# ---- wb_uart_tx ----
==> src/rtl/wb_uart_tx.sv <==
// wb_uart_tx: Wishbone-pipelined slave for the two-word UART window.
// DATA writes queue bytes in a TX FIFO; an 8N1 serializer drains it onto o_uart_tx.
module wb_uart_tx #(
    parameter int unsigned FIFO_DEPTH  = 16,
    parameter int unsigned DEFAULT_DIV = 434
) (
    input  logic        i_clk,
    input  logic        i_resetn,
    input  logic        i_wb_cyc,
    input  logic        i_wb_stb,
    input  logic        i_wb_we,
    input  logic        i_wb_addr,
    input  logic [31:0] i_wb_data,
    input  logic [3:0]  i_wb_sel,
    output logic        o_wb_ack,
    output logic        o_wb_stall,
    output logic [31:0] o_wb_data,
    output logic        o_uart_tx,
    output logic        o_irq
);

    localparam int unsigned PW      = $clog2(FIFO_DEPTH);
    localparam int unsigned CW      = PW + 1;
    localparam logic [15:0] MIN_DIV = 16'd16;

    typedef enum logic [1:0] {
        S_IDLE,
        S_START,
        S_DATA,
        S_STOP
    } state_e;

    // Bus-side state
    logic          ack_q, ack_d;
    logic [31:0]   rdata_q, rdata_d;
    logic [15:0]   div_q, div_d;
    logic          ovf_q, ovf_d;

    // FIFO state
    logic [7:0]    fifo_mem [FIFO_DEPTH];
    logic [PW-1:0] wr_ptr_q, wr_ptr_d;
    logic [PW-1:0] rd_ptr_q, rd_ptr_d;
    logic [CW-1:0] count_q, count_d;

    // Serializer state
    state_e        state_q, state_d;
    logic [7:0]    shift_q, shift_d;
    logic [15:0]   frame_div_q, frame_div_d;
    logic [15:0]   baud_q, baud_d;
    logic [2:0]    bit_cnt_q, bit_cnt_d;
    logic          tx_q, tx_d;

    logic          req;
    logic          push_req;
    logic          push_ok;
    logic          pop;
    logic          fifo_full;
    logic          fifo_empty;
    logic          baud_zero;
    logic [4:0]    count_field;
    logic          unused_bits;

    assign req         = i_wb_cyc && i_wb_stb;
    assign fifo_full   = (count_q == CW'(FIFO_DEPTH));
    assign fifo_empty  = (count_q == '0);
    assign push_req    = req && i_wb_we && !i_wb_addr && i_wb_sel[0];
    // Fullness is taken from the registered count, so a same-cycle pop never frees a slot for this push.
    assign push_ok     = push_req && !fifo_full;
    assign baud_zero   = (baud_q == '0);
    assign count_field = 5'(count_q);
    assign unused_bits = ^{i_wb_data[30:16], i_wb_sel[2]};

    // ------------------------------------------------------------------
    // Serializer: start bit, 8 data bits LSB first, stop bit.
    // ------------------------------------------------------------------
    always_comb begin
        // NOTE: every signal gets a default before the case so no path leaves it unassigned, which would infer a latch.
        state_d     = state_q;
        shift_d     = shift_q;
        frame_div_d = frame_div_q;
        baud_d      = baud_q;
        bit_cnt_d   = bit_cnt_q;
        pop         = 1'b0;

        case (state_q)
            S_IDLE: begin
                if (!fifo_empty) begin
                    pop         = 1'b1;
                    shift_d     = fifo_mem[rd_ptr_q];
                    frame_div_d = div_q;
                    baud_d      = div_q - 16'd1;
                    bit_cnt_d   = '0;
                    state_d     = S_START;
                end
            end
            S_START: begin
                if (baud_zero) begin
                    baud_d  = frame_div_q - 16'd1;
                    state_d = S_DATA;
                end else begin
                    baud_d = baud_q - 16'd1;
                end
            end
            S_DATA: begin
                if (baud_zero) begin
                    baud_d    = frame_div_q - 16'd1;
                    shift_d   = {1'b0, shift_q[7:1]};
                    bit_cnt_d = bit_cnt_q + 3'd1;
                    if (bit_cnt_q == 3'd7) begin
                        state_d = S_STOP;
                    end
                end else begin
                    baud_d = baud_q - 16'd1;
                end
            end
            S_STOP: begin
                if (baud_zero) begin
                    state_d = S_IDLE;
                end else begin
                    baud_d = baud_q - 16'd1;
                end
            end
            default: state_d = S_IDLE;
        endcase

        // The line is registered from the next state so it changes on the same edge as the FSM.
        case (state_d)
            S_START: tx_d = 1'b0;
            S_DATA:  tx_d = shift_d[0];
            default: tx_d = 1'b1;
        endcase
    end

    // ------------------------------------------------------------------
    // Bus decode, control registers and FIFO pointers.
    // ------------------------------------------------------------------
    always_comb begin
        ack_d    = req;
        rdata_d  = '0;
        div_d    = div_q;
        ovf_d    = ovf_q;
        wr_ptr_d = wr_ptr_q;
        rd_ptr_d = rd_ptr_q;
        count_d  = count_q;

        if (req && !i_wb_we && i_wb_addr) begin
            rdata_d = {ovf_q, 7'h0, 3'h0, count_field, div_q};
        end

        if (req && i_wb_we && i_wb_addr) begin
            if (i_wb_sel[1:0] == 2'b11) begin
                div_d = (i_wb_data[15:0] < MIN_DIV) ? MIN_DIV : i_wb_data[15:0];
            end
            if (i_wb_sel[3] && i_wb_data[31]) begin
                ovf_d = 1'b0;
            end
        end

        if (push_req && fifo_full) begin
            ovf_d = 1'b1;
        end

        if (push_ok) begin
            wr_ptr_d = wr_ptr_q + PW'(1);
        end
        if (pop) begin
            rd_ptr_d = rd_ptr_q + PW'(1);
        end

        case ({push_ok, pop})
            2'b10:   count_d = count_q + CW'(1);
            2'b01:   count_d = count_q - CW'(1);
            default: count_d = count_q;
        endcase
    end

    // NOTE: state registers use non-blocking assignments so every flop samples the pre-edge values.
    always_ff @(posedge i_clk or negedge i_resetn) begin
        if (!i_resetn) begin
            ack_q       <= 1'b0;
            rdata_q     <= '0;
            div_q       <= 16'(DEFAULT_DIV);
            ovf_q       <= 1'b0;
            wr_ptr_q    <= '0;
            rd_ptr_q    <= '0;
            count_q     <= '0;
            state_q     <= S_IDLE;
            shift_q     <= '0;
            frame_div_q <= 16'(DEFAULT_DIV);
            baud_q      <= '0;
            bit_cnt_q   <= '0;
            tx_q        <= 1'b1;
        end else begin
            ack_q       <= ack_d;
            rdata_q     <= rdata_d;
            div_q       <= div_d;
            ovf_q       <= ovf_d;
            wr_ptr_q    <= wr_ptr_d;
            rd_ptr_q    <= rd_ptr_d;
            count_q     <= count_d;
            state_q     <= state_d;
            shift_q     <= shift_d;
            frame_div_q <= frame_div_d;
            baud_q      <= baud_d;
            bit_cnt_q   <= bit_cnt_d;
            tx_q        <= tx_d;
        end
    end

    // NOTE: the storage array has no reset; emptiness is tracked by count_q, so stale bytes are never read.
    always_ff @(posedge i_clk) begin
        if (push_ok) begin
            fifo_mem[wr_ptr_q] <= i_wb_data[7:0];
        end
    end

    assign o_wb_ack   = ack_q;
    assign o_wb_stall = 1'b0;
    assign o_wb_data  = rdata_q;
    assign o_uart_tx  = tx_q;
    assign o_irq      = fifo_empty && (state_q == S_IDLE);

endmodule

==> config.mk <==
export PLATFORM = sky130hd
export DESIGN_NAME = wb_uart_tx
export DESIGN_NICKNAME = d
export VERILOG_FILES = /design/src/rtl/wb_uart_tx.sv
export SDC_FILE = /design/constraint.sdc
export NUM_CORES = 1
export LEC_CHECK = 0
export CAP_MARGIN = 20
export CELL_PAD_IN_SITES_DETAIL_PLACEMENT = 1
export CELL_PAD_IN_SITES_GLOBAL_PLACEMENT = 2
export CORE_MARGIN = 8
export CORE_UTILIZATION = 44
export CTS_BUF_LIST = sky130_fd_sc_hd__clkbuf_16
export CTS_CLUSTER_DIAMETER = 100
export DETAILED_ROUTE_END_ITERATION = 8
export PLACE_DENSITY_LB_ADDON = 0.1
export SYNTH_ARGS = -nofsm -noshare
export SYNTH_HDL_FRONTEND = slang
export SYNTH_SLANG_ARGS = --single-unit
==> constraint.sdc <==
create_clock -name i_clk -period 6.2 [get_ports i_clk]
set_input_delay 1.24 -clock i_clk [delete_from_list [all_inputs] [get_ports i_clk]]
set_output_delay 1.24 -clock i_clk [all_outputs]
set_load 0.01 [all_outputs]
# ---- mem_access_unit_flat ----
### config.mk
export PLATFORM = sky130hd
export DESIGN_NAME = mem_access_unit_flat
export DESIGN_NICKNAME = d
export VERILOG_FILES = /design/src/rtl/mem_access_unit_if.sv /design/src/rtl/mem_access_unit.sv /design/src/flat_wrapper.sv
export SDC_FILE = /design/constraint.sdc
export NUM_CORES = 1
export LEC_CHECK = 0
export CAP_MARGIN = 0
export CORE_ASPECT_RATIO = 1.75
export CORE_MARGIN = 1
export CORE_UTILIZATION = 41
export CTS_BUF_LIST = sky130_fd_sc_hd__clkbuf_8 sky130_fd_sc_hd__clkbuf_16
export DETAILED_ROUTE_END_ITERATION = 6
export PLACE_DENSITY = 0.9
export SLEW_MARGIN = 5
export SYNTH_ARGS = -nofsm -noshare
export SYNTH_HDL_FRONTEND = slang
export SYNTH_SLANG_ARGS = --single-unit
export TNS_END_PERCENT = 30
### constraint.sdc
create_clock -name clk -period 2.95 [get_ports clk]
set_input_delay 0.295 -clock clk [delete_from_list [all_inputs] [get_ports clk]]
set_output_delay 0.295 -clock clk [all_outputs]
set_load 0.005 [all_outputs]
### src/rtl/mem_access_unit_if.sv
// Pipeline-side bundle of the MEM-stage load/store unit: request fields in,
// load result and stall/error status out.
interface mem_access_unit_if;
    logic        req;
    logic [2:0]  op;
    logic [31:0] addr;
    logic [31:0] wdata;
    logic [31:0] rd_data;
    logic        stall;
    logic        addr_err;

    modport master (output req, op, addr, wdata, input rd_data, stall, addr_err);
    modport slave  (input req, op, addr, wdata, output rd_data, stall, addr_err);
endinterface

### src/rtl/mem_access_unit.sv
// MEM-stage load/store unit: maps byte addresses onto a word memory, extends loads,
// and runs SB/SH as a stalled read-modify-write (merge registered, write next cycle).
module mem_access_unit #(
    parameter logic [31:0] ADDR_BASE      = 32'h10010000,
    parameter int          MEM_WORDS_LOG2 = 11
) (
    input  logic                      clk,
    input  logic                      rst_n,
    mem_access_unit_if.slave          pipe,
    output logic [7:0]                err_count,
    output logic [MEM_WORDS_LOG2-1:0] dm_addr,
    output logic [31:0]               dm_wdata,
    output logic                      dm_we,
    input  logic [31:0]               dm_rdata
);
    localparam logic [2:0] OP_LW = 3'd0, OP_LB = 3'd1, OP_LBU = 3'd2, OP_LH = 3'd3,
                           OP_LHU = 3'd4, OP_SW = 3'd5, OP_SB = 3'd6, OP_SH = 3'd7;

    typedef enum logic {IDLE, WRITE} state_t;

    state_t      state, state_nxt;
    logic [31:0] off;
    logic [1:0]  lane;
    logic        out_of_window, misaligned, addr_err, ok_req, start_rmw;
    logic [31:0] merged, merge_reg;
    logic [7:0]  byte_sel;
    logic [15:0] half_sel;

    assign off           = pipe.addr - ADDR_BASE;
    assign lane          = off[1:0];
    assign dm_addr       = off[MEM_WORDS_LOG2+1:2];
    assign out_of_window = |off[31:MEM_WORDS_LOG2+2];

    always_comb begin
        misaligned = 1'b0;
        case (pipe.op)
            OP_LW, OP_SW:          misaligned = (lane != 2'b00);
            OP_LH, OP_LHU, OP_SH:  misaligned = lane[0];
            default:               misaligned = 1'b0;
        endcase
    end

    assign addr_err      = pipe.req & (out_of_window | misaligned);
    assign pipe.addr_err = addr_err;
    assign ok_req        = pipe.req & ~addr_err;
    assign start_rmw     = (state == IDLE) & ok_req & ((pipe.op == OP_SB) | (pipe.op == OP_SH));

    assign byte_sel = dm_rdata[{lane, 3'b000} +: 8];
    assign half_sel = dm_rdata[{lane[1], 4'b0000} +: 16];

    always_comb begin
        merged = dm_rdata;
        if (pipe.op == OP_SB)
            merged[{lane, 3'b000} +: 8] = pipe.wdata[7:0];
        else
            merged[{lane[1], 4'b0000} +: 16] = pipe.wdata[15:0];
    end

    always_ff @(posedge clk or negedge rst_n) begin
        if (!rst_n) begin
            state     <= IDLE;
            merge_reg <= '0;
            err_count <= '0;
        end else begin
            state <= state_nxt;
            if (start_rmw)
                merge_reg <= merged;
            if (addr_err && err_count != 8'hFF)
                err_count <= err_count + 8'd1;
        end
    end

    // The held store is still on the inputs during WRITE, so WRITE always returns to IDLE.
    always_comb begin
        state_nxt = state;
        case (state)
            IDLE:    if (start_rmw) state_nxt = WRITE;
            WRITE:   state_nxt = IDLE;
            default: state_nxt = IDLE;
        endcase
    end

    always_comb begin
        pipe.stall   = 1'b0;
        dm_we        = 1'b0;
        dm_wdata     = pipe.wdata;
        pipe.rd_data = '0;
        if (state == WRITE) begin
            dm_we    = 1'b1;
            dm_wdata = merge_reg;
        end else begin
            pipe.stall = start_rmw;
            dm_we      = ok_req & (pipe.op == OP_SW);
            if (ok_req) begin
                case (pipe.op)
                    OP_LW:   pipe.rd_data = dm_rdata;
                    OP_LB:   pipe.rd_data = {{24{byte_sel[7]}}, byte_sel};
                    OP_LBU:  pipe.rd_data = {24'd0, byte_sel};
                    OP_LH:   pipe.rd_data = {{16{half_sel[15]}}, half_sel};
                    OP_LHU:  pipe.rd_data = {16'd0, half_sel};
                    default: pipe.rd_data = '0;
                endcase
            end
        end
        // Reset must cut a pending write before the falling edge commits it.
        if (!rst_n) begin
            pipe.stall = 1'b0;
            dm_we      = 1'b0;
        end
    end
endmodule

### src/flat_wrapper.sv
// flat-port wrapper written by rule: the top's interface ports become plain ports
module mem_access_unit_flat 
#(
    parameter logic [31:0] ADDR_BASE      = 32'h10010000,
    parameter int          MEM_WORDS_LOG2 = 11
)
  (clk, rst_n, err_count, dm_addr, dm_wdata, dm_we, dm_rdata, pipe_req, pipe_op, pipe_addr, pipe_wdata, pipe_rd_data, pipe_stall, pipe_addr_err);
  mem_access_unit_if pipe_i ();
  input  logic clk;
  input  logic rst_n;
  output logic [7:0] err_count;
  output logic [MEM_WORDS_LOG2-1:0] dm_addr;
  output logic [31:0] dm_wdata;
  output logic dm_we;
  input  logic [31:0] dm_rdata;
  input wire logic [$bits(pipe_i.req)-1:0] pipe_req;
  input wire logic [$bits(pipe_i.op)-1:0] pipe_op;
  input wire logic [$bits(pipe_i.addr)-1:0] pipe_addr;
  input wire logic [$bits(pipe_i.wdata)-1:0] pipe_wdata;
  output wire logic [$bits(pipe_i.rd_data)-1:0] pipe_rd_data;
  output wire logic [$bits(pipe_i.stall)-1:0] pipe_stall;
  output wire logic [$bits(pipe_i.addr_err)-1:0] pipe_addr_err;
  assign pipe_i.req = pipe_req;
  assign pipe_i.op = pipe_op;
  assign pipe_i.addr = pipe_addr;
  assign pipe_i.wdata = pipe_wdata;
  assign pipe_rd_data = pipe_i.rd_data;
  assign pipe_stall = pipe_i.stall;
  assign pipe_addr_err = pipe_i.addr_err;
  mem_access_unit #(.ADDR_BASE(ADDR_BASE), .MEM_WORDS_LOG2(MEM_WORDS_LOG2)) u_core (.clk(clk), .rst_n(rst_n), .pipe(pipe_i), .err_count(err_count), .dm_addr(dm_addr), .dm_wdata(dm_wdata), .dm_we(dm_we), .dm_rdata(dm_rdata));
endmodule
# ---- uart_tx_8n1 ----
<file path="src/rtl/uart_pkg.sv">
// Shared types and constants for the 8N1 UART transmitter.
// The bit-period divisor truncates, matching integer division of clock by baud.
package uart_pkg;

    typedef enum logic [1:0] {IDLE, START, DATA, STOP} uart_state_e;

    localparam int   UART_DATA_BITS  = 8;
    localparam logic UART_IDLE_LEVEL = 1'b1;

    function automatic int bit_cycles(input int clk_freq, input int baud);
        return clk_freq / baud;
    endfunction

endpackage

</file>
<file path="src/rtl/uart_baud_tick.sv">
// Bit-period timer: reloads on clear, counts down while enabled,
// and pulses tick for one cycle on terminal count.
module uart_baud_tick #(
    parameter int BIT_CYCLES = 434
) (
    input  logic clk_50mhz,
    input  logic rst_n,
    input  logic clear,
    input  logic enable,
    output logic tick
);

    localparam int CNT_W = $clog2(BIT_CYCLES);
    localparam logic [CNT_W-1:0] RELOAD = CNT_W'(BIT_CYCLES - 1);

    logic [CNT_W-1:0] cnt;

    assign tick = enable && (cnt == '0);

    always_ff @(posedge clk_50mhz) begin
        if (!rst_n) begin
            cnt <= RELOAD;
        end else if (clear || tick) begin
            cnt <= RELOAD;
        end else if (enable) begin
            cnt <= cnt - 1'b1;
        end
    end

endmodule

</file>
<file path="src/rtl/uart_tx_8n1.sv">
// Transmit-only 8N1 UART: start bit, eight data bits LSB first, stop bit.
// Outputs are registered from next-state values so the line never glitches.
module uart_tx_8n1
    import uart_pkg::*;
#(
    parameter int CLK_FREQ  = 50_000_000,
    parameter int BAUD_RATE = 115200
) (
    input  logic       clk_50mhz,
    input  logic       rst_n,
    input  logic       tx_start,
    input  logic [7:0] tx_data,
    output logic       tx_out,
    output logic       tx_busy
);

    localparam int BIT_CYCLES = bit_cycles(CLK_FREQ, BAUD_RATE);

    generate
        if (BIT_CYCLES < 2) begin : g_bad_divisor
            $error("uart_tx_8n1: BIT_CYCLES must be at least 2");
        end
    endgenerate

    uart_state_e               state, state_d;
    logic [UART_DATA_BITS-1:0] shreg, shreg_d;
    logic [2:0]                bit_idx, bit_idx_d;
    logic                      tx_out_d, tx_busy_d;
    logic                      accept, tick;

    uart_baud_tick #(.BIT_CYCLES(BIT_CYCLES)) u_baud (
        .clk_50mhz (clk_50mhz),
        .rst_n     (rst_n),
        .clear     (accept),
        .enable    (state != IDLE),
        .tick      (tick)
    );

    always_ff @(posedge clk_50mhz) begin
        if (!rst_n) begin
            state   <= IDLE;
            shreg   <= '0;
            bit_idx <= '0;
            tx_out  <= UART_IDLE_LEVEL;
            tx_busy <= 1'b0;
        end else begin
            state   <= state_d;
            shreg   <= shreg_d;
            bit_idx <= bit_idx_d;
            tx_out  <= tx_out_d;
            tx_busy <= tx_busy_d;
        end
    end

    always_comb begin
        state_d   = state;
        shreg_d   = shreg;
        bit_idx_d = bit_idx;
        accept    = 1'b0;
        case (state)
            IDLE: begin
                if (tx_start) begin
                    accept  = 1'b1;
                    shreg_d = tx_data;
                    state_d = START;
                end
            end
            START: begin
                if (tick) begin
                    state_d   = DATA;
                    bit_idx_d = '0;
                end
            end
            DATA: begin
                if (tick) begin
                    shreg_d = shreg >> 1;
                    if (bit_idx == 3'(UART_DATA_BITS - 1)) begin
                        state_d = STOP;
                    end else begin
                        bit_idx_d = bit_idx + 3'd1;
                    end
                end
            end
            STOP: begin
                if (tick) begin
                    state_d = IDLE;
                end
            end
            default: state_d = IDLE;
        endcase

        // Drive the line from the state being entered so it lands on the same edge.
        case (state_d)
            START:   tx_out_d = 1'b0;
            DATA:    tx_out_d = shreg_d[0];
            default: tx_out_d = UART_IDLE_LEVEL;
        endcase
        tx_busy_d = (state_d != IDLE);
    end

endmodule

</file>
<file path="config.mk">
export PLATFORM = sky130hd
export DESIGN_NAME = uart_tx_8n1
export DESIGN_NICKNAME = d
export VERILOG_FILES = /design/src/rtl/uart_pkg.sv /design/src/rtl/uart_baud_tick.sv /design/src/rtl/uart_tx_8n1.sv
export SDC_FILE = /design/constraint.sdc
export NUM_CORES = 1
export LEC_CHECK = 0
export ABC_AREA = 1
export CAP_MARGIN = 20
export CORE_MARGIN = 8
export CORE_UTILIZATION = 57
export DETAILED_ROUTE_END_ITERATION = 12
export HOLD_SLACK_MARGIN = 0.12
export PLACE_DENSITY = 0.83
export SLEW_MARGIN = 0
export SYNTH_ARGS = -nofsm -noshare
export SYNTH_HDL_FRONTEND = slang
export SYNTH_SLANG_ARGS = --single-unit
</file>
<file path="constraint.sdc">
create_clock -name clk_50mhz -period 4 [get_ports clk_50mhz]
set_clock_uncertainty 0.05 [all_clocks]
set_input_delay 0.8 -clock clk_50mhz [delete_from_list [all_inputs] [get_ports clk_50mhz]]
set_output_delay 0.8 -clock clk_50mhz [all_outputs]
set_load 0.01 [all_outputs]
</file>
# ---- fifo_rd_stream ----
`src/rtl/fifo_rd_stream.sv`:
```
// Streams words from a show-ahead-less FIFO read port into a valid/ready interface through a 2-entry skid buffer.
// Optional transfer counter port xfer_cnt is enabled by defining FIFO_RD_STREAM_CNT_EN.
module fifo_rd_stream #(
  parameter int WIDTH = 4
) (
  input  logic             clk,
  input  logic             rst,
  input  logic [WIDTH-1:0] fifo_data,
  input  logic             fifo_empty,
  output logic             fifo_read,
  input  logic             flush,
  output logic [WIDTH-1:0] m_data,
  output logic             m_valid,
  input  logic             m_ready
`ifdef FIFO_RD_STREAM_CNT_EN
  ,
  output logic [15:0]      xfer_cnt
`endif
);

  typedef enum logic [1:0] {EMPTY, ONE, TWO} state_t;

  state_t           state;
  state_t           state_next;
  logic [WIDTH-1:0] mem [2];
  logic             head;
  logic             tail;
  logic             inflight;
  logic             pop;
  logic             capture;
  logic [1:0]       occ;
  logic [1:0]       load;

  // NOTE: every signal written here gets a default first, so no path can infer a latch.
  always_comb begin
    occ        = 2'd0;
    state_next = state;
    unique case (state)
      EMPTY:   occ = 2'd0;
      ONE:     occ = 2'd1;
      TWO:     occ = 2'd2;
      default: occ = 2'd0;
    endcase

    m_valid = (state != EMPTY);
    m_data  = mem[head];
    pop     = m_valid && m_ready;
    capture = inflight && !flush;

    // Words already held plus the one on its way, minus the one leaving now, must leave room.
    load      = occ + {1'b0, inflight} - {1'b0, pop};
    fifo_read = rst && !fifo_empty && !flush && (load < 2'd2);

    if (flush) begin
      state_next = EMPTY;
    end else begin
      unique case (state)
        EMPTY:   if (capture) state_next = ONE;
        ONE: begin
          if (capture && !pop)      state_next = TWO;
          else if (!capture && pop) state_next = EMPTY;
        end
        TWO:     if (pop && !capture) state_next = ONE;
        default: state_next = EMPTY;
      endcase
    end
  end

  // NOTE: the two storage entries are reset because m_data must read 0 while in reset.
  always_ff @(posedge clk or negedge rst) begin
    if (!rst) begin
      state    <= EMPTY;
      inflight <= 1'b0;
      head     <= 1'b0;
      tail     <= 1'b0;
      mem[0]   <= '0;
      mem[1]   <= '0;
    end else begin
      // NOTE: non-blocking assignments keep every register update on the same pre-edge values.
      state    <= state_next;
      inflight <= fifo_read;
      if (flush) begin
        head <= 1'b0;
        tail <= 1'b0;
      end else begin
        if (capture) begin
          mem[tail] <= fifo_data;
          tail      <= tail + 1'b1;
        end
        if (pop) head <= head + 1'b1;
      end
    end
  end

`ifdef FIFO_RD_STREAM_CNT_EN
  // Counts consumer handshakes only; flush drops words but never touches the count.
  always_ff @(posedge clk or negedge rst) begin
    if (!rst)     xfer_cnt <= 16'd0;
    else if (pop) xfer_cnt <= xfer_cnt + 16'd1;
  end
`endif

endmodule
```
`config.mk`:
```
export PLATFORM = sky130hd
export DESIGN_NAME = fifo_rd_stream
export DESIGN_NICKNAME = d
export VERILOG_FILES = /design/src/rtl/fifo_rd_stream.sv
export SDC_FILE = /design/constraint.sdc
export NUM_CORES = 1
export LEC_CHECK = 0
export CORE_MARGIN = 2
export CORE_UTILIZATION = 42
export CTS_CLUSTER_DIAMETER = 80
export DETAILED_ROUTE_END_ITERATION = 7
export PLACE_DENSITY = 0.71
export SKIP_CTS_REPAIR_TIMING = 1
export SLEW_MARGIN = 20
export SYNTH_ARGS = -nofsm -noshare
export SYNTH_HDL_FRONTEND = slang
export SYNTH_SLANG_ARGS = --single-unit
```
`constraint.sdc`:
```
create_clock -name clk -period 1.1 [get_ports clk]
set_input_delay 0.22 -clock clk [delete_from_list [all_inputs] [get_ports clk]]
set_output_delay 0.22 -clock clk [all_outputs]
set_load 0.02 [all_outputs]
```
# ---- ctrl_multiciclo ----
<file path="src/rtl/ctrl_multiciclo.sv">
// Multicycle control sequencer for the nRisc 8-bit core.
// Steps BUSCA/DECODE/EXEC/MEM/WB and bounds every memory wait with a timeout.
module ctrl_multiciclo #(
    parameter int unsigned WAIT_MAX = 15
) (
    input  logic       Clock,
    input  logic       Reset,
    input  logic [2:0] OPcode,
    input  logic       Zero,
    input  logic       InstPronta,
    input  logic       MemPronta,
    output logic       LerInst,
    output logic       EscIR,
    output logic       EscPC,
    output logic       Jump,
    output logic       Branch,
    output logic       ULAFonte,
    output logic [1:0] ULAOp,
    output logic       LerMem,
    output logic       EscMem,
    output logic       MemToReg,
    output logic       RegDest,
    output logic       EscReg,
    output logic [2:0] Estado,
    output logic       Parado,
    output logic       Erro,
    output logic [7:0] Retiradas
);

    typedef enum logic [2:0] {
        BUSCA  = 3'd0,
        DECODE = 3'd1,
        EXEC   = 3'd2,
        MEM    = 3'd3,
        WB     = 3'd4,
        PARADO = 3'd5,
        ERRO   = 3'd6
    } estado_t;

    localparam logic [2:0] OP_ADD  = 3'b000;
    localparam logic [2:0] OP_SUB  = 3'b001;
    localparam logic [2:0] OP_ADDI = 3'b010;
    localparam logic [2:0] OP_LW   = 3'b011;
    localparam logic [2:0] OP_SW   = 3'b100;
    localparam logic [2:0] OP_BEQ  = 3'b101;
    localparam logic [2:0] OP_J    = 3'b110;
    localparam logic [2:0] OP_HALT = 3'b111;

    localparam logic [7:0] LIMITE = 8'(WAIT_MAX - 1);

    estado_t    estado, prox;
    logic [7:0] espera, espera_prox;
    logic       retira;

    always_ff @(posedge Clock) begin
        if (Reset) begin
            estado    <= BUSCA;
            espera    <= 8'd0;
            Retiradas <= 8'd0;
        end else begin
            estado <= prox;
            espera <= espera_prox;
            if (retira) Retiradas <= Retiradas + 8'd1;
        end
    end

    always_comb begin
        prox        = estado;
        espera_prox = espera;
        retira      = 1'b0;
        LerInst     = 1'b0;
        EscIR       = 1'b0;
        EscPC       = 1'b0;
        Jump        = 1'b0;
        Branch      = 1'b0;
        ULAFonte    = 1'b0;
        ULAOp       = 2'b00;
        LerMem      = 1'b0;
        EscMem      = 1'b0;
        MemToReg    = 1'b0;
        RegDest     = 1'b0;
        EscReg      = 1'b0;
        Parado      = 1'b0;
        Erro        = 1'b0;
        case (estado)
            BUSCA: begin
                LerInst = 1'b1;
                // ready wins over a timeout landing in the same cycle
                if (InstPronta) begin
                    EscIR       = 1'b1;
                    EscPC       = 1'b1;
                    espera_prox = 8'd0;
                    prox        = DECODE;
                end else if (espera == LIMITE) begin
                    espera_prox = 8'd0;
                    prox        = ERRO;
                end else begin
                    espera_prox = espera + 8'd1;
                end
            end
            DECODE: begin
                espera_prox = 8'd0;
                case (OPcode)
                    OP_HALT: prox = PARADO;
                    OP_J: begin
                        Jump   = 1'b1;
                        EscPC  = 1'b1;
                        retira = 1'b1;
                        prox   = BUSCA;
                    end
                    default: prox = EXEC;
                endcase
            end
            EXEC: begin
                espera_prox = 8'd0;
                case (OPcode)
                    OP_ADD, OP_SUB: begin
                        ULAOp = 2'b10;
                        prox  = WB;
                    end
                    OP_ADDI: begin
                        ULAFonte = 1'b1;
                        prox     = WB;
                    end
                    OP_LW, OP_SW: begin
                        ULAFonte = 1'b1;
                        prox     = MEM;
                    end
                    OP_BEQ: begin
                        ULAOp  = 2'b01;
                        Branch = 1'b1;
                        EscPC  = Zero;
                        retira = 1'b1;
                        prox   = BUSCA;
                    end
                    default: prox = BUSCA;
                endcase
            end
            MEM: begin
                if (OPcode == OP_SW) EscMem = 1'b1;
                else                 LerMem = 1'b1;
                if (MemPronta) begin
                    espera_prox = 8'd0;
                    if (OPcode == OP_SW) begin
                        retira = 1'b1;
                        prox   = BUSCA;
                    end else begin
                        prox = WB;
                    end
                end else if (espera == LIMITE) begin
                    espera_prox = 8'd0;
                    prox        = ERRO;
                end else begin
                    espera_prox = espera + 8'd1;
                end
            end
            WB: begin
                EscReg   = 1'b1;
                MemToReg = (OPcode == OP_LW);
                RegDest  = (OPcode == OP_ADD) || (OPcode == OP_SUB);
                retira   = 1'b1;
                prox     = BUSCA;
            end
            PARADO: Parado = 1'b1;
            ERRO:   Erro   = 1'b1;
            default: prox = BUSCA;
        endcase
        // a reset cycle abandons the instruction with every strobe quiet
        if (Reset) begin
            retira   = 1'b0;
            LerInst  = 1'b0;
            EscIR    = 1'b0;
            EscPC    = 1'b0;
            Jump     = 1'b0;
            Branch   = 1'b0;
            ULAFonte = 1'b0;
            ULAOp    = 2'b00;
            LerMem   = 1'b0;
            EscMem   = 1'b0;
            MemToReg = 1'b0;
            RegDest  = 1'b0;
            EscReg   = 1'b0;
            Parado   = 1'b0;
            Erro     = 1'b0;
        end
    end

    assign Estado = estado;

endmodule

</file>
<file path="config.mk">
export PLATFORM = sky130hd
export DESIGN_NAME = ctrl_multiciclo
export DESIGN_NICKNAME = d
export VERILOG_FILES = /design/src/rtl/ctrl_multiciclo.sv
export SDC_FILE = /design/constraint.sdc
export NUM_CORES = 1
export LEC_CHECK = 0
export ABC_AREA = 1
export CORE_MARGIN = 2
export CORE_UTILIZATION = 48
export DETAILED_ROUTE_END_ITERATION = 12
export PLACE_DENSITY = 0.81
export SYNTH_ARGS = -nofsm -noshare
export SYNTH_HDL_FRONTEND = slang
export SYNTH_SLANG_ARGS = --single-unit
</file>
<file path="constraint.sdc">
create_clock -name Clock -period 1.9 [get_ports Clock]
set_clock_uncertainty 0.1 [all_clocks]
set_input_delay 0.19 -clock Clock [delete_from_list [all_inputs] [get_ports Clock]]
set_output_delay 0.19 -clock Clock [all_outputs]
set_load 0.02 [all_outputs]
</file>

==> gallery <==
Cell area per tile.
image #1
Drawn at 8 px/µm. The die is cut into 9 by 9 equal tiles; black is low, pale yellow is high, 0 to 100% covered.
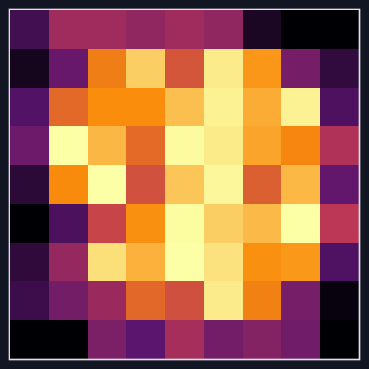
image #2
Drawn at 6 px/µm. The die is cut into 11 by 11 equal tiles; black is low, pale yellow is high, 0 to 100% covered.
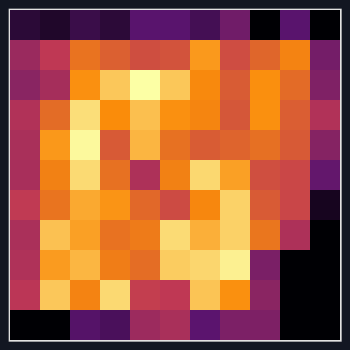
image #3
Drawn at 6 px/µm. The die is cut into 6 by 6 equal tiles; black is low, pale yellow is high, 0 to 100% covered.
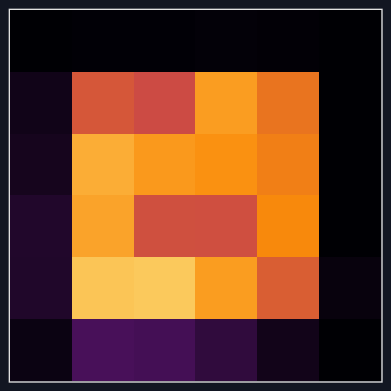
image #4
Drawn at 2 px/µm. The die is cut into 17 by 17 equal tiles; black is low, pale yellow is high, 0 to 100% covered.
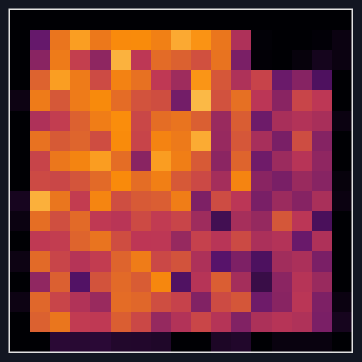
image #5
Drawn at 4 px/µm. The die is cut into 7 by 13 equal tiles; black is low, pale yellow is high, 0 to 100% covered.
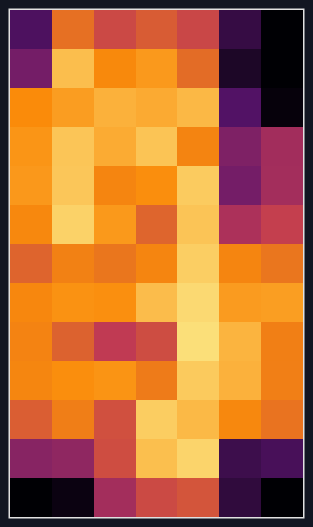
Of these, smallest die: image #1
Of these, largest die: image #4
ctrl_multiciclo is image #2.
uart_tx_8n1 is image #3.
wb_uart_tx is image #4.
fifo_rd_stream is image #1.
mem_access_unit_flat is image #5.

Key to image #3:
The densest ninth of the die: middle. The mean over all tiles is 35%. 28% of the tiles are nearly empty. 22% of the tiles are over 75% full. The fullest tile reaches 88%.

**mem_access_unit_flat: supply network**

Drawn at 4 px/µm. Pins as bars on the die edge.
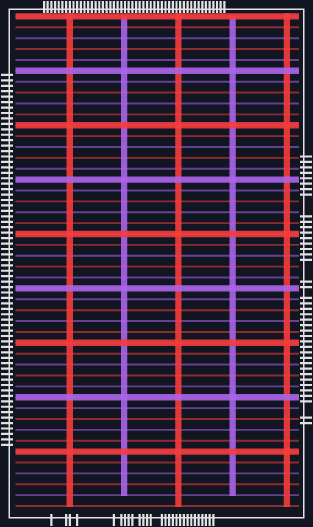
Key: red = VSS; purple = VDD
188 signal pins sit on the boundary. 46 met1 rails follow the rows. 5 straps on met4. 9 straps on met5.
floorplan die width: 73.3 µm
CORE AREA: 8670 µm²

==> Changelog: implementation, mem_access_unit_flat <==
## Flow update

- WP buf/inv: 6
- Ratio of final minimum period to clock period: 0.992
- Total via count in the routed design: 4238
- Top cells by count, synth: nand2_1, mux2_2, dfrtp_1
- Final Setup Violations: 0
- Post-synthesis chip area from yosys: between 3000 and 4000 µm²
- Power share of the combinational group: 0.361
- Crit-path cells: clkdlybuf4s50_1 -> inv_1 -> ha_1 -> or4_4 -> nand3_2 -> nor4_4 -> buf_4 -> buf_4 -> nand2_1 -> buf_12 -> a21oi_1 -> dlygate4sd2_1
- Setup skew after layout: 0.00544 ns
- Wirelength, routed: about 15 mm
- Worst setup timing slack at the placement stage: -0.479 ns
- Fraction of the mapped netlist area in adder cells: 0.0240
- Largest stage delay, worst path: 0.53 ns
- Highest layer used for signal routing: met4
- Worst slew margin relative to its limit: 0.392
- Dominant logic cell types in the final layout: clkdlybuf4s50_1, buf_4, nand2_1
- Non-clock buffering overhead in the final layout: 0.343
- # placed instances: 688
- Number of cell rows: about 45
- Final-layout fill cell count: 678
- Area fraction in xor and xnor cells: 0.0168
- Share of the synthesized area in the top cell type: 0.281
- Launch point of the worst reg-to-reg path: u_core.state
- Result of the run: complete, no violations
- Slew at the pin with the worst max-slew slack: 0.908 ns
- # Cells Yosys: ~390
- WL met3: 1.12 mm
**uart_tx_8n1: sequential cells grouped by signal name**

Drawn at 6 px/µm. Other sequential cells in the stronger gray, the rest of the logic in the fainter gray.
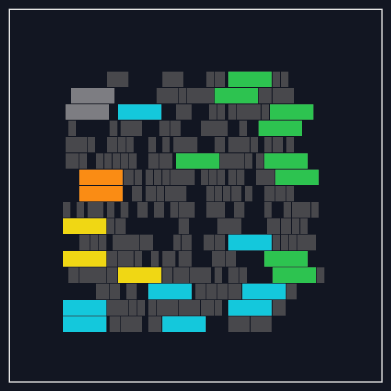
Key: cyan = shreg [sequential cells 8]; green = u_baud.cnt [sequential cells 9]; yellow = bit_idx [sequential cells 3]; orange = state [sequential cells 2]
Another 2 sequential cells are not colored.
total area of sequential cells: 480 µm²
register share of the cell area: 0.353
post-route core utilization: 0.686
power drawn by the sequential cells: 0.000254 W

==> Changelog: implementation, uart_tx_8n1 <==
## Flow update

- Result of the run: complete, no violations
- CORE AREA: 1980 µm²
- First-pass detailed-route iteration total: 4
- Slew at the pin with the worst max-slew slack: 0.770 ns
- Nature of the critical path endpoint: flip-flop
- # placed instances: between 150 and 200
- End of the worst hold path: u_baud.cnt[3]
- Pint: 0.000307 W
- Chip footprint: 3830 µm²
- Reg-to-reg endpoint: bit_idx[1]
- Most numerous logic cell after layout: nand2_1
- Dominant logic cell types in the final layout: nand2_1, dfxtp_1, nand3_1
- Die height: 61.9 µm
- Power share of the combinational group: 0.129
- Layout overhead on the synthesized area: 13.3%
- Placed instance area: 1340 µm²
- Worst setup endpoint: u_baud.cnt[4]
- Count of tool warnings: 27
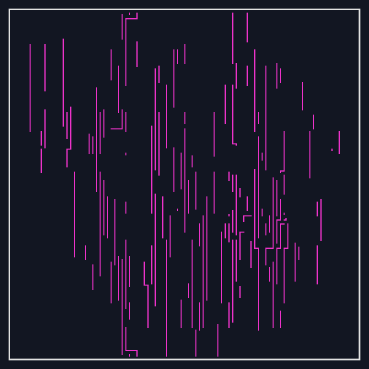
**Above:** fifo_rd_stream (signal wires on met2).
Drawn at 8 px/µm.
The wires run mostly vertical. The longest straight run is 14.4 µm. 86 nets have wire on it.
total via count in the routed design: 523
wirelength, routed: 1.42 mm
global routing met2 resource utilization: 0.232

**fifo_rd_stream: supply network**

Drawn at 8 px/µm. Pins as bars on the die edge.
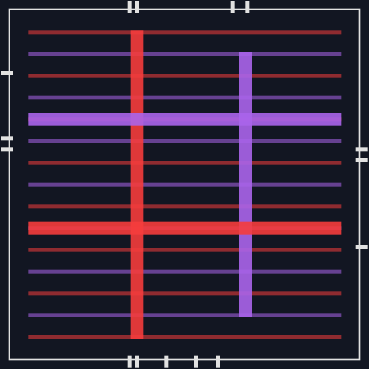
Key: red = VSS; purple = VDD
2 straps on met5. The core has 14 rows.
CORE AREA: 1490 µm²
floorplan die width: 43.6 µm
Max VDD drop: 0.767 mV
die height: 43.6 µm

==> Changelog: implementation, fifo_rd_stream <==
## Flow update

- Maximum number of pins on one net before global-route repair: 14
- Post-DP HPWL: about 950 µm
- # Max-Cap Violations: 0
- RSZ-0062 raised after global routing: yes
- Synthesized area per cell: between 10 and 15 µm²
- Pint: 0.000946 W
- Worst setup endpoint: fifo_read
- Most numerous logic cell after layout: buf_6
- Switching share of total power: 0.266
- Portion of netlist area occupied by mux cells: 0.205
- Result of the run: complete, but fails checks
- Minimum setup slack among reg-to-reg paths: -0.19 ns
- Ratio of final minimum period to clock period: 1.48
- Final Hold Slack: approximately 0.28 ns
- Startpoint class of the critical path: flip-flop
- Share of flip-flops with an asynchronous set or reset after synthesis: 1.00
- WL/cell: 14.7 µm
- Number of cell rows: 14
- Placed instance area: between 900 and 1000 µm²
- Sequential area share after synthesis: 0.494
- Antenna violations before repair: 0
- Depth of the critical timing path with buffers and inverters included: 4
- Fraction of the mapped netlist area in adder cells: 0
- WL met3: around 67 µm
- Worst setup timing slack at the placement stage: -1.04 ns
- Nature of the critical path endpoint: primary output
- Clk power: 0.000292 W
- Combinational share of cell area: 0.376
- Highest layer used for signal routing: met4
- Overflow after GRT: 0
- Detailed-route DRC error count: 0
- Worst setup margin: -0.524 ns
- Final Setup Violations: 16
- Worst slew margin relative to its limit: 0.830
- Io pins: 15
- Failing checks: negative setup slack
- Top cells by count, synth: dfrtp_1, mux2_2, nor2_1
- GR Layer Usage met3: 0.0458
- Gate Area: just under 400 µm²
- Max Root-Sink Buffers: 2
- Clock latency on the worst-skew pair: 0.27 ns
- # placed instances: 91
- Yosys top cell by area: dfrtp_1
- Final-layout fill cell count: between 100 and 150
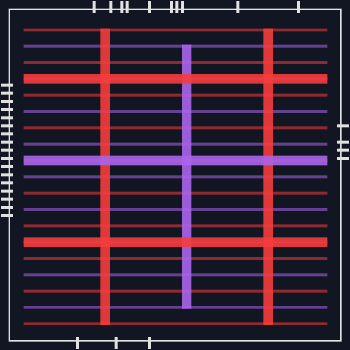
**Above:** ctrl_multiciclo (supply network).
Drawn at 6 px/µm. Pins as bars on the die edge.
Key: red = VSS; purple = VDD
3 straps on met4. 3 straps on met5. 19 met1 rails follow the rows. The core has 18 rows.
die height: 55.0 µm
CORE AREA: 2480 µm²
floorplan die width: 55.0 µm
Max VDD drop: 0.373 mV

==> Changelog: implementation, ctrl_multiciclo <==
## Flow update

- Share of the synthesized area in the top cell type: 0.305
- Launch point of the worst reg-to-reg path: Estado[2]
- Result of the run: complete, no violations
- Detailed-routed wire length on met2: 1.45 mm
- Combinational share of cell area: 0.432
- Number of multi-input combinational cells: approximately 160
- Number of post-CTS setup repair buffers: 0
- Count of antenna-violating nets left after detailed routing: 0
- Cell depth of the worst hold path: 2
- Worst setup endpoint: Estado[2]
- GR Layer Usage met3: 0.0349
- H-tree depth reported by CTS: 1
- Flop pwr share: 0.494
- Minimum setup slack among reg-to-reg paths: 0.28 ns
- Dominant Register Cell: dfxtp_1
- Hold Path Origin: espera[1]
**wb_uart_tx: clock routing**

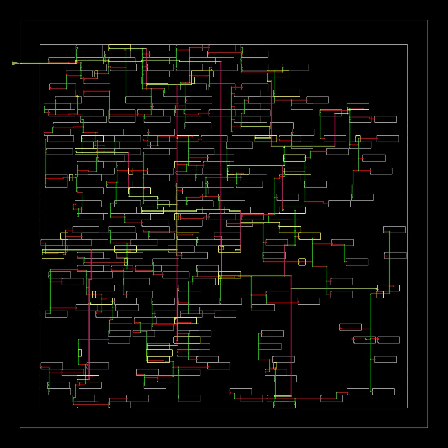
TritonCTS Buffers: 26
clock latency on the worst-skew pair: 0.54 ns
clkbuf count: 26
flop count: 227

==> Changelog: implementation, wb_uart_tx <==
## Flow update

- Result of the run: complete, no violations
- Number of pins exceeding their max-slew limit in the final report: 0
- Total area of sequential cells: 6340 µm²
- Power dissipated by switching net loads: 0.00198 W
- Depth of the critical timing path with buffers and inverters included: 3
- Cell depth of the worst hold path: 2
- Crit path max-delay family: simple AND/OR/NAND/NOR gates
- Slew at the pin with the worst max-slew slack: 1.11 ns
- Combinational share of cell area: 0.318
- Post_cts resized: 0
- CORE AREA: 23500 µm²
- Master of the slowest instance on the critical path: nor4_2
- Post-synthesis cell area: around 11000 µm²
- Clock power frac: 0.287
- Number of cell rows: 56
- Fraction of the mapped netlist area in adder cells: 0.0225
- Most numerous logic cell after layout: nand2_1
- Worst setup timing slack at the placement stage: 2.10 ns
- Count of synthesis-stage warnings from yosys: 0
- Number of multi-input combinational cells: 563
- Count of tool warnings: 50
- Max Root-Sink Buffers: 3
- Share of flip-flops with an asynchronous set or reset after synthesis: 0.436
- Layout overhead on the synthesized area: 16.3%
- Post-route core utilization: 0.523
- Dominant Register Cell: edfxtp_1
- Worst setup margin: between 1.5 and 2 ns
- Power share of the combinational group: 0.339
- Non-clock buffering overhead in the final layout: 0.0528
- Maximum number of pins on one net before global-route repair: 51
- Number of post-CTS setup repair buffers: 0
- Metal1 wirelength: 11.7 mm
- Area fraction in xor and xnor cells: 0.0365
- Most congested layer reported by global routing: met2
- Path type of the worst min-delay path: flip-flop to flip-flop
- Floorplan die width: between 150 and 200 µm
- Count of antenna-violating nets left after detailed routing: 0
- Max FFs per register: 128
- Layout net count: between 900 and 1000
- Top cells by count, synth: nand2_1, edfxtp_1, dfrtp_1
- Ratio of final minimum period to clock period: 0.698
- Synthesized area per cell: 12.3 µm²
- WP buf/inv: 1
- Register bit total from synthesis: 227
- Largest area class, layout: sequential cells
- Worst slew margin relative to its limit: 0.256
- First-pass detailed-route iteration total: 4
- Top logic family: simple AND/OR/NAND/NOR gates
- Clock input transition at the sequential cells of the worst setup and hold paths: 0.06 ns
- Area share of and-or/or-and cells after synthesis: 0.0802
- Count of library flops with an enable pin: 128
- N_taps: 319
- # placed instances: 1198
- Cell at the root of the clock tree: clkbuf_16
- Per-cell via count in the routed design: 5.51
- Critical path launch point: count_field[1]
- Synthesized-area fraction occupied by and/or/nand/nor cells: 0.143
- Switching share of total power: 0.353
- WL/cell: 21.5 µm
- Leading post-synthesis cells by cell area: edfxtp_1, dfrtp_1, mux4_2, nand2_1, dfstp_2

# ---- instruction_fetch_stage ----
**instruction_fetch_stage: clock routing**

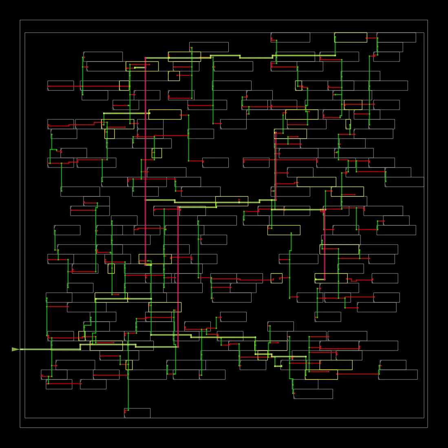

[src/rtl/instruction_fetch_stage.sv]
// Instruction fetch stage: issues one request at a time to instruction memory and
// delivers a registered instruction/PC pair to decode, with a one-entry skid buffer.
module instruction_fetch_stage #(
   parameter logic [31:0] NOP_INSTRUCTION = 32'h00000013
) (
   input  logic        CLK,
   input  logic        RST_N,
   input  logic [31:0] PC,
   input  logic        CLEAR_DECODING_STAGE,
   input  logic        STALL_DECODING_STAGE,
   output logic        IMEM_REQ,
   output logic [31:0] IMEM_ADDR,
   input  logic        IMEM_GNT,
   input  logic        IMEM_RVALID,
   input  logic [31:0] IMEM_RDATA,
   output logic [31:0] INSTRUCTION,
   output logic [31:0] PC_DECODING,
   output logic        VALID_DECODING,
   output logic        STALL_PROGRAME_COUNTER,
   output logic        FETCH_MISALIGNED
);

   typedef enum logic [1:0] {S_REQ, S_WAIT, S_DROP, S_SKID} state_t;

   state_t      r_state;
   logic [31:0] r_inflight_pc;
   logic [31:0] r_skid_instr;
   logic [31:0] r_skid_pc;
   logic [31:0] r_instruction;
   logic [31:0] r_pc_decoding;
   logic        r_valid;
   logic        r_misaligned;

   logic w_aligned;
   logic w_rsp_in_wait;
   logic w_rsp_to_output;
   logic w_skid_release;

   assign w_aligned       = (PC[1:0] == 2'b00);
   assign w_rsp_in_wait   = (r_state == S_WAIT) && IMEM_RVALID;
   assign w_rsp_to_output = w_rsp_in_wait && (!r_valid || !STALL_DECODING_STAGE);
   assign w_skid_release  = (r_state == S_SKID) && !STALL_DECODING_STAGE;

   // The PC stage may only advance when a response is taken or a redirect happens.
   assign IMEM_REQ               = RST_N && (r_state == S_REQ) && w_aligned && !CLEAR_DECODING_STAGE;
   assign IMEM_ADDR              = PC;
   assign STALL_PROGRAME_COUNTER = !(RST_N && (CLEAR_DECODING_STAGE || w_rsp_in_wait));

   assign INSTRUCTION      = r_instruction;
   assign PC_DECODING      = r_pc_decoding;
   assign VALID_DECODING   = r_valid;
   assign FETCH_MISALIGNED = r_misaligned;

   always_ff @(posedge CLK) begin
      if (!RST_N) begin
         r_state       <= S_REQ;
         r_valid       <= 1'b0;
         r_instruction <= NOP_INSTRUCTION;
         r_pc_decoding <= 32'd0;
         r_misaligned  <= 1'b0;
         r_inflight_pc <= 32'd0;
      end else if (CLEAR_DECODING_STAGE) begin
         r_valid       <= 1'b0;
         r_instruction <= NOP_INSTRUCTION;
         r_misaligned  <= 1'b0;
         // A granted or still-outstanding request must have its response swallowed.
         if (((r_state == S_REQ) && IMEM_GNT) ||
             (((r_state == S_WAIT) || (r_state == S_DROP)) && !IMEM_RVALID))
            r_state <= S_DROP;
         else
            r_state <= S_REQ;
      end else begin
         if (w_rsp_to_output) begin
            r_valid       <= 1'b1;
            r_instruction <= IMEM_RDATA;
            r_pc_decoding <= r_inflight_pc;
         end else if (w_skid_release) begin
            r_valid       <= 1'b1;
            r_instruction <= r_skid_instr;
            r_pc_decoding <= r_skid_pc;
         end else if (!STALL_DECODING_STAGE) begin
            r_valid       <= 1'b0;
            r_instruction <= NOP_INSTRUCTION;
         end

         case (r_state)
            S_REQ: begin
               if (!w_aligned) begin
                  r_misaligned <= 1'b1;
               end else if (IMEM_GNT) begin
                  r_inflight_pc <= PC;
                  r_state       <= S_WAIT;
               end
            end
            S_WAIT: begin
               if (IMEM_RVALID)
                  r_state <= w_rsp_to_output ? S_REQ : S_SKID;
            end
            S_DROP: begin
               if (IMEM_RVALID)
                  r_state <= S_REQ;
            end
            S_SKID: begin
               if (!STALL_DECODING_STAGE)
                  r_state <= S_REQ;
            end
         endcase
      end
   end

   // NOTE: skid data needs no reset; whether it holds anything is carried by r_state.
   always_ff @(posedge CLK) begin
      if (w_rsp_in_wait && !w_rsp_to_output && !CLEAR_DECODING_STAGE) begin
         r_skid_instr <= IMEM_RDATA;
         r_skid_pc    <= r_inflight_pc;
      end
   end

endmodule

[config.mk]
export PLATFORM = sky130hd
export DESIGN_NAME = instruction_fetch_stage
export DESIGN_NICKNAME = d
export VERILOG_FILES = /design/src/rtl/instruction_fetch_stage.sv
export SDC_FILE = /design/constraint.sdc
export NUM_CORES = 1
export LEC_CHECK = 0
export CAP_MARGIN = 20
export CORE_UTILIZATION = 53
export DETAILED_ROUTE_END_ITERATION = 16
export GPL_ROUTABILITY_DRIVEN = 0
export GPL_TIMING_DRIVEN = 1
export PLACE_DENSITY = 0.85
export SLEW_MARGIN = 30
export SYNTH_ARGS = -nofsm -noshare
export SYNTH_HDL_FRONTEND = slang
export SYNTH_SLANG_ARGS = --single-unit
[constraint.sdc]
create_clock -name CLK -period 9.65 [get_ports CLK]
set_input_delay 0.965 -clock CLK [delete_from_list [all_inputs] [get_ports CLK]]
set_output_delay 0.965 -clock CLK [all_outputs]
set_load 0.02 [all_outputs]
# ---- tick_pwm_generator ----
File: src/rtl/pwm_pkg.sv
// Shared types and defaults for the tick-driven PWM generator.
package pwm_pkg;

  localparam int DEFAULT_CNT_WIDTH = 8;

  typedef enum logic {
    PWM_IDLE = 1'b0,
    PWM_RUN  = 1'b1
  } pwm_state_t;

endpackage

File: src/rtl/tick_edge_detect.sv
// Turns each rising edge of a clk-synchronous slow signal into a one-cycle pulse.
module tick_edge_detect (
  input  logic clk,
  input  logic rst_n,
  input  logic sig_in,
  output logic rise_pulse
);

  logic sig_prev_q;

  // NOTE: sequential state is written with non-blocking assignments so every register samples pre-edge values.
  always_ff @(posedge clk) begin
    if (!rst_n) sig_prev_q <= 1'b0;
    else        sig_prev_q <= sig_in;
  end

  assign rise_pulse = sig_in & ~sig_prev_q;

endmodule

File: src/rtl/tick_pwm_generator.sv
// Tick-counting PWM with double-buffered period/duty applied at period boundaries.
// Optional PWM_COMPLEMENT_EN adds a registered complementary output pwm_out_n.
module tick_pwm_generator
  import pwm_pkg::*;
#(
  parameter int CNT_WIDTH = DEFAULT_CNT_WIDTH
) (
  input  logic                 clk,
  input  logic                 rst_n,
  input  logic                 tick_in,
  input  logic                 enable,
  input  logic [CNT_WIDTH-1:0] period,
  input  logic [CNT_WIDTH-1:0] duty,
  input  logic                 update,
  output logic                 pwm_out,
  output logic                 period_done,
  output logic                 running
`ifdef PWM_COMPLEMENT_EN
  ,
  output logic                 pwm_out_n
`endif
);

  pwm_state_t           state_q, state_d;
  logic [CNT_WIDTH-1:0] counter_q, counter_d;
  logic [CNT_WIDTH-1:0] act_period_q, act_period_d;
  logic [CNT_WIDTH-1:0] act_duty_q, act_duty_d;
  logic [CNT_WIDTH-1:0] pend_period_q, pend_period_d;
  logic [CNT_WIDTH-1:0] pend_duty_q, pend_duty_d;
  logic                 pend_valid_q, pend_valid_d;
  logic                 pwm_q, pwm_d;
  logic                 done_q, done_d;
  logic                 tick;

  tick_edge_detect u_edge (
    .clk        (clk),
    .rst_n      (rst_n),
    .sig_in     (tick_in),
    .rise_pulse (tick)
  );

  always_comb begin
    // NOTE: every next-state signal gets its current value first, so no path can infer a latch.
    state_d       = state_q;
    counter_d     = counter_q;
    act_period_d  = act_period_q;
    act_duty_d    = act_duty_q;
    pend_period_d = pend_period_q;
    pend_duty_d   = pend_duty_q;
    pend_valid_d  = pend_valid_q;
    done_d        = 1'b0;

    if (update) begin
      pend_period_d = period;
      pend_duty_d   = duty;
      pend_valid_d  = 1'b1;
    end

    unique case (state_q)
      PWM_IDLE: begin
        if (pend_valid_q) begin
          act_period_d = pend_period_q;
          act_duty_d   = pend_duty_q;
          if (!update) pend_valid_d = 1'b0;
        end
        if (enable && (act_period_q != '0)) begin
          state_d   = PWM_RUN;
          counter_d = '0;
        end
      end
      PWM_RUN: begin
        if (!enable || (act_period_q == '0)) begin
          state_d   = PWM_IDLE;
          counter_d = '0;
        end else if (tick) begin
          if (counter_q == act_period_q - CNT_WIDTH'(1)) begin
            counter_d = '0;
            done_d    = 1'b1;
            // A strobe coinciding with the wrap bypasses the buffer so it lands in this period.
            if (update) begin
              act_period_d = period;
              act_duty_d   = duty;
              pend_valid_d = 1'b0;
            end else if (pend_valid_q) begin
              act_period_d = pend_period_q;
              act_duty_d   = pend_duty_q;
              pend_valid_d = 1'b0;
            end
          end else begin
            counter_d = counter_q + CNT_WIDTH'(1);
          end
        end
      end
      default: state_d = PWM_IDLE;
    endcase

    pwm_d = (state_d == PWM_RUN) && (counter_d < act_duty_d);
  end

  always_ff @(posedge clk) begin
    if (!rst_n) begin
      state_q       <= PWM_IDLE;
      counter_q     <= '0;
      act_period_q  <= '0;
      act_duty_q    <= '0;
      pend_period_q <= '0;
      pend_duty_q   <= '0;
      pend_valid_q  <= 1'b0;
      pwm_q         <= 1'b0;
      done_q        <= 1'b0;
    end else begin
      state_q       <= state_d;
      counter_q     <= counter_d;
      act_period_q  <= act_period_d;
      act_duty_q    <= act_duty_d;
      pend_period_q <= pend_period_d;
      pend_duty_q   <= pend_duty_d;
      pend_valid_q  <= pend_valid_d;
      pwm_q         <= pwm_d;
      done_q        <= done_d;
    end
  end

  assign pwm_out     = pwm_q;
  assign period_done = done_q;
  assign running     = (state_q == PWM_RUN);

`ifdef PWM_COMPLEMENT_EN
  logic pwm_n_q, pwm_n_d;

  assign pwm_n_d = (state_d == PWM_RUN) && !pwm_d;

  always_ff @(posedge clk) begin
    if (!rst_n) pwm_n_q <= 1'b0;
    else        pwm_n_q <= pwm_n_d;
  end

  assign pwm_out_n = pwm_n_q;
`endif

endmodule

File: config.mk
export PLATFORM = sky130hd
export DESIGN_NAME = tick_pwm_generator
export DESIGN_NICKNAME = d
export VERILOG_FILES = /design/src/rtl/pwm_pkg.sv /design/src/rtl/tick_edge_detect.sv /design/src/rtl/tick_pwm_generator.sv
export SDC_FILE = /design/constraint.sdc
export NUM_CORES = 1
export LEC_CHECK = 0
export ABC_AREA = 1
export CAP_MARGIN = 20
export CORE_UTILIZATION = 35
export CTS_CLUSTER_DIAMETER = 50
export DETAILED_ROUTE_END_ITERATION = 10
export HOLD_SLACK_MARGIN = 0.02
export SETUP_SLACK_MARGIN = 0.05
export SKIP_CTS_REPAIR_TIMING = 1
export SLEW_MARGIN = 15
export SYNTH_ARGS = -nofsm -noshare
export SYNTH_HDL_FRONTEND = slang
export SYNTH_SLANG_ARGS = --single-unit
File: constraint.sdc
create_clock -name clk -period 3.2 [get_ports clk]
set_input_delay 0.8 -clock clk [delete_from_list [all_inputs] [get_ports clk]]
set_output_delay 0.8 -clock clk [all_outputs]
set_load 0.03 [all_outputs]
# ---- multicycle_control_fsm ----
==> src/rtl/multicycle_control_fsm.sv <==
// Multicycle MIPS controller: steps the shared ALU / memory / register-file
// datapath through fetch, decode, execute, memory and write-back states.
// Memory states wait on Mem_ready; a stalled access is abandoned after
// MEM_TIMEOUT idle cycles (0 disables the abort). Retired instructions are
// counted modulo 2^COUNT_W.
// Optional feature: define MC_CTRL_ADDI_EN to execute addi (opcode 001000);
// otherwise that opcode traps as illegal.
//
// state       | meaning
// ------------+-------------------------------------------------------------
// S_FETCH     | read instruction at PC, PC+4 and IR load when memory is ready
// S_DECODE    | branch target precompute, dispatch on Opcode
// S_R_EXEC    | R-type ALU operation rs op rt
// S_R_WB      | write ALUOut to rd, retire
// S_MEM_ADDR  | effective address rs + sign-extended immediate
// S_MEM_READ  | load data read at ALUOut, wait for memory
// S_MEM_WB    | write MDR to rt, retire
// S_MEM_WRITE | store rt at ALUOut, wait for memory, retire
// S_BRANCH    | compare rs - rt, conditional PC load, retire
// S_JUMP      | PC load from jump target, retire
// S_TRAP      | unsupported opcode, flag and return to fetch
// S_ADDI_EXEC | addi: rs + sign-extended immediate
// S_ADDI_WB   | addi: write ALUOut to rt, retire
module multicycle_control_fsm #(
  parameter int MEM_TIMEOUT = 15,
  parameter int COUNT_W     = 16
) (
  input  logic               clk,
  input  logic               rst,
  input  logic [5:0]         Opcode,
  input  logic               Mem_ready,
  output logic               PC_write,
  output logic               PC_write_cond,
  output logic               I_or_D,
  output logic               Mem_read,
  output logic               Mem_write,
  output logic               IR_write,
  output logic               Mem_to_reg,
  output logic               Reg_dst,
  output logic               Reg_write,
  output logic               Alu_src_a,
  output logic [1:0]         Alu_src_b,
  output logic [1:0]         Alu_op,
  output logic [1:0]         Pc_source,
  output logic               Instr_done,
  output logic               Illegal_op,
  output logic               Mem_timeout,
  output logic [COUNT_W-1:0] Instr_count
);

`ifdef MC_CTRL_ADDI_EN
  localparam bit ADDI_EN = 1'b1;
`else
  localparam bit ADDI_EN = 1'b0;
`endif

  localparam logic [5:0] OP_RTYPE = 6'b000000;
  localparam logic [5:0] OP_LW    = 6'b100011;
  localparam logic [5:0] OP_SW    = 6'b101011;
  localparam logic [5:0] OP_BEQ   = 6'b000100;
  localparam logic [5:0] OP_J     = 6'b000010;
  localparam logic [5:0] OP_ADDI  = 6'b001000;

  // Wait timer is a down-counter loaded with MEM_TIMEOUT; terminal count 0
  // reached while still waiting means the access has had its full budget.
  localparam int              WAIT_W     = (MEM_TIMEOUT > 1) ? $clog2(MEM_TIMEOUT + 1) : 1;
  localparam logic [WAIT_W-1:0] WAIT_LOAD = WAIT_W'(MEM_TIMEOUT);
  localparam bit              TIMEOUT_EN = (MEM_TIMEOUT != 0);

  typedef enum logic [3:0] {
    S_FETCH,
    S_DECODE,
    S_R_EXEC,
    S_R_WB,
    S_MEM_ADDR,
    S_MEM_READ,
    S_MEM_WB,
    S_MEM_WRITE,
    S_BRANCH,
    S_JUMP,
    S_TRAP,
    S_ADDI_EXEC,
    S_ADDI_WB
  } state_t;

  state_t               state_q, state_d;
  logic [WAIT_W-1:0]    wait_q, wait_d;
  logic [COUNT_W-1:0]   cnt_q, cnt_d;
  logic                 mem_wait;
  logic                 timeout;

  assign mem_wait = ((state_q == S_FETCH) || (state_q == S_MEM_READ) ||
                     (state_q == S_MEM_WRITE)) && !Mem_ready;
  assign timeout  = TIMEOUT_EN && mem_wait && (wait_q == '0);
  // Any cycle that is not a continuing wait (ready, new state, abort) reloads.
  assign wait_d   = (TIMEOUT_EN && mem_wait && !timeout) ? (wait_q - WAIT_W'(1)) : WAIT_LOAD;
  assign cnt_d    = cnt_q + COUNT_W'(Instr_done);
  // Reset forces every output low, including the visible count.
  assign Instr_count = rst ? '0 : cnt_q;

  // State, wait timer and retire counter registers with synchronous reset.
  always_ff @(posedge clk) begin
    if (rst) begin
      state_q <= S_FETCH;
      wait_q  <= WAIT_LOAD;
      cnt_q   <= '0;
    end else begin
      state_q <= state_d;
      wait_q  <= wait_d;
      cnt_q   <= cnt_d;
    end
  end

  // Next-state and Moore-style control decode (Mem_ready qualifies handshakes).
  always_comb begin
    state_d       = state_q;
    PC_write      = 1'b0;
    PC_write_cond = 1'b0;
    I_or_D        = 1'b0;
    Mem_read      = 1'b0;
    Mem_write     = 1'b0;
    IR_write      = 1'b0;
    Mem_to_reg    = 1'b0;
    Reg_dst       = 1'b0;
    Reg_write     = 1'b0;
    Alu_src_a     = 1'b0;
    Alu_src_b     = 2'b00;
    Alu_op        = 2'b00;
    Pc_source     = 2'b00;
    Instr_done    = 1'b0;
    Illegal_op    = 1'b0;
    Mem_timeout   = 1'b0;
    if (!rst) begin
      case (state_q)
        S_FETCH: begin
          Mem_read  = 1'b1;
          Alu_src_b = 2'b01;
          IR_write  = Mem_ready;
          PC_write  = Mem_ready;
          if (Mem_ready) begin
            state_d = S_DECODE;
          end else if (timeout) begin
            Mem_timeout = 1'b1;
            state_d     = S_FETCH;
          end
        end
        S_DECODE: begin
          Alu_src_b = 2'b11;
          case (Opcode)
            OP_RTYPE:      state_d = S_R_EXEC;
            OP_LW, OP_SW:  state_d = S_MEM_ADDR;
            OP_BEQ:        state_d = S_BRANCH;
            OP_J:          state_d = S_JUMP;
            OP_ADDI:       state_d = ADDI_EN ? S_ADDI_EXEC : S_TRAP;
            default:       state_d = S_TRAP;
          endcase
        end
        S_R_EXEC: begin
          Alu_src_a = 1'b1;
          Alu_op    = 2'b10;
          state_d   = S_R_WB;
        end
        S_R_WB: begin
          Reg_dst    = 1'b1;
          Reg_write  = 1'b1;
          Instr_done = 1'b1;
          state_d    = S_FETCH;
        end
        S_MEM_ADDR: begin
          Alu_src_a = 1'b1;
          Alu_src_b = 2'b10;
          state_d   = (Opcode == OP_LW) ? S_MEM_READ : S_MEM_WRITE;
        end
        S_MEM_READ: begin
          Mem_read = 1'b1;
          I_or_D   = 1'b1;
          if (Mem_ready) begin
            state_d = S_MEM_WB;
          end else if (timeout) begin
            Mem_timeout = 1'b1;
            state_d     = S_FETCH;
          end
        end
        S_MEM_WB: begin
          Reg_write  = 1'b1;
          Mem_to_reg = 1'b1;
          Instr_done = 1'b1;
          state_d    = S_FETCH;
        end
        S_MEM_WRITE: begin
          Mem_write = 1'b1;
          I_or_D    = 1'b1;
          if (Mem_ready) begin
            Instr_done = 1'b1;
            state_d    = S_FETCH;
          end else if (timeout) begin
            Mem_timeout = 1'b1;
            state_d     = S_FETCH;
          end
        end
        S_BRANCH: begin
          Alu_src_a     = 1'b1;
          Alu_op        = 2'b01;
          PC_write_cond = 1'b1;
          Pc_source     = 2'b01;
          Instr_done    = 1'b1;
          state_d       = S_FETCH;
        end
        S_JUMP: begin
          PC_write   = 1'b1;
          Pc_source  = 2'b10;
          Instr_done = 1'b1;
          state_d    = S_FETCH;
        end
        S_TRAP: begin
          Illegal_op = 1'b1;
          state_d    = S_FETCH;
        end
        S_ADDI_EXEC: begin
          Alu_src_a = 1'b1;
          Alu_src_b = 2'b10;
          state_d   = S_ADDI_WB;
        end
        S_ADDI_WB: begin
          Reg_write  = 1'b1;
          Instr_done = 1'b1;
          state_d    = S_FETCH;
        end
        default: state_d = S_FETCH;
      endcase
    end
  end

endmodule

==> config.mk <==
export PLATFORM = sky130hd
export DESIGN_NAME = multicycle_control_fsm
export DESIGN_NICKNAME = d
export VERILOG_FILES = /design/src/rtl/multicycle_control_fsm.sv
export SDC_FILE = /design/constraint.sdc
export NUM_CORES = 1
export LEC_CHECK = 0
export CORE_MARGIN = 2
export CORE_UTILIZATION = 45
export DETAILED_ROUTE_END_ITERATION = 10
export PLACE_DENSITY = 0.83
export SLEW_MARGIN = 25
export SYNTH_ARGS = -nofsm -noshare
export SYNTH_HDL_FRONTEND = slang
export SYNTH_SLANG_ARGS = --single-unit
==> constraint.sdc <==
create_clock -name clk -period 6.6 [get_ports clk]
set_input_delay 1.32 -clock clk [delete_from_list [all_inputs] [get_ports clk]]
set_output_delay 1.32 -clock clk [all_outputs]
set_load 0.02 [all_outputs]
# ---- spi_master_feeder_flat ----
### src/rtl/spi_master_feeder_if.sv
// Master-side link between the byte feeder and the SPI core.
// The master modport is the feeder side. It drives the byte and the start pulse.
// The slave modport is the core side. It returns the done strobes and the received byte.
interface spi_master_feeder_if;
  logic [7:0] master_data_in;
  logic       tx_start;
  logic       master_tx_done;
  logic       master_rx_done;
  logic [7:0] master_data_out;

  modport master (
    output master_data_in,
    output tx_start,
    input  master_tx_done,
    input  master_rx_done,
    input  master_data_out
  );

  modport slave (
    input  master_data_in,
    input  tx_start,
    output master_tx_done,
    output master_rx_done,
    output master_data_out
  );
endinterface

### src/rtl/spi_master_feeder.sv
// spi_master_feeder: TX byte FIFO in front of the SPI master. It launches one byte
// at a time and returns each received byte on a valid/ready port.
// Optional macro SPI_FEEDER_GAP_EN adds a GAP state that inserts GAP_CYCLES idle
// clocks after every transfer.
module spi_master_feeder #(
  parameter int DEPTH      = 8,
  parameter int GAP_CYCLES = 4
) (
  input  logic                   clk,
  input  logic                   reset_n,
  input  logic                   wr_en,
  input  logic [7:0]             wr_data,
  output logic                   full,
  output logic                   empty,
  output logic [$clog2(DEPTH):0] level,
  output logic                   overflow,
  input  logic                   ovf_clr,
  spi_master_feeder_if.master    spi,
  output logic [7:0]             rx_data,
  output logic                   rx_valid,
  input  logic                   rx_ready,
  output logic                   busy
);
  localparam int AW = $clog2(DEPTH);
  localparam int LW = AW + 1;

  // Reject bad parameter values at elaboration time.
  if (DEPTH < 2 || (DEPTH & (DEPTH - 1)) != 0) begin : g_bad_depth
    $error("spi_master_feeder: DEPTH must be a power of two and >= 2");
  end
  if (GAP_CYCLES < 1 || GAP_CYCLES > 255) begin : g_bad_gap
    $error("spi_master_feeder: GAP_CYCLES must be in 1..255");
  end

  typedef enum logic [1:0] {
    S_IDLE   = 2'd0,
    S_LAUNCH = 2'd1,
    S_WAIT   = 2'd2
`ifdef SPI_FEEDER_GAP_EN
    , S_GAP  = 2'd3
`endif
  } state_t;

  state_t          r_state;
  state_t          w_state_next;
  logic [7:0]      r_mem [DEPTH];
  logic [AW-1:0]   r_wptr;
  logic [AW-1:0]   r_rptr;
  logic [LW-1:0]   r_level;
  logic [7:0]      r_mdata;
  logic            r_ovf;
  logic            r_tx_seen;
  logic            r_rx_seen;
  logic [7:0]      r_rx_data;
  logic            r_rx_valid;
  logic            w_wr_acc;
  logic            w_pop;
  logic            w_tx_any;
  logic            w_rx_any;
  logic            w_done_both;
  logic            w_rx_cap;
`ifdef SPI_FEEDER_GAP_EN
  logic [7:0]      r_gap_cnt;
`endif

  assign full        = (r_level == LW'(DEPTH));
  assign empty       = (r_level == '0);
  assign level       = r_level;
  assign overflow    = r_ovf;
  assign rx_data     = r_rx_data;
  assign rx_valid    = r_rx_valid;
  assign busy        = (r_state != S_IDLE) || !empty;

  assign spi.master_data_in = r_mdata;
  assign spi.tx_start       = (r_state == S_LAUNCH);

  // A pop happens only from IDLE, and only when the previous rx byte has been taken.
  assign w_wr_acc    = wr_en && !full;
  assign w_pop       = (r_state == S_IDLE) && !empty && !r_rx_valid;
  assign w_tx_any    = r_tx_seen | spi.master_tx_done;
  assign w_rx_any    = r_rx_seen | spi.master_rx_done;
  assign w_done_both = (r_state == S_WAIT) && w_tx_any && w_rx_any;
  assign w_rx_cap    = (r_state == S_WAIT) && spi.master_rx_done && !r_rx_seen;

  // FIFO storage. It has no reset and is written only by accepted pushes.
  always_ff @(posedge clk) begin
    if (w_wr_acc) r_mem[r_wptr] <= wr_data;
  end

  // Pointers, occupancy and the registered head byte for the master.
  always_ff @(posedge clk or negedge reset_n) begin
    if (!reset_n) begin
      r_wptr  <= '0;
      r_rptr  <= '0;
      r_level <= '0;
      r_mdata <= '0;
    end else begin
      if (w_wr_acc) r_wptr <= r_wptr + 1'b1;
      if (w_pop) begin
        r_rptr  <= r_rptr + 1'b1;
        r_mdata <= r_mem[r_rptr];
      end
      case ({w_wr_acc, w_pop})
        2'b10:   r_level <= r_level + 1'b1;
        2'b01:   r_level <= r_level - 1'b1;
        default: r_level <= r_level;
      endcase
    end
  end

  // Sticky overflow flag. A dropped write wins over a clear in the same cycle.
  always_ff @(posedge clk or negedge reset_n) begin
    if (!reset_n)           r_ovf <= 1'b0;
    else if (wr_en && full) r_ovf <= 1'b1;
    else if (ovf_clr)       r_ovf <= 1'b0;
  end

  // Done-strobe latches. They count only in WAIT and clear when WAIT exits.
  always_ff @(posedge clk or negedge reset_n) begin
    if (!reset_n) begin
      r_tx_seen <= 1'b0;
      r_rx_seen <= 1'b0;
    end else if (r_state != S_WAIT || w_done_both) begin
      r_tx_seen <= 1'b0;
      r_rx_seen <= 1'b0;
    end else begin
      if (spi.master_tx_done) r_tx_seen <= 1'b1;
      if (spi.master_rx_done) r_rx_seen <= 1'b1;
    end
  end

  // Received byte holding register with its valid/ready handshake.
  always_ff @(posedge clk or negedge reset_n) begin
    if (!reset_n) begin
      r_rx_data  <= '0;
      r_rx_valid <= 1'b0;
    end else if (w_rx_cap) begin
      r_rx_data  <= spi.master_data_out;
      r_rx_valid <= 1'b1;
    end else if (r_rx_valid && rx_ready) begin
      r_rx_valid <= 1'b0;
    end
  end

`ifdef SPI_FEEDER_GAP_EN
  // Inter-byte gap counter. It restarts from zero each time GAP is entered.
  always_ff @(posedge clk or negedge reset_n) begin
    if (!reset_n)               r_gap_cnt <= '0;
    else if (r_state == S_GAP)  r_gap_cnt <= r_gap_cnt + 1'b1;
    else                        r_gap_cnt <= '0;
  end
`endif

  // FSM state register.
  always_ff @(posedge clk or negedge reset_n) begin
    if (!reset_n) r_state <= S_IDLE;
    else          r_state <= w_state_next;
  end

  // FSM next-state logic.
  always_comb begin
    w_state_next = r_state;
    case (r_state)
      S_IDLE:   if (w_pop) w_state_next = S_LAUNCH;
      S_LAUNCH: w_state_next = S_WAIT;
      S_WAIT: begin
        if (w_done_both) begin
`ifdef SPI_FEEDER_GAP_EN
          w_state_next = S_GAP;
`else
          w_state_next = S_IDLE;
`endif
        end
      end
`ifdef SPI_FEEDER_GAP_EN
      S_GAP:    if (r_gap_cnt == 8'(GAP_CYCLES - 1)) w_state_next = S_IDLE;
`endif
      default:  w_state_next = S_IDLE;
    endcase
  end
endmodule

### src/flat_wrapper.sv
// flat-port wrapper written by rule: the top's interface ports become plain ports
module spi_master_feeder_flat 
#(
  parameter int DEPTH      = 8,
  parameter int GAP_CYCLES = 4
)
  (clk, reset_n, wr_en, wr_data, full, empty, level, overflow, ovf_clr, rx_data, rx_valid, rx_ready, busy, spi_master_data_in, spi_tx_start, spi_master_tx_done, spi_master_rx_done, spi_master_data_out);
  spi_master_feeder_if spi_i ();
  input  logic clk;
  input  logic reset_n;
  input  logic wr_en;
  input  logic [7:0] wr_data;
  output logic full;
  output logic empty;
  output logic [$clog2(DEPTH):0] level;
  output logic overflow;
  input  logic ovf_clr;
  output logic [7:0] rx_data;
  output logic rx_valid;
  input  logic rx_ready;
  output logic busy;
  output wire logic [$bits(spi_i.master_data_in)-1:0] spi_master_data_in;
  output wire logic [$bits(spi_i.tx_start)-1:0] spi_tx_start;
  input wire logic [$bits(spi_i.master_tx_done)-1:0] spi_master_tx_done;
  input wire logic [$bits(spi_i.master_rx_done)-1:0] spi_master_rx_done;
  input wire logic [$bits(spi_i.master_data_out)-1:0] spi_master_data_out;
  assign spi_master_data_in = spi_i.master_data_in;
  assign spi_tx_start = spi_i.tx_start;
  assign spi_i.master_tx_done = spi_master_tx_done;
  assign spi_i.master_rx_done = spi_master_rx_done;
  assign spi_i.master_data_out = spi_master_data_out;
  spi_master_feeder #(.DEPTH(DEPTH), .GAP_CYCLES(GAP_CYCLES)) u_core (.clk(clk), .reset_n(reset_n), .wr_en(wr_en), .wr_data(wr_data), .full(full), .empty(empty), .level(level), .overflow(overflow), .ovf_clr(ovf_clr), .spi(spi_i), .rx_data(rx_data), .rx_valid(rx_valid), .rx_ready(rx_ready), .busy(busy));
endmodule
### config.mk
export PLATFORM = sky130hd
export DESIGN_NAME = spi_master_feeder_flat
export DESIGN_NICKNAME = d
export VERILOG_FILES = /design/src/rtl/spi_master_feeder_if.sv /design/src/rtl/spi_master_feeder.sv /design/src/flat_wrapper.sv
export SDC_FILE = /design/constraint.sdc
export NUM_CORES = 1
export LEC_CHECK = 0
export CAP_MARGIN = 10
export CORE_MARGIN = 2
export CORE_UTILIZATION = 40
export CTS_BUF_LIST = sky130_fd_sc_hd__clkbuf_8
export DETAILED_ROUTE_END_ITERATION = 8
export PLACE_DENSITY = 0.58
export SLEW_MARGIN = 10
export SYNTH_ARGS = -nofsm -noshare
export SYNTH_HDL_FRONTEND = slang
export SYNTH_SLANG_ARGS = --single-unit
### constraint.sdc
create_clock -name clk -period 2.9 [get_ports clk]
set_input_delay 0.58 -clock clk [delete_from_list [all_inputs] [get_ports clk]]
set_output_delay 0.58 -clock clk [all_outputs]
set_load 0.05 [all_outputs]
**multicycle_control_fsm: supply network**

Drawn at 6 px/µm. Pins as bars on the die edge.
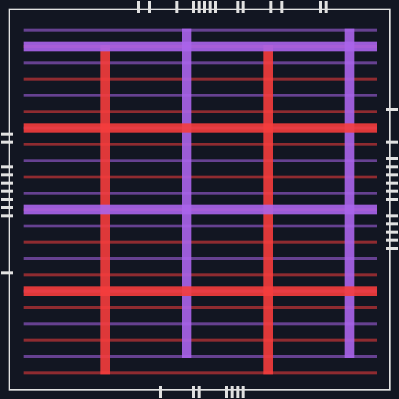
Key: purple = VDD; red = VSS
22 met1 rails follow the rows. 4 straps on met4. 4 straps on met5. 44 signal pins sit on the boundary.
floorplan die width: 63.2 µm
CORE AREA: 3360 µm²

**multicycle_control_fsm: clock routing**

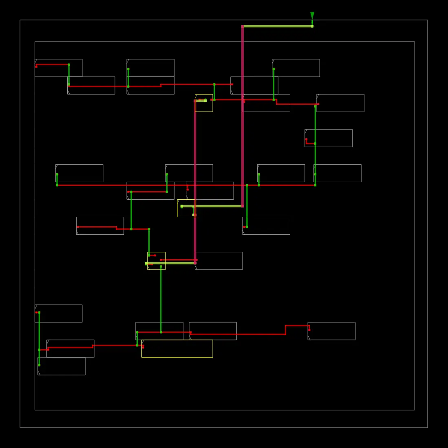
TritonCTS Buffers: 3
CTS Sinks: 24
clkbuf count: 3

==> Changelog: implementation, multicycle_control_fsm <==
## Flow update

- Pint: roughly 0.00025 W
- Post-Synthesis Net Count: 218
- Share of the synthesized area in the top cell type: 0.305
- Crit-path cells: clkdlybuf4s50_1 -> buf_4 -> nor4b_1 -> or2_2 -> clkdlybuf4s50_1
- Leading post-synthesis cells by cell area: dfxtp_1, nor2b_1, xnor2_1, nor2_1, ha_1
- Per-cell via count in the routed design: around 5.4
- Hold Path Origin: wait_q[0]
- Period minus WS final: 4.99 ns
- Global routing met2 resource utilization: 0.289
- Count of tool warnings: 27
- Result of the run: complete, no violations
- Clk power: 0.000110 W
- WL met3: between 200 and 250 µm
- RSZ-0062 raised after global routing: no
- Yosys top cell by instances: nor2_1
- Most numerous logic cell after layout: clkdlybuf4s50_1
- WP buf/inv: 3
- First-pass detailed-route iteration total: 4
- Number of cell rows: 21
- Setup Crit Path Kind: input port to primary output
- TritonCTS clock tree: built
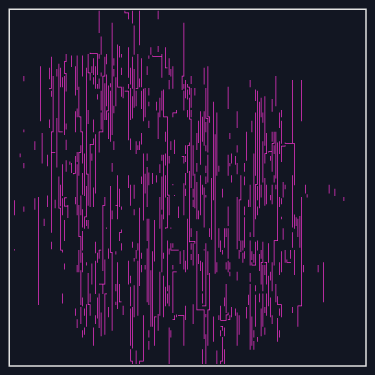
**Above:** tick_pwm_generator (signal wires on met2).
Drawn at 4 px/µm.
341 nets have wire on it. The layer carries 2810 µm of wire. The layer holds 44% of the routed length. The longest straight run is 34.7 µm.
total via count in the routed design: 2467
global routing met2 resource utilization: 0.274
wirelength, routed: 6.35 mm

**tick_pwm_generator: supply network**

Drawn at 4 px/µm. Pins as bars on the die edge.
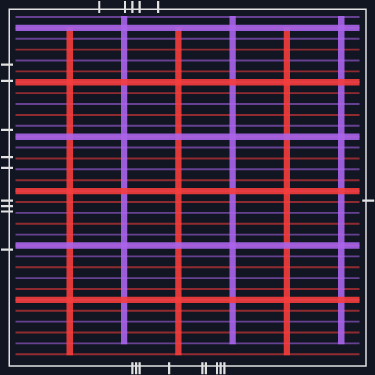
Key: red = VSS; purple = VDD
32 met1 rails follow the rows. 6 straps on met4. The core has 31 rows. 24 signal pins sit on the boundary. 6 straps on met5.
Max VDD drop: 0.291 mV
floorplan die width: 88.8 µm
die height: 88.8 µm
CORE AREA: 7250 µm²

==> Changelog: implementation, tick_pwm_generator <==
## Flow update

- Result of the run: complete, no violations
- Clock latency on the worst-skew pair: 0.30 ns
- Combinational share of cell area: 0.489
- Library cells used by synthesis: 38
- Clkbuf count: 7
- Area of all placed cells without fillers: 3240 µm²
- Setup skew after layout: 0.00559 ns
- Post-synthesis cell area: 2640 µm²
- Slew at the pin with the worst max-slew slack: about 0.66 ns
- Top pwr grp: sequential cells
- Summed negative setup slack over all endpoints: 0 ns
- Reg-to-reg endpoint: pwm_out
- Per-cell via count in the routed design: between 4 and 5
- Flop pwr share: 0.445
- Register bit total from synthesis: 45
- Power dissipated by switching net loads: around 0.00043 W
- Total track usage: 0.177
- Metal1 wirelength: 3.16 mm
- Max Root-Sink Buffers: 2
- Number of standard cells in the final layout excluding fillers: just over 500
- Synthesized-area fraction occupied by and/or/nand/nor cells: 0.279
- Number of multi-input combinational cells: about 280
- Crit path max-delay family: simple AND/OR/NAND/NOR gates
- First-pass detailed-route iteration total: 4
- Synthesized area per cell: 6.99 µm²
- Area share of and-or/or-and cells after synthesis: 0.204
- # placed instances: 498
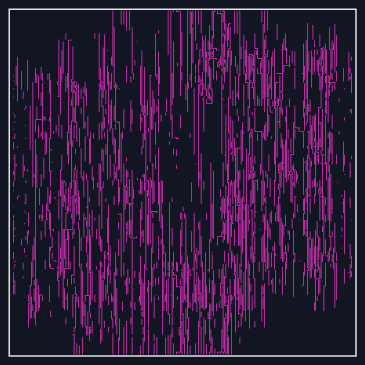
**Above:** instruction_fetch_stage (signal wires on met2).
Drawn at 3 px/µm.
The layer holds 50% of the routed length. The layer carries 7800 µm of wire. The wires run mostly vertical.
wirelength, routed: 15.8 mm
total via count in the routed design: 4962
global routing met2 resource utilization: 0.400

## Picture notes: 'clock routing' of instruction_fetch_stage
clkbuf count: 20
CTS Sinks: 164
setup skew after layout: 0.00458 ns

==> Changelog: implementation, instruction_fetch_stage <==
## Flow update

- Register bit total from synthesis: 164
- Area fraction in xor and xnor cells: 0
- Register share of the cell area: 0.444
- Worst slew margin relative to its limit: 0.410
- Result of the run: complete, no violations
- Pint: 0.00120 W
- Number of cell rows: ~40
- Cells after synthesis: about 580
- Critical path launch point: RST_N
- Met1 Track Usage GR: 0.305
- Antenna fix cells: 0
- Maximum number of pins on one net before global-route repair: 73
- Clock power frac: 0.434
- Io pins: 170
- Top logic family: AND-OR/OR-AND gates
- Dominant Register Cell: dfxtp_1
- Leading post-synthesis cells by cell area: dfxtp_1, edfxtp_1, o311a_1, buf_4, nand2_1
- Sequential area share after synthesis: 0.579
- Number of multi-input combinational cells: 325
- Starting DRT DRC Count: 349
- TritonCTS clock tree: built
- Post_cts resized: 0
- Final Setup Violations: 0
- Summed negative setup slack over all endpoints: 0 ns
- Setup Crit Path Kind: input port to primary output
- # Max-Cap Violations: 0
- Synthesized area per cell: 11.7 µm²
- WL met3: around 1.2 mm
- Post-Synthesis Net Count: 654
- Period minus WS final: just under 4 ns
- Max Root-Sink Buffers: 2
- Worst Reg-to-Reg Cells: 5
- WL/cell: 18.0 µm
- Count of synthesis-stage warnings from yosys: 0
- Nature of the critical path endpoint: primary output
- Worst setup endpoint: IMEM_REQ
- Final Hold Slack: 0.452 ns
**spi_master_feeder_flat: supply network**

Drawn at 4 px/µm. Pins as bars on the die edge.
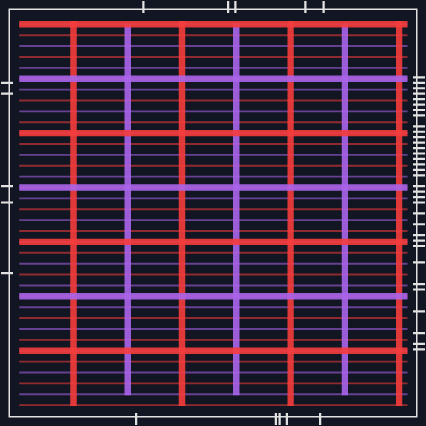
Key: red = VSS; purple = VDD
49 signal pins sit on the boundary. 7 straps on met4. 36 met1 rails follow the rows. The core has 35 rows.
Max VDD drop: 0.320 mV
die height: 102 µm

**spi_master_feeder_flat: sequential cells grouped by signal name**

Drawn at 4 px/µm. Other sequential cells in the stronger gray, the rest of the logic in the fainter gray.
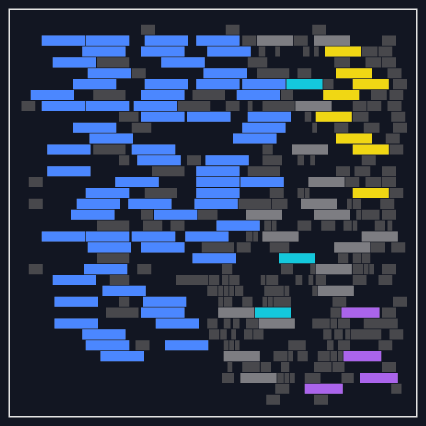
Key: purple = u_core.level [sequential cells 4, where bottom right]; cyan = u_core.r_rptr [sequential cells 3]; blue = u_core.r_mem [sequential cells 64]; yellow = u_core.rx_data [sequential cells 8, where top right]
register share of the cell area: 0.581
power drawn by the sequential cells: 0.00212 W
total area of sequential cells: 2730 µm²
post-route core utilization: 0.508

==> Changelog: implementation, spi_master_feeder_flat <==
## Flow update

- Critical path launch point: u_core.level[0]
- Yosys top cell by instances: edfxtp_1
- Clk cell area share: 0.0381
- Number of input and output port buffers inserted: 48
- N_taps: between 100 and 150
- Most numerous logic cell after layout: edfxtp_1
- Non-clock buffer count in the final layout: 61
- Post_cts resized: 0
- RSZ-0062 raised after global routing: no
- Maximum fanout along the worst path: 7
- Worst setup margin: 0.235 ns
- Number of multi-input combinational cells: ~110
- Gate Area: 1030 µm²
- Final-layout fill cell count: 782
- Launch point of the worst reg-to-reg path: u_core.level[0]
- Post-synthesis chip area from yosys: 3800 µm²
- Global-route wire length before repair: 10.7 mm
- Power dissipated by switching net loads: approximately 0.002 W
- Top logic family: multiplexers
- Clock input transition at the sequential cells of the worst setup and hold paths: ~0.1 ns
- CTS Sinks: 96
- Register containing the most flip-flops in the final layout: u_core.r_mem
- H-tree depth reported by CTS: 3
- Share of flip-flops with an asynchronous set or reset after synthesis: 0.333
- Max FFs per register: 64
- Post-synthesis cell area: around 3800 µm²
- Worst setup endpoint: full
- Number of post-CTS setup repair buffers: 0
- Cell at the root of the clock tree: clkbuf_8
- Power share of the combinational group: 0.424
- Result of the run: complete, no violations
- Synthesized area per cell: 17.4 µm²
- Path type of the worst min-delay path: flip-flop to flip-flop
- GR Layer Usage met3: 0.0317
- Top cells by count, synth: edfxtp_1, dfrtp_1, nand2_1
- Starting DRT DRC Count: 90
- Reg-to-reg endpoint: u_core.level[2]
- Cell area power density: 1080 nW/µm²

==> notes/layouts.md <==
Pictures saved along the way, in no particular order.

Cell area per tile.
(a)
Drawn at 4 px/µm. The die is cut into 9 by 9 equal tiles; black is low, pale yellow is high, 0 to 100% covered.
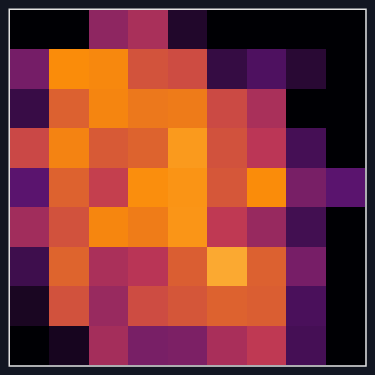
(b)
Drawn at 4 px/µm. The die is cut into 10 by 10 equal tiles; black is low, pale yellow is high, 0 to 100% covered.
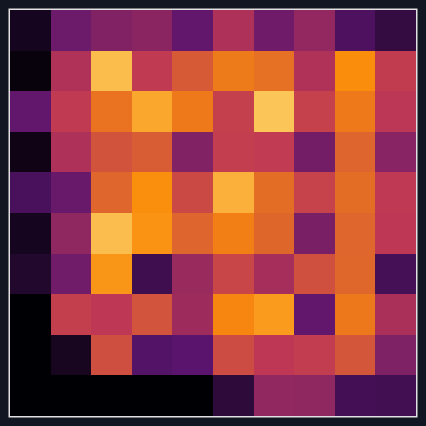
(c)
Drawn at 3 px/µm. The die is cut into 12 by 12 equal tiles; black is low, pale yellow is high, 0 to 100% covered.
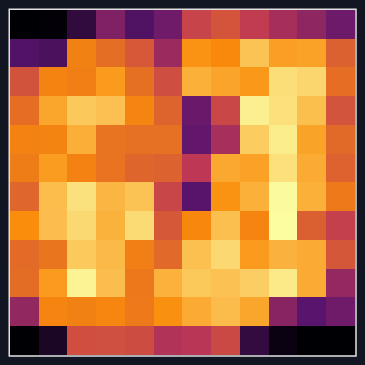
(d)
Drawn at 6 px/µm. The die is cut into 6 by 6 equal tiles; black is low, pale yellow is high, 0 to 100% covered.
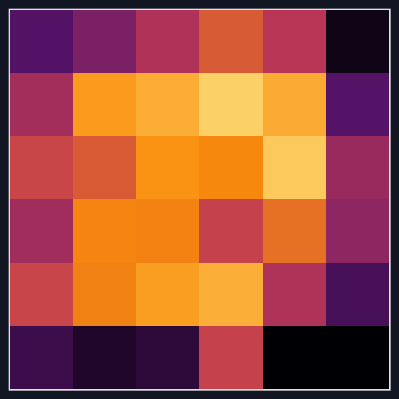
The one with the highest utilization is (c).
The one with the largest die is (c).
- (c) = instruction_fetch_stage
- (b) = spi_master_feeder_flat
- (a) = tick_pwm_generator
- (d) = multicycle_control_fsm

Key to (c):
3.5% of the tiles are nearly empty. The fullest tile reaches 99%. 42% of the tiles are over 75% full. The mean over all tiles is 65%.



## Gallery

Sequential cells grouped by signal name.
Plate I
Drawn at 6 px/µm. Other sequential cells in the stronger gray, the rest of the logic in the fainter gray.
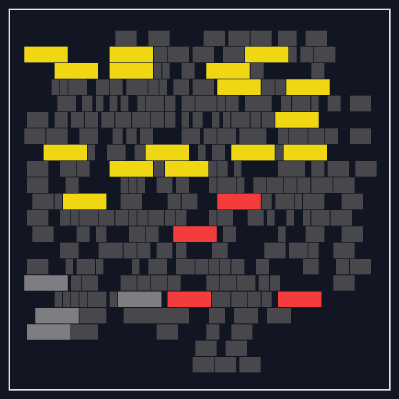
Plate II
Drawn at 8 px/µm. Other sequential cells in the stronger gray, the rest of the logic in the fainter gray.
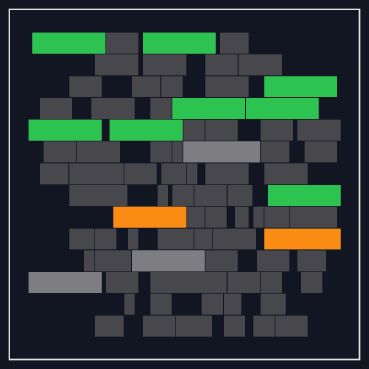
Plate III
Drawn at 2 px/µm. Other sequential cells in the stronger gray, the rest of the logic in the fainter gray.
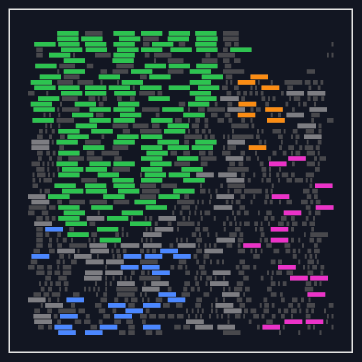
Plate IV
Drawn at 4 px/µm. Other sequential cells in the stronger gray, the rest of the logic in the fainter gray.
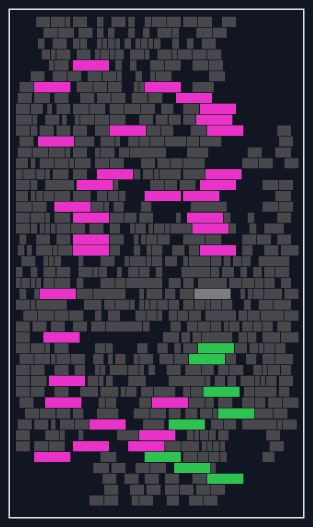
Plate V
Drawn at 6 px/µm. Other sequential cells in the stronger gray, the rest of the logic in the fainter gray.
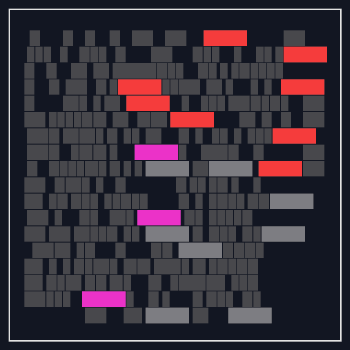
Of these, most cells: Plate III
Of these, largest die: Plate III
ctrl_multiciclo -> Plate V
fifo_rd_stream -> Plate II
multicycle_control_fsm -> Plate I
mem_access_unit_flat -> Plate IV
wb_uart_tx -> Plate III


==> notes/layouts.md <==
Pictures saved along the way, in no particular order.

Clock routing.
shot_01.png
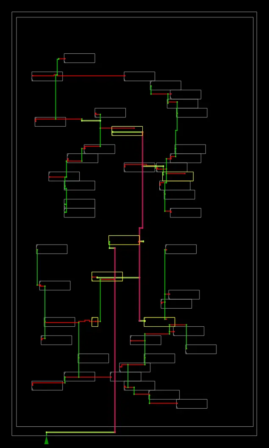
shot_02.png
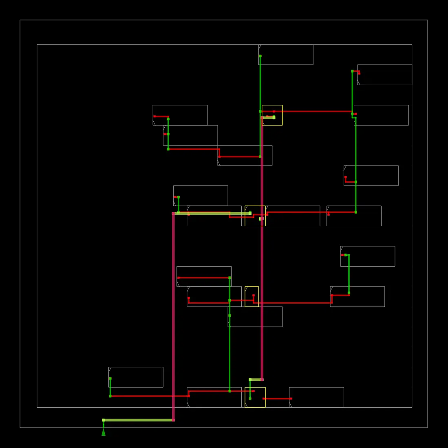
shot_03.png
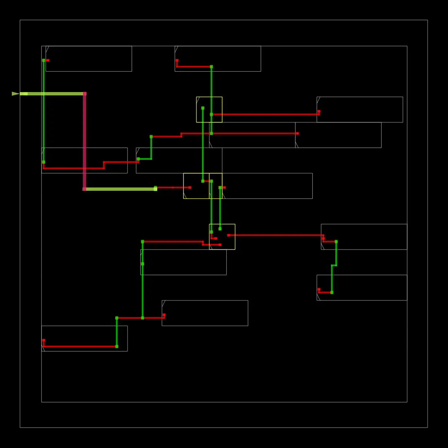
shot_04.png
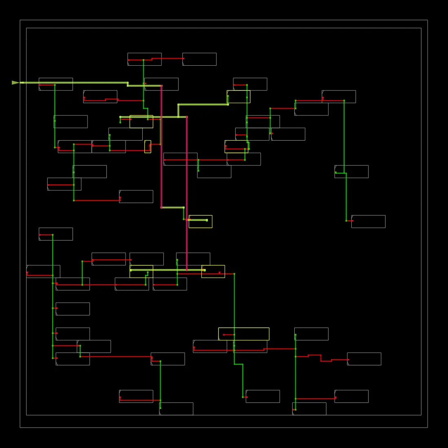
shot_05.png
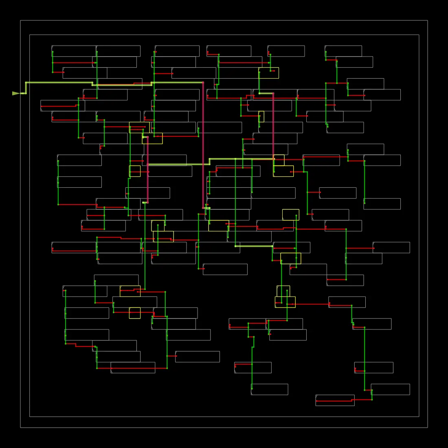
shot_02.png -> ctrl_multiciclo
shot_01.png -> mem_access_unit_flat
shot_04.png -> tick_pwm_generator
shot_05.png -> spi_master_feeder_flat
shot_03.png -> fifo_rd_stream
The one with the fewest sequential cells is shot_03.png.
The one with the most sequential cells is shot_05.png.

Power figures rest on the tool's default switching activity, not on a simulated workload.
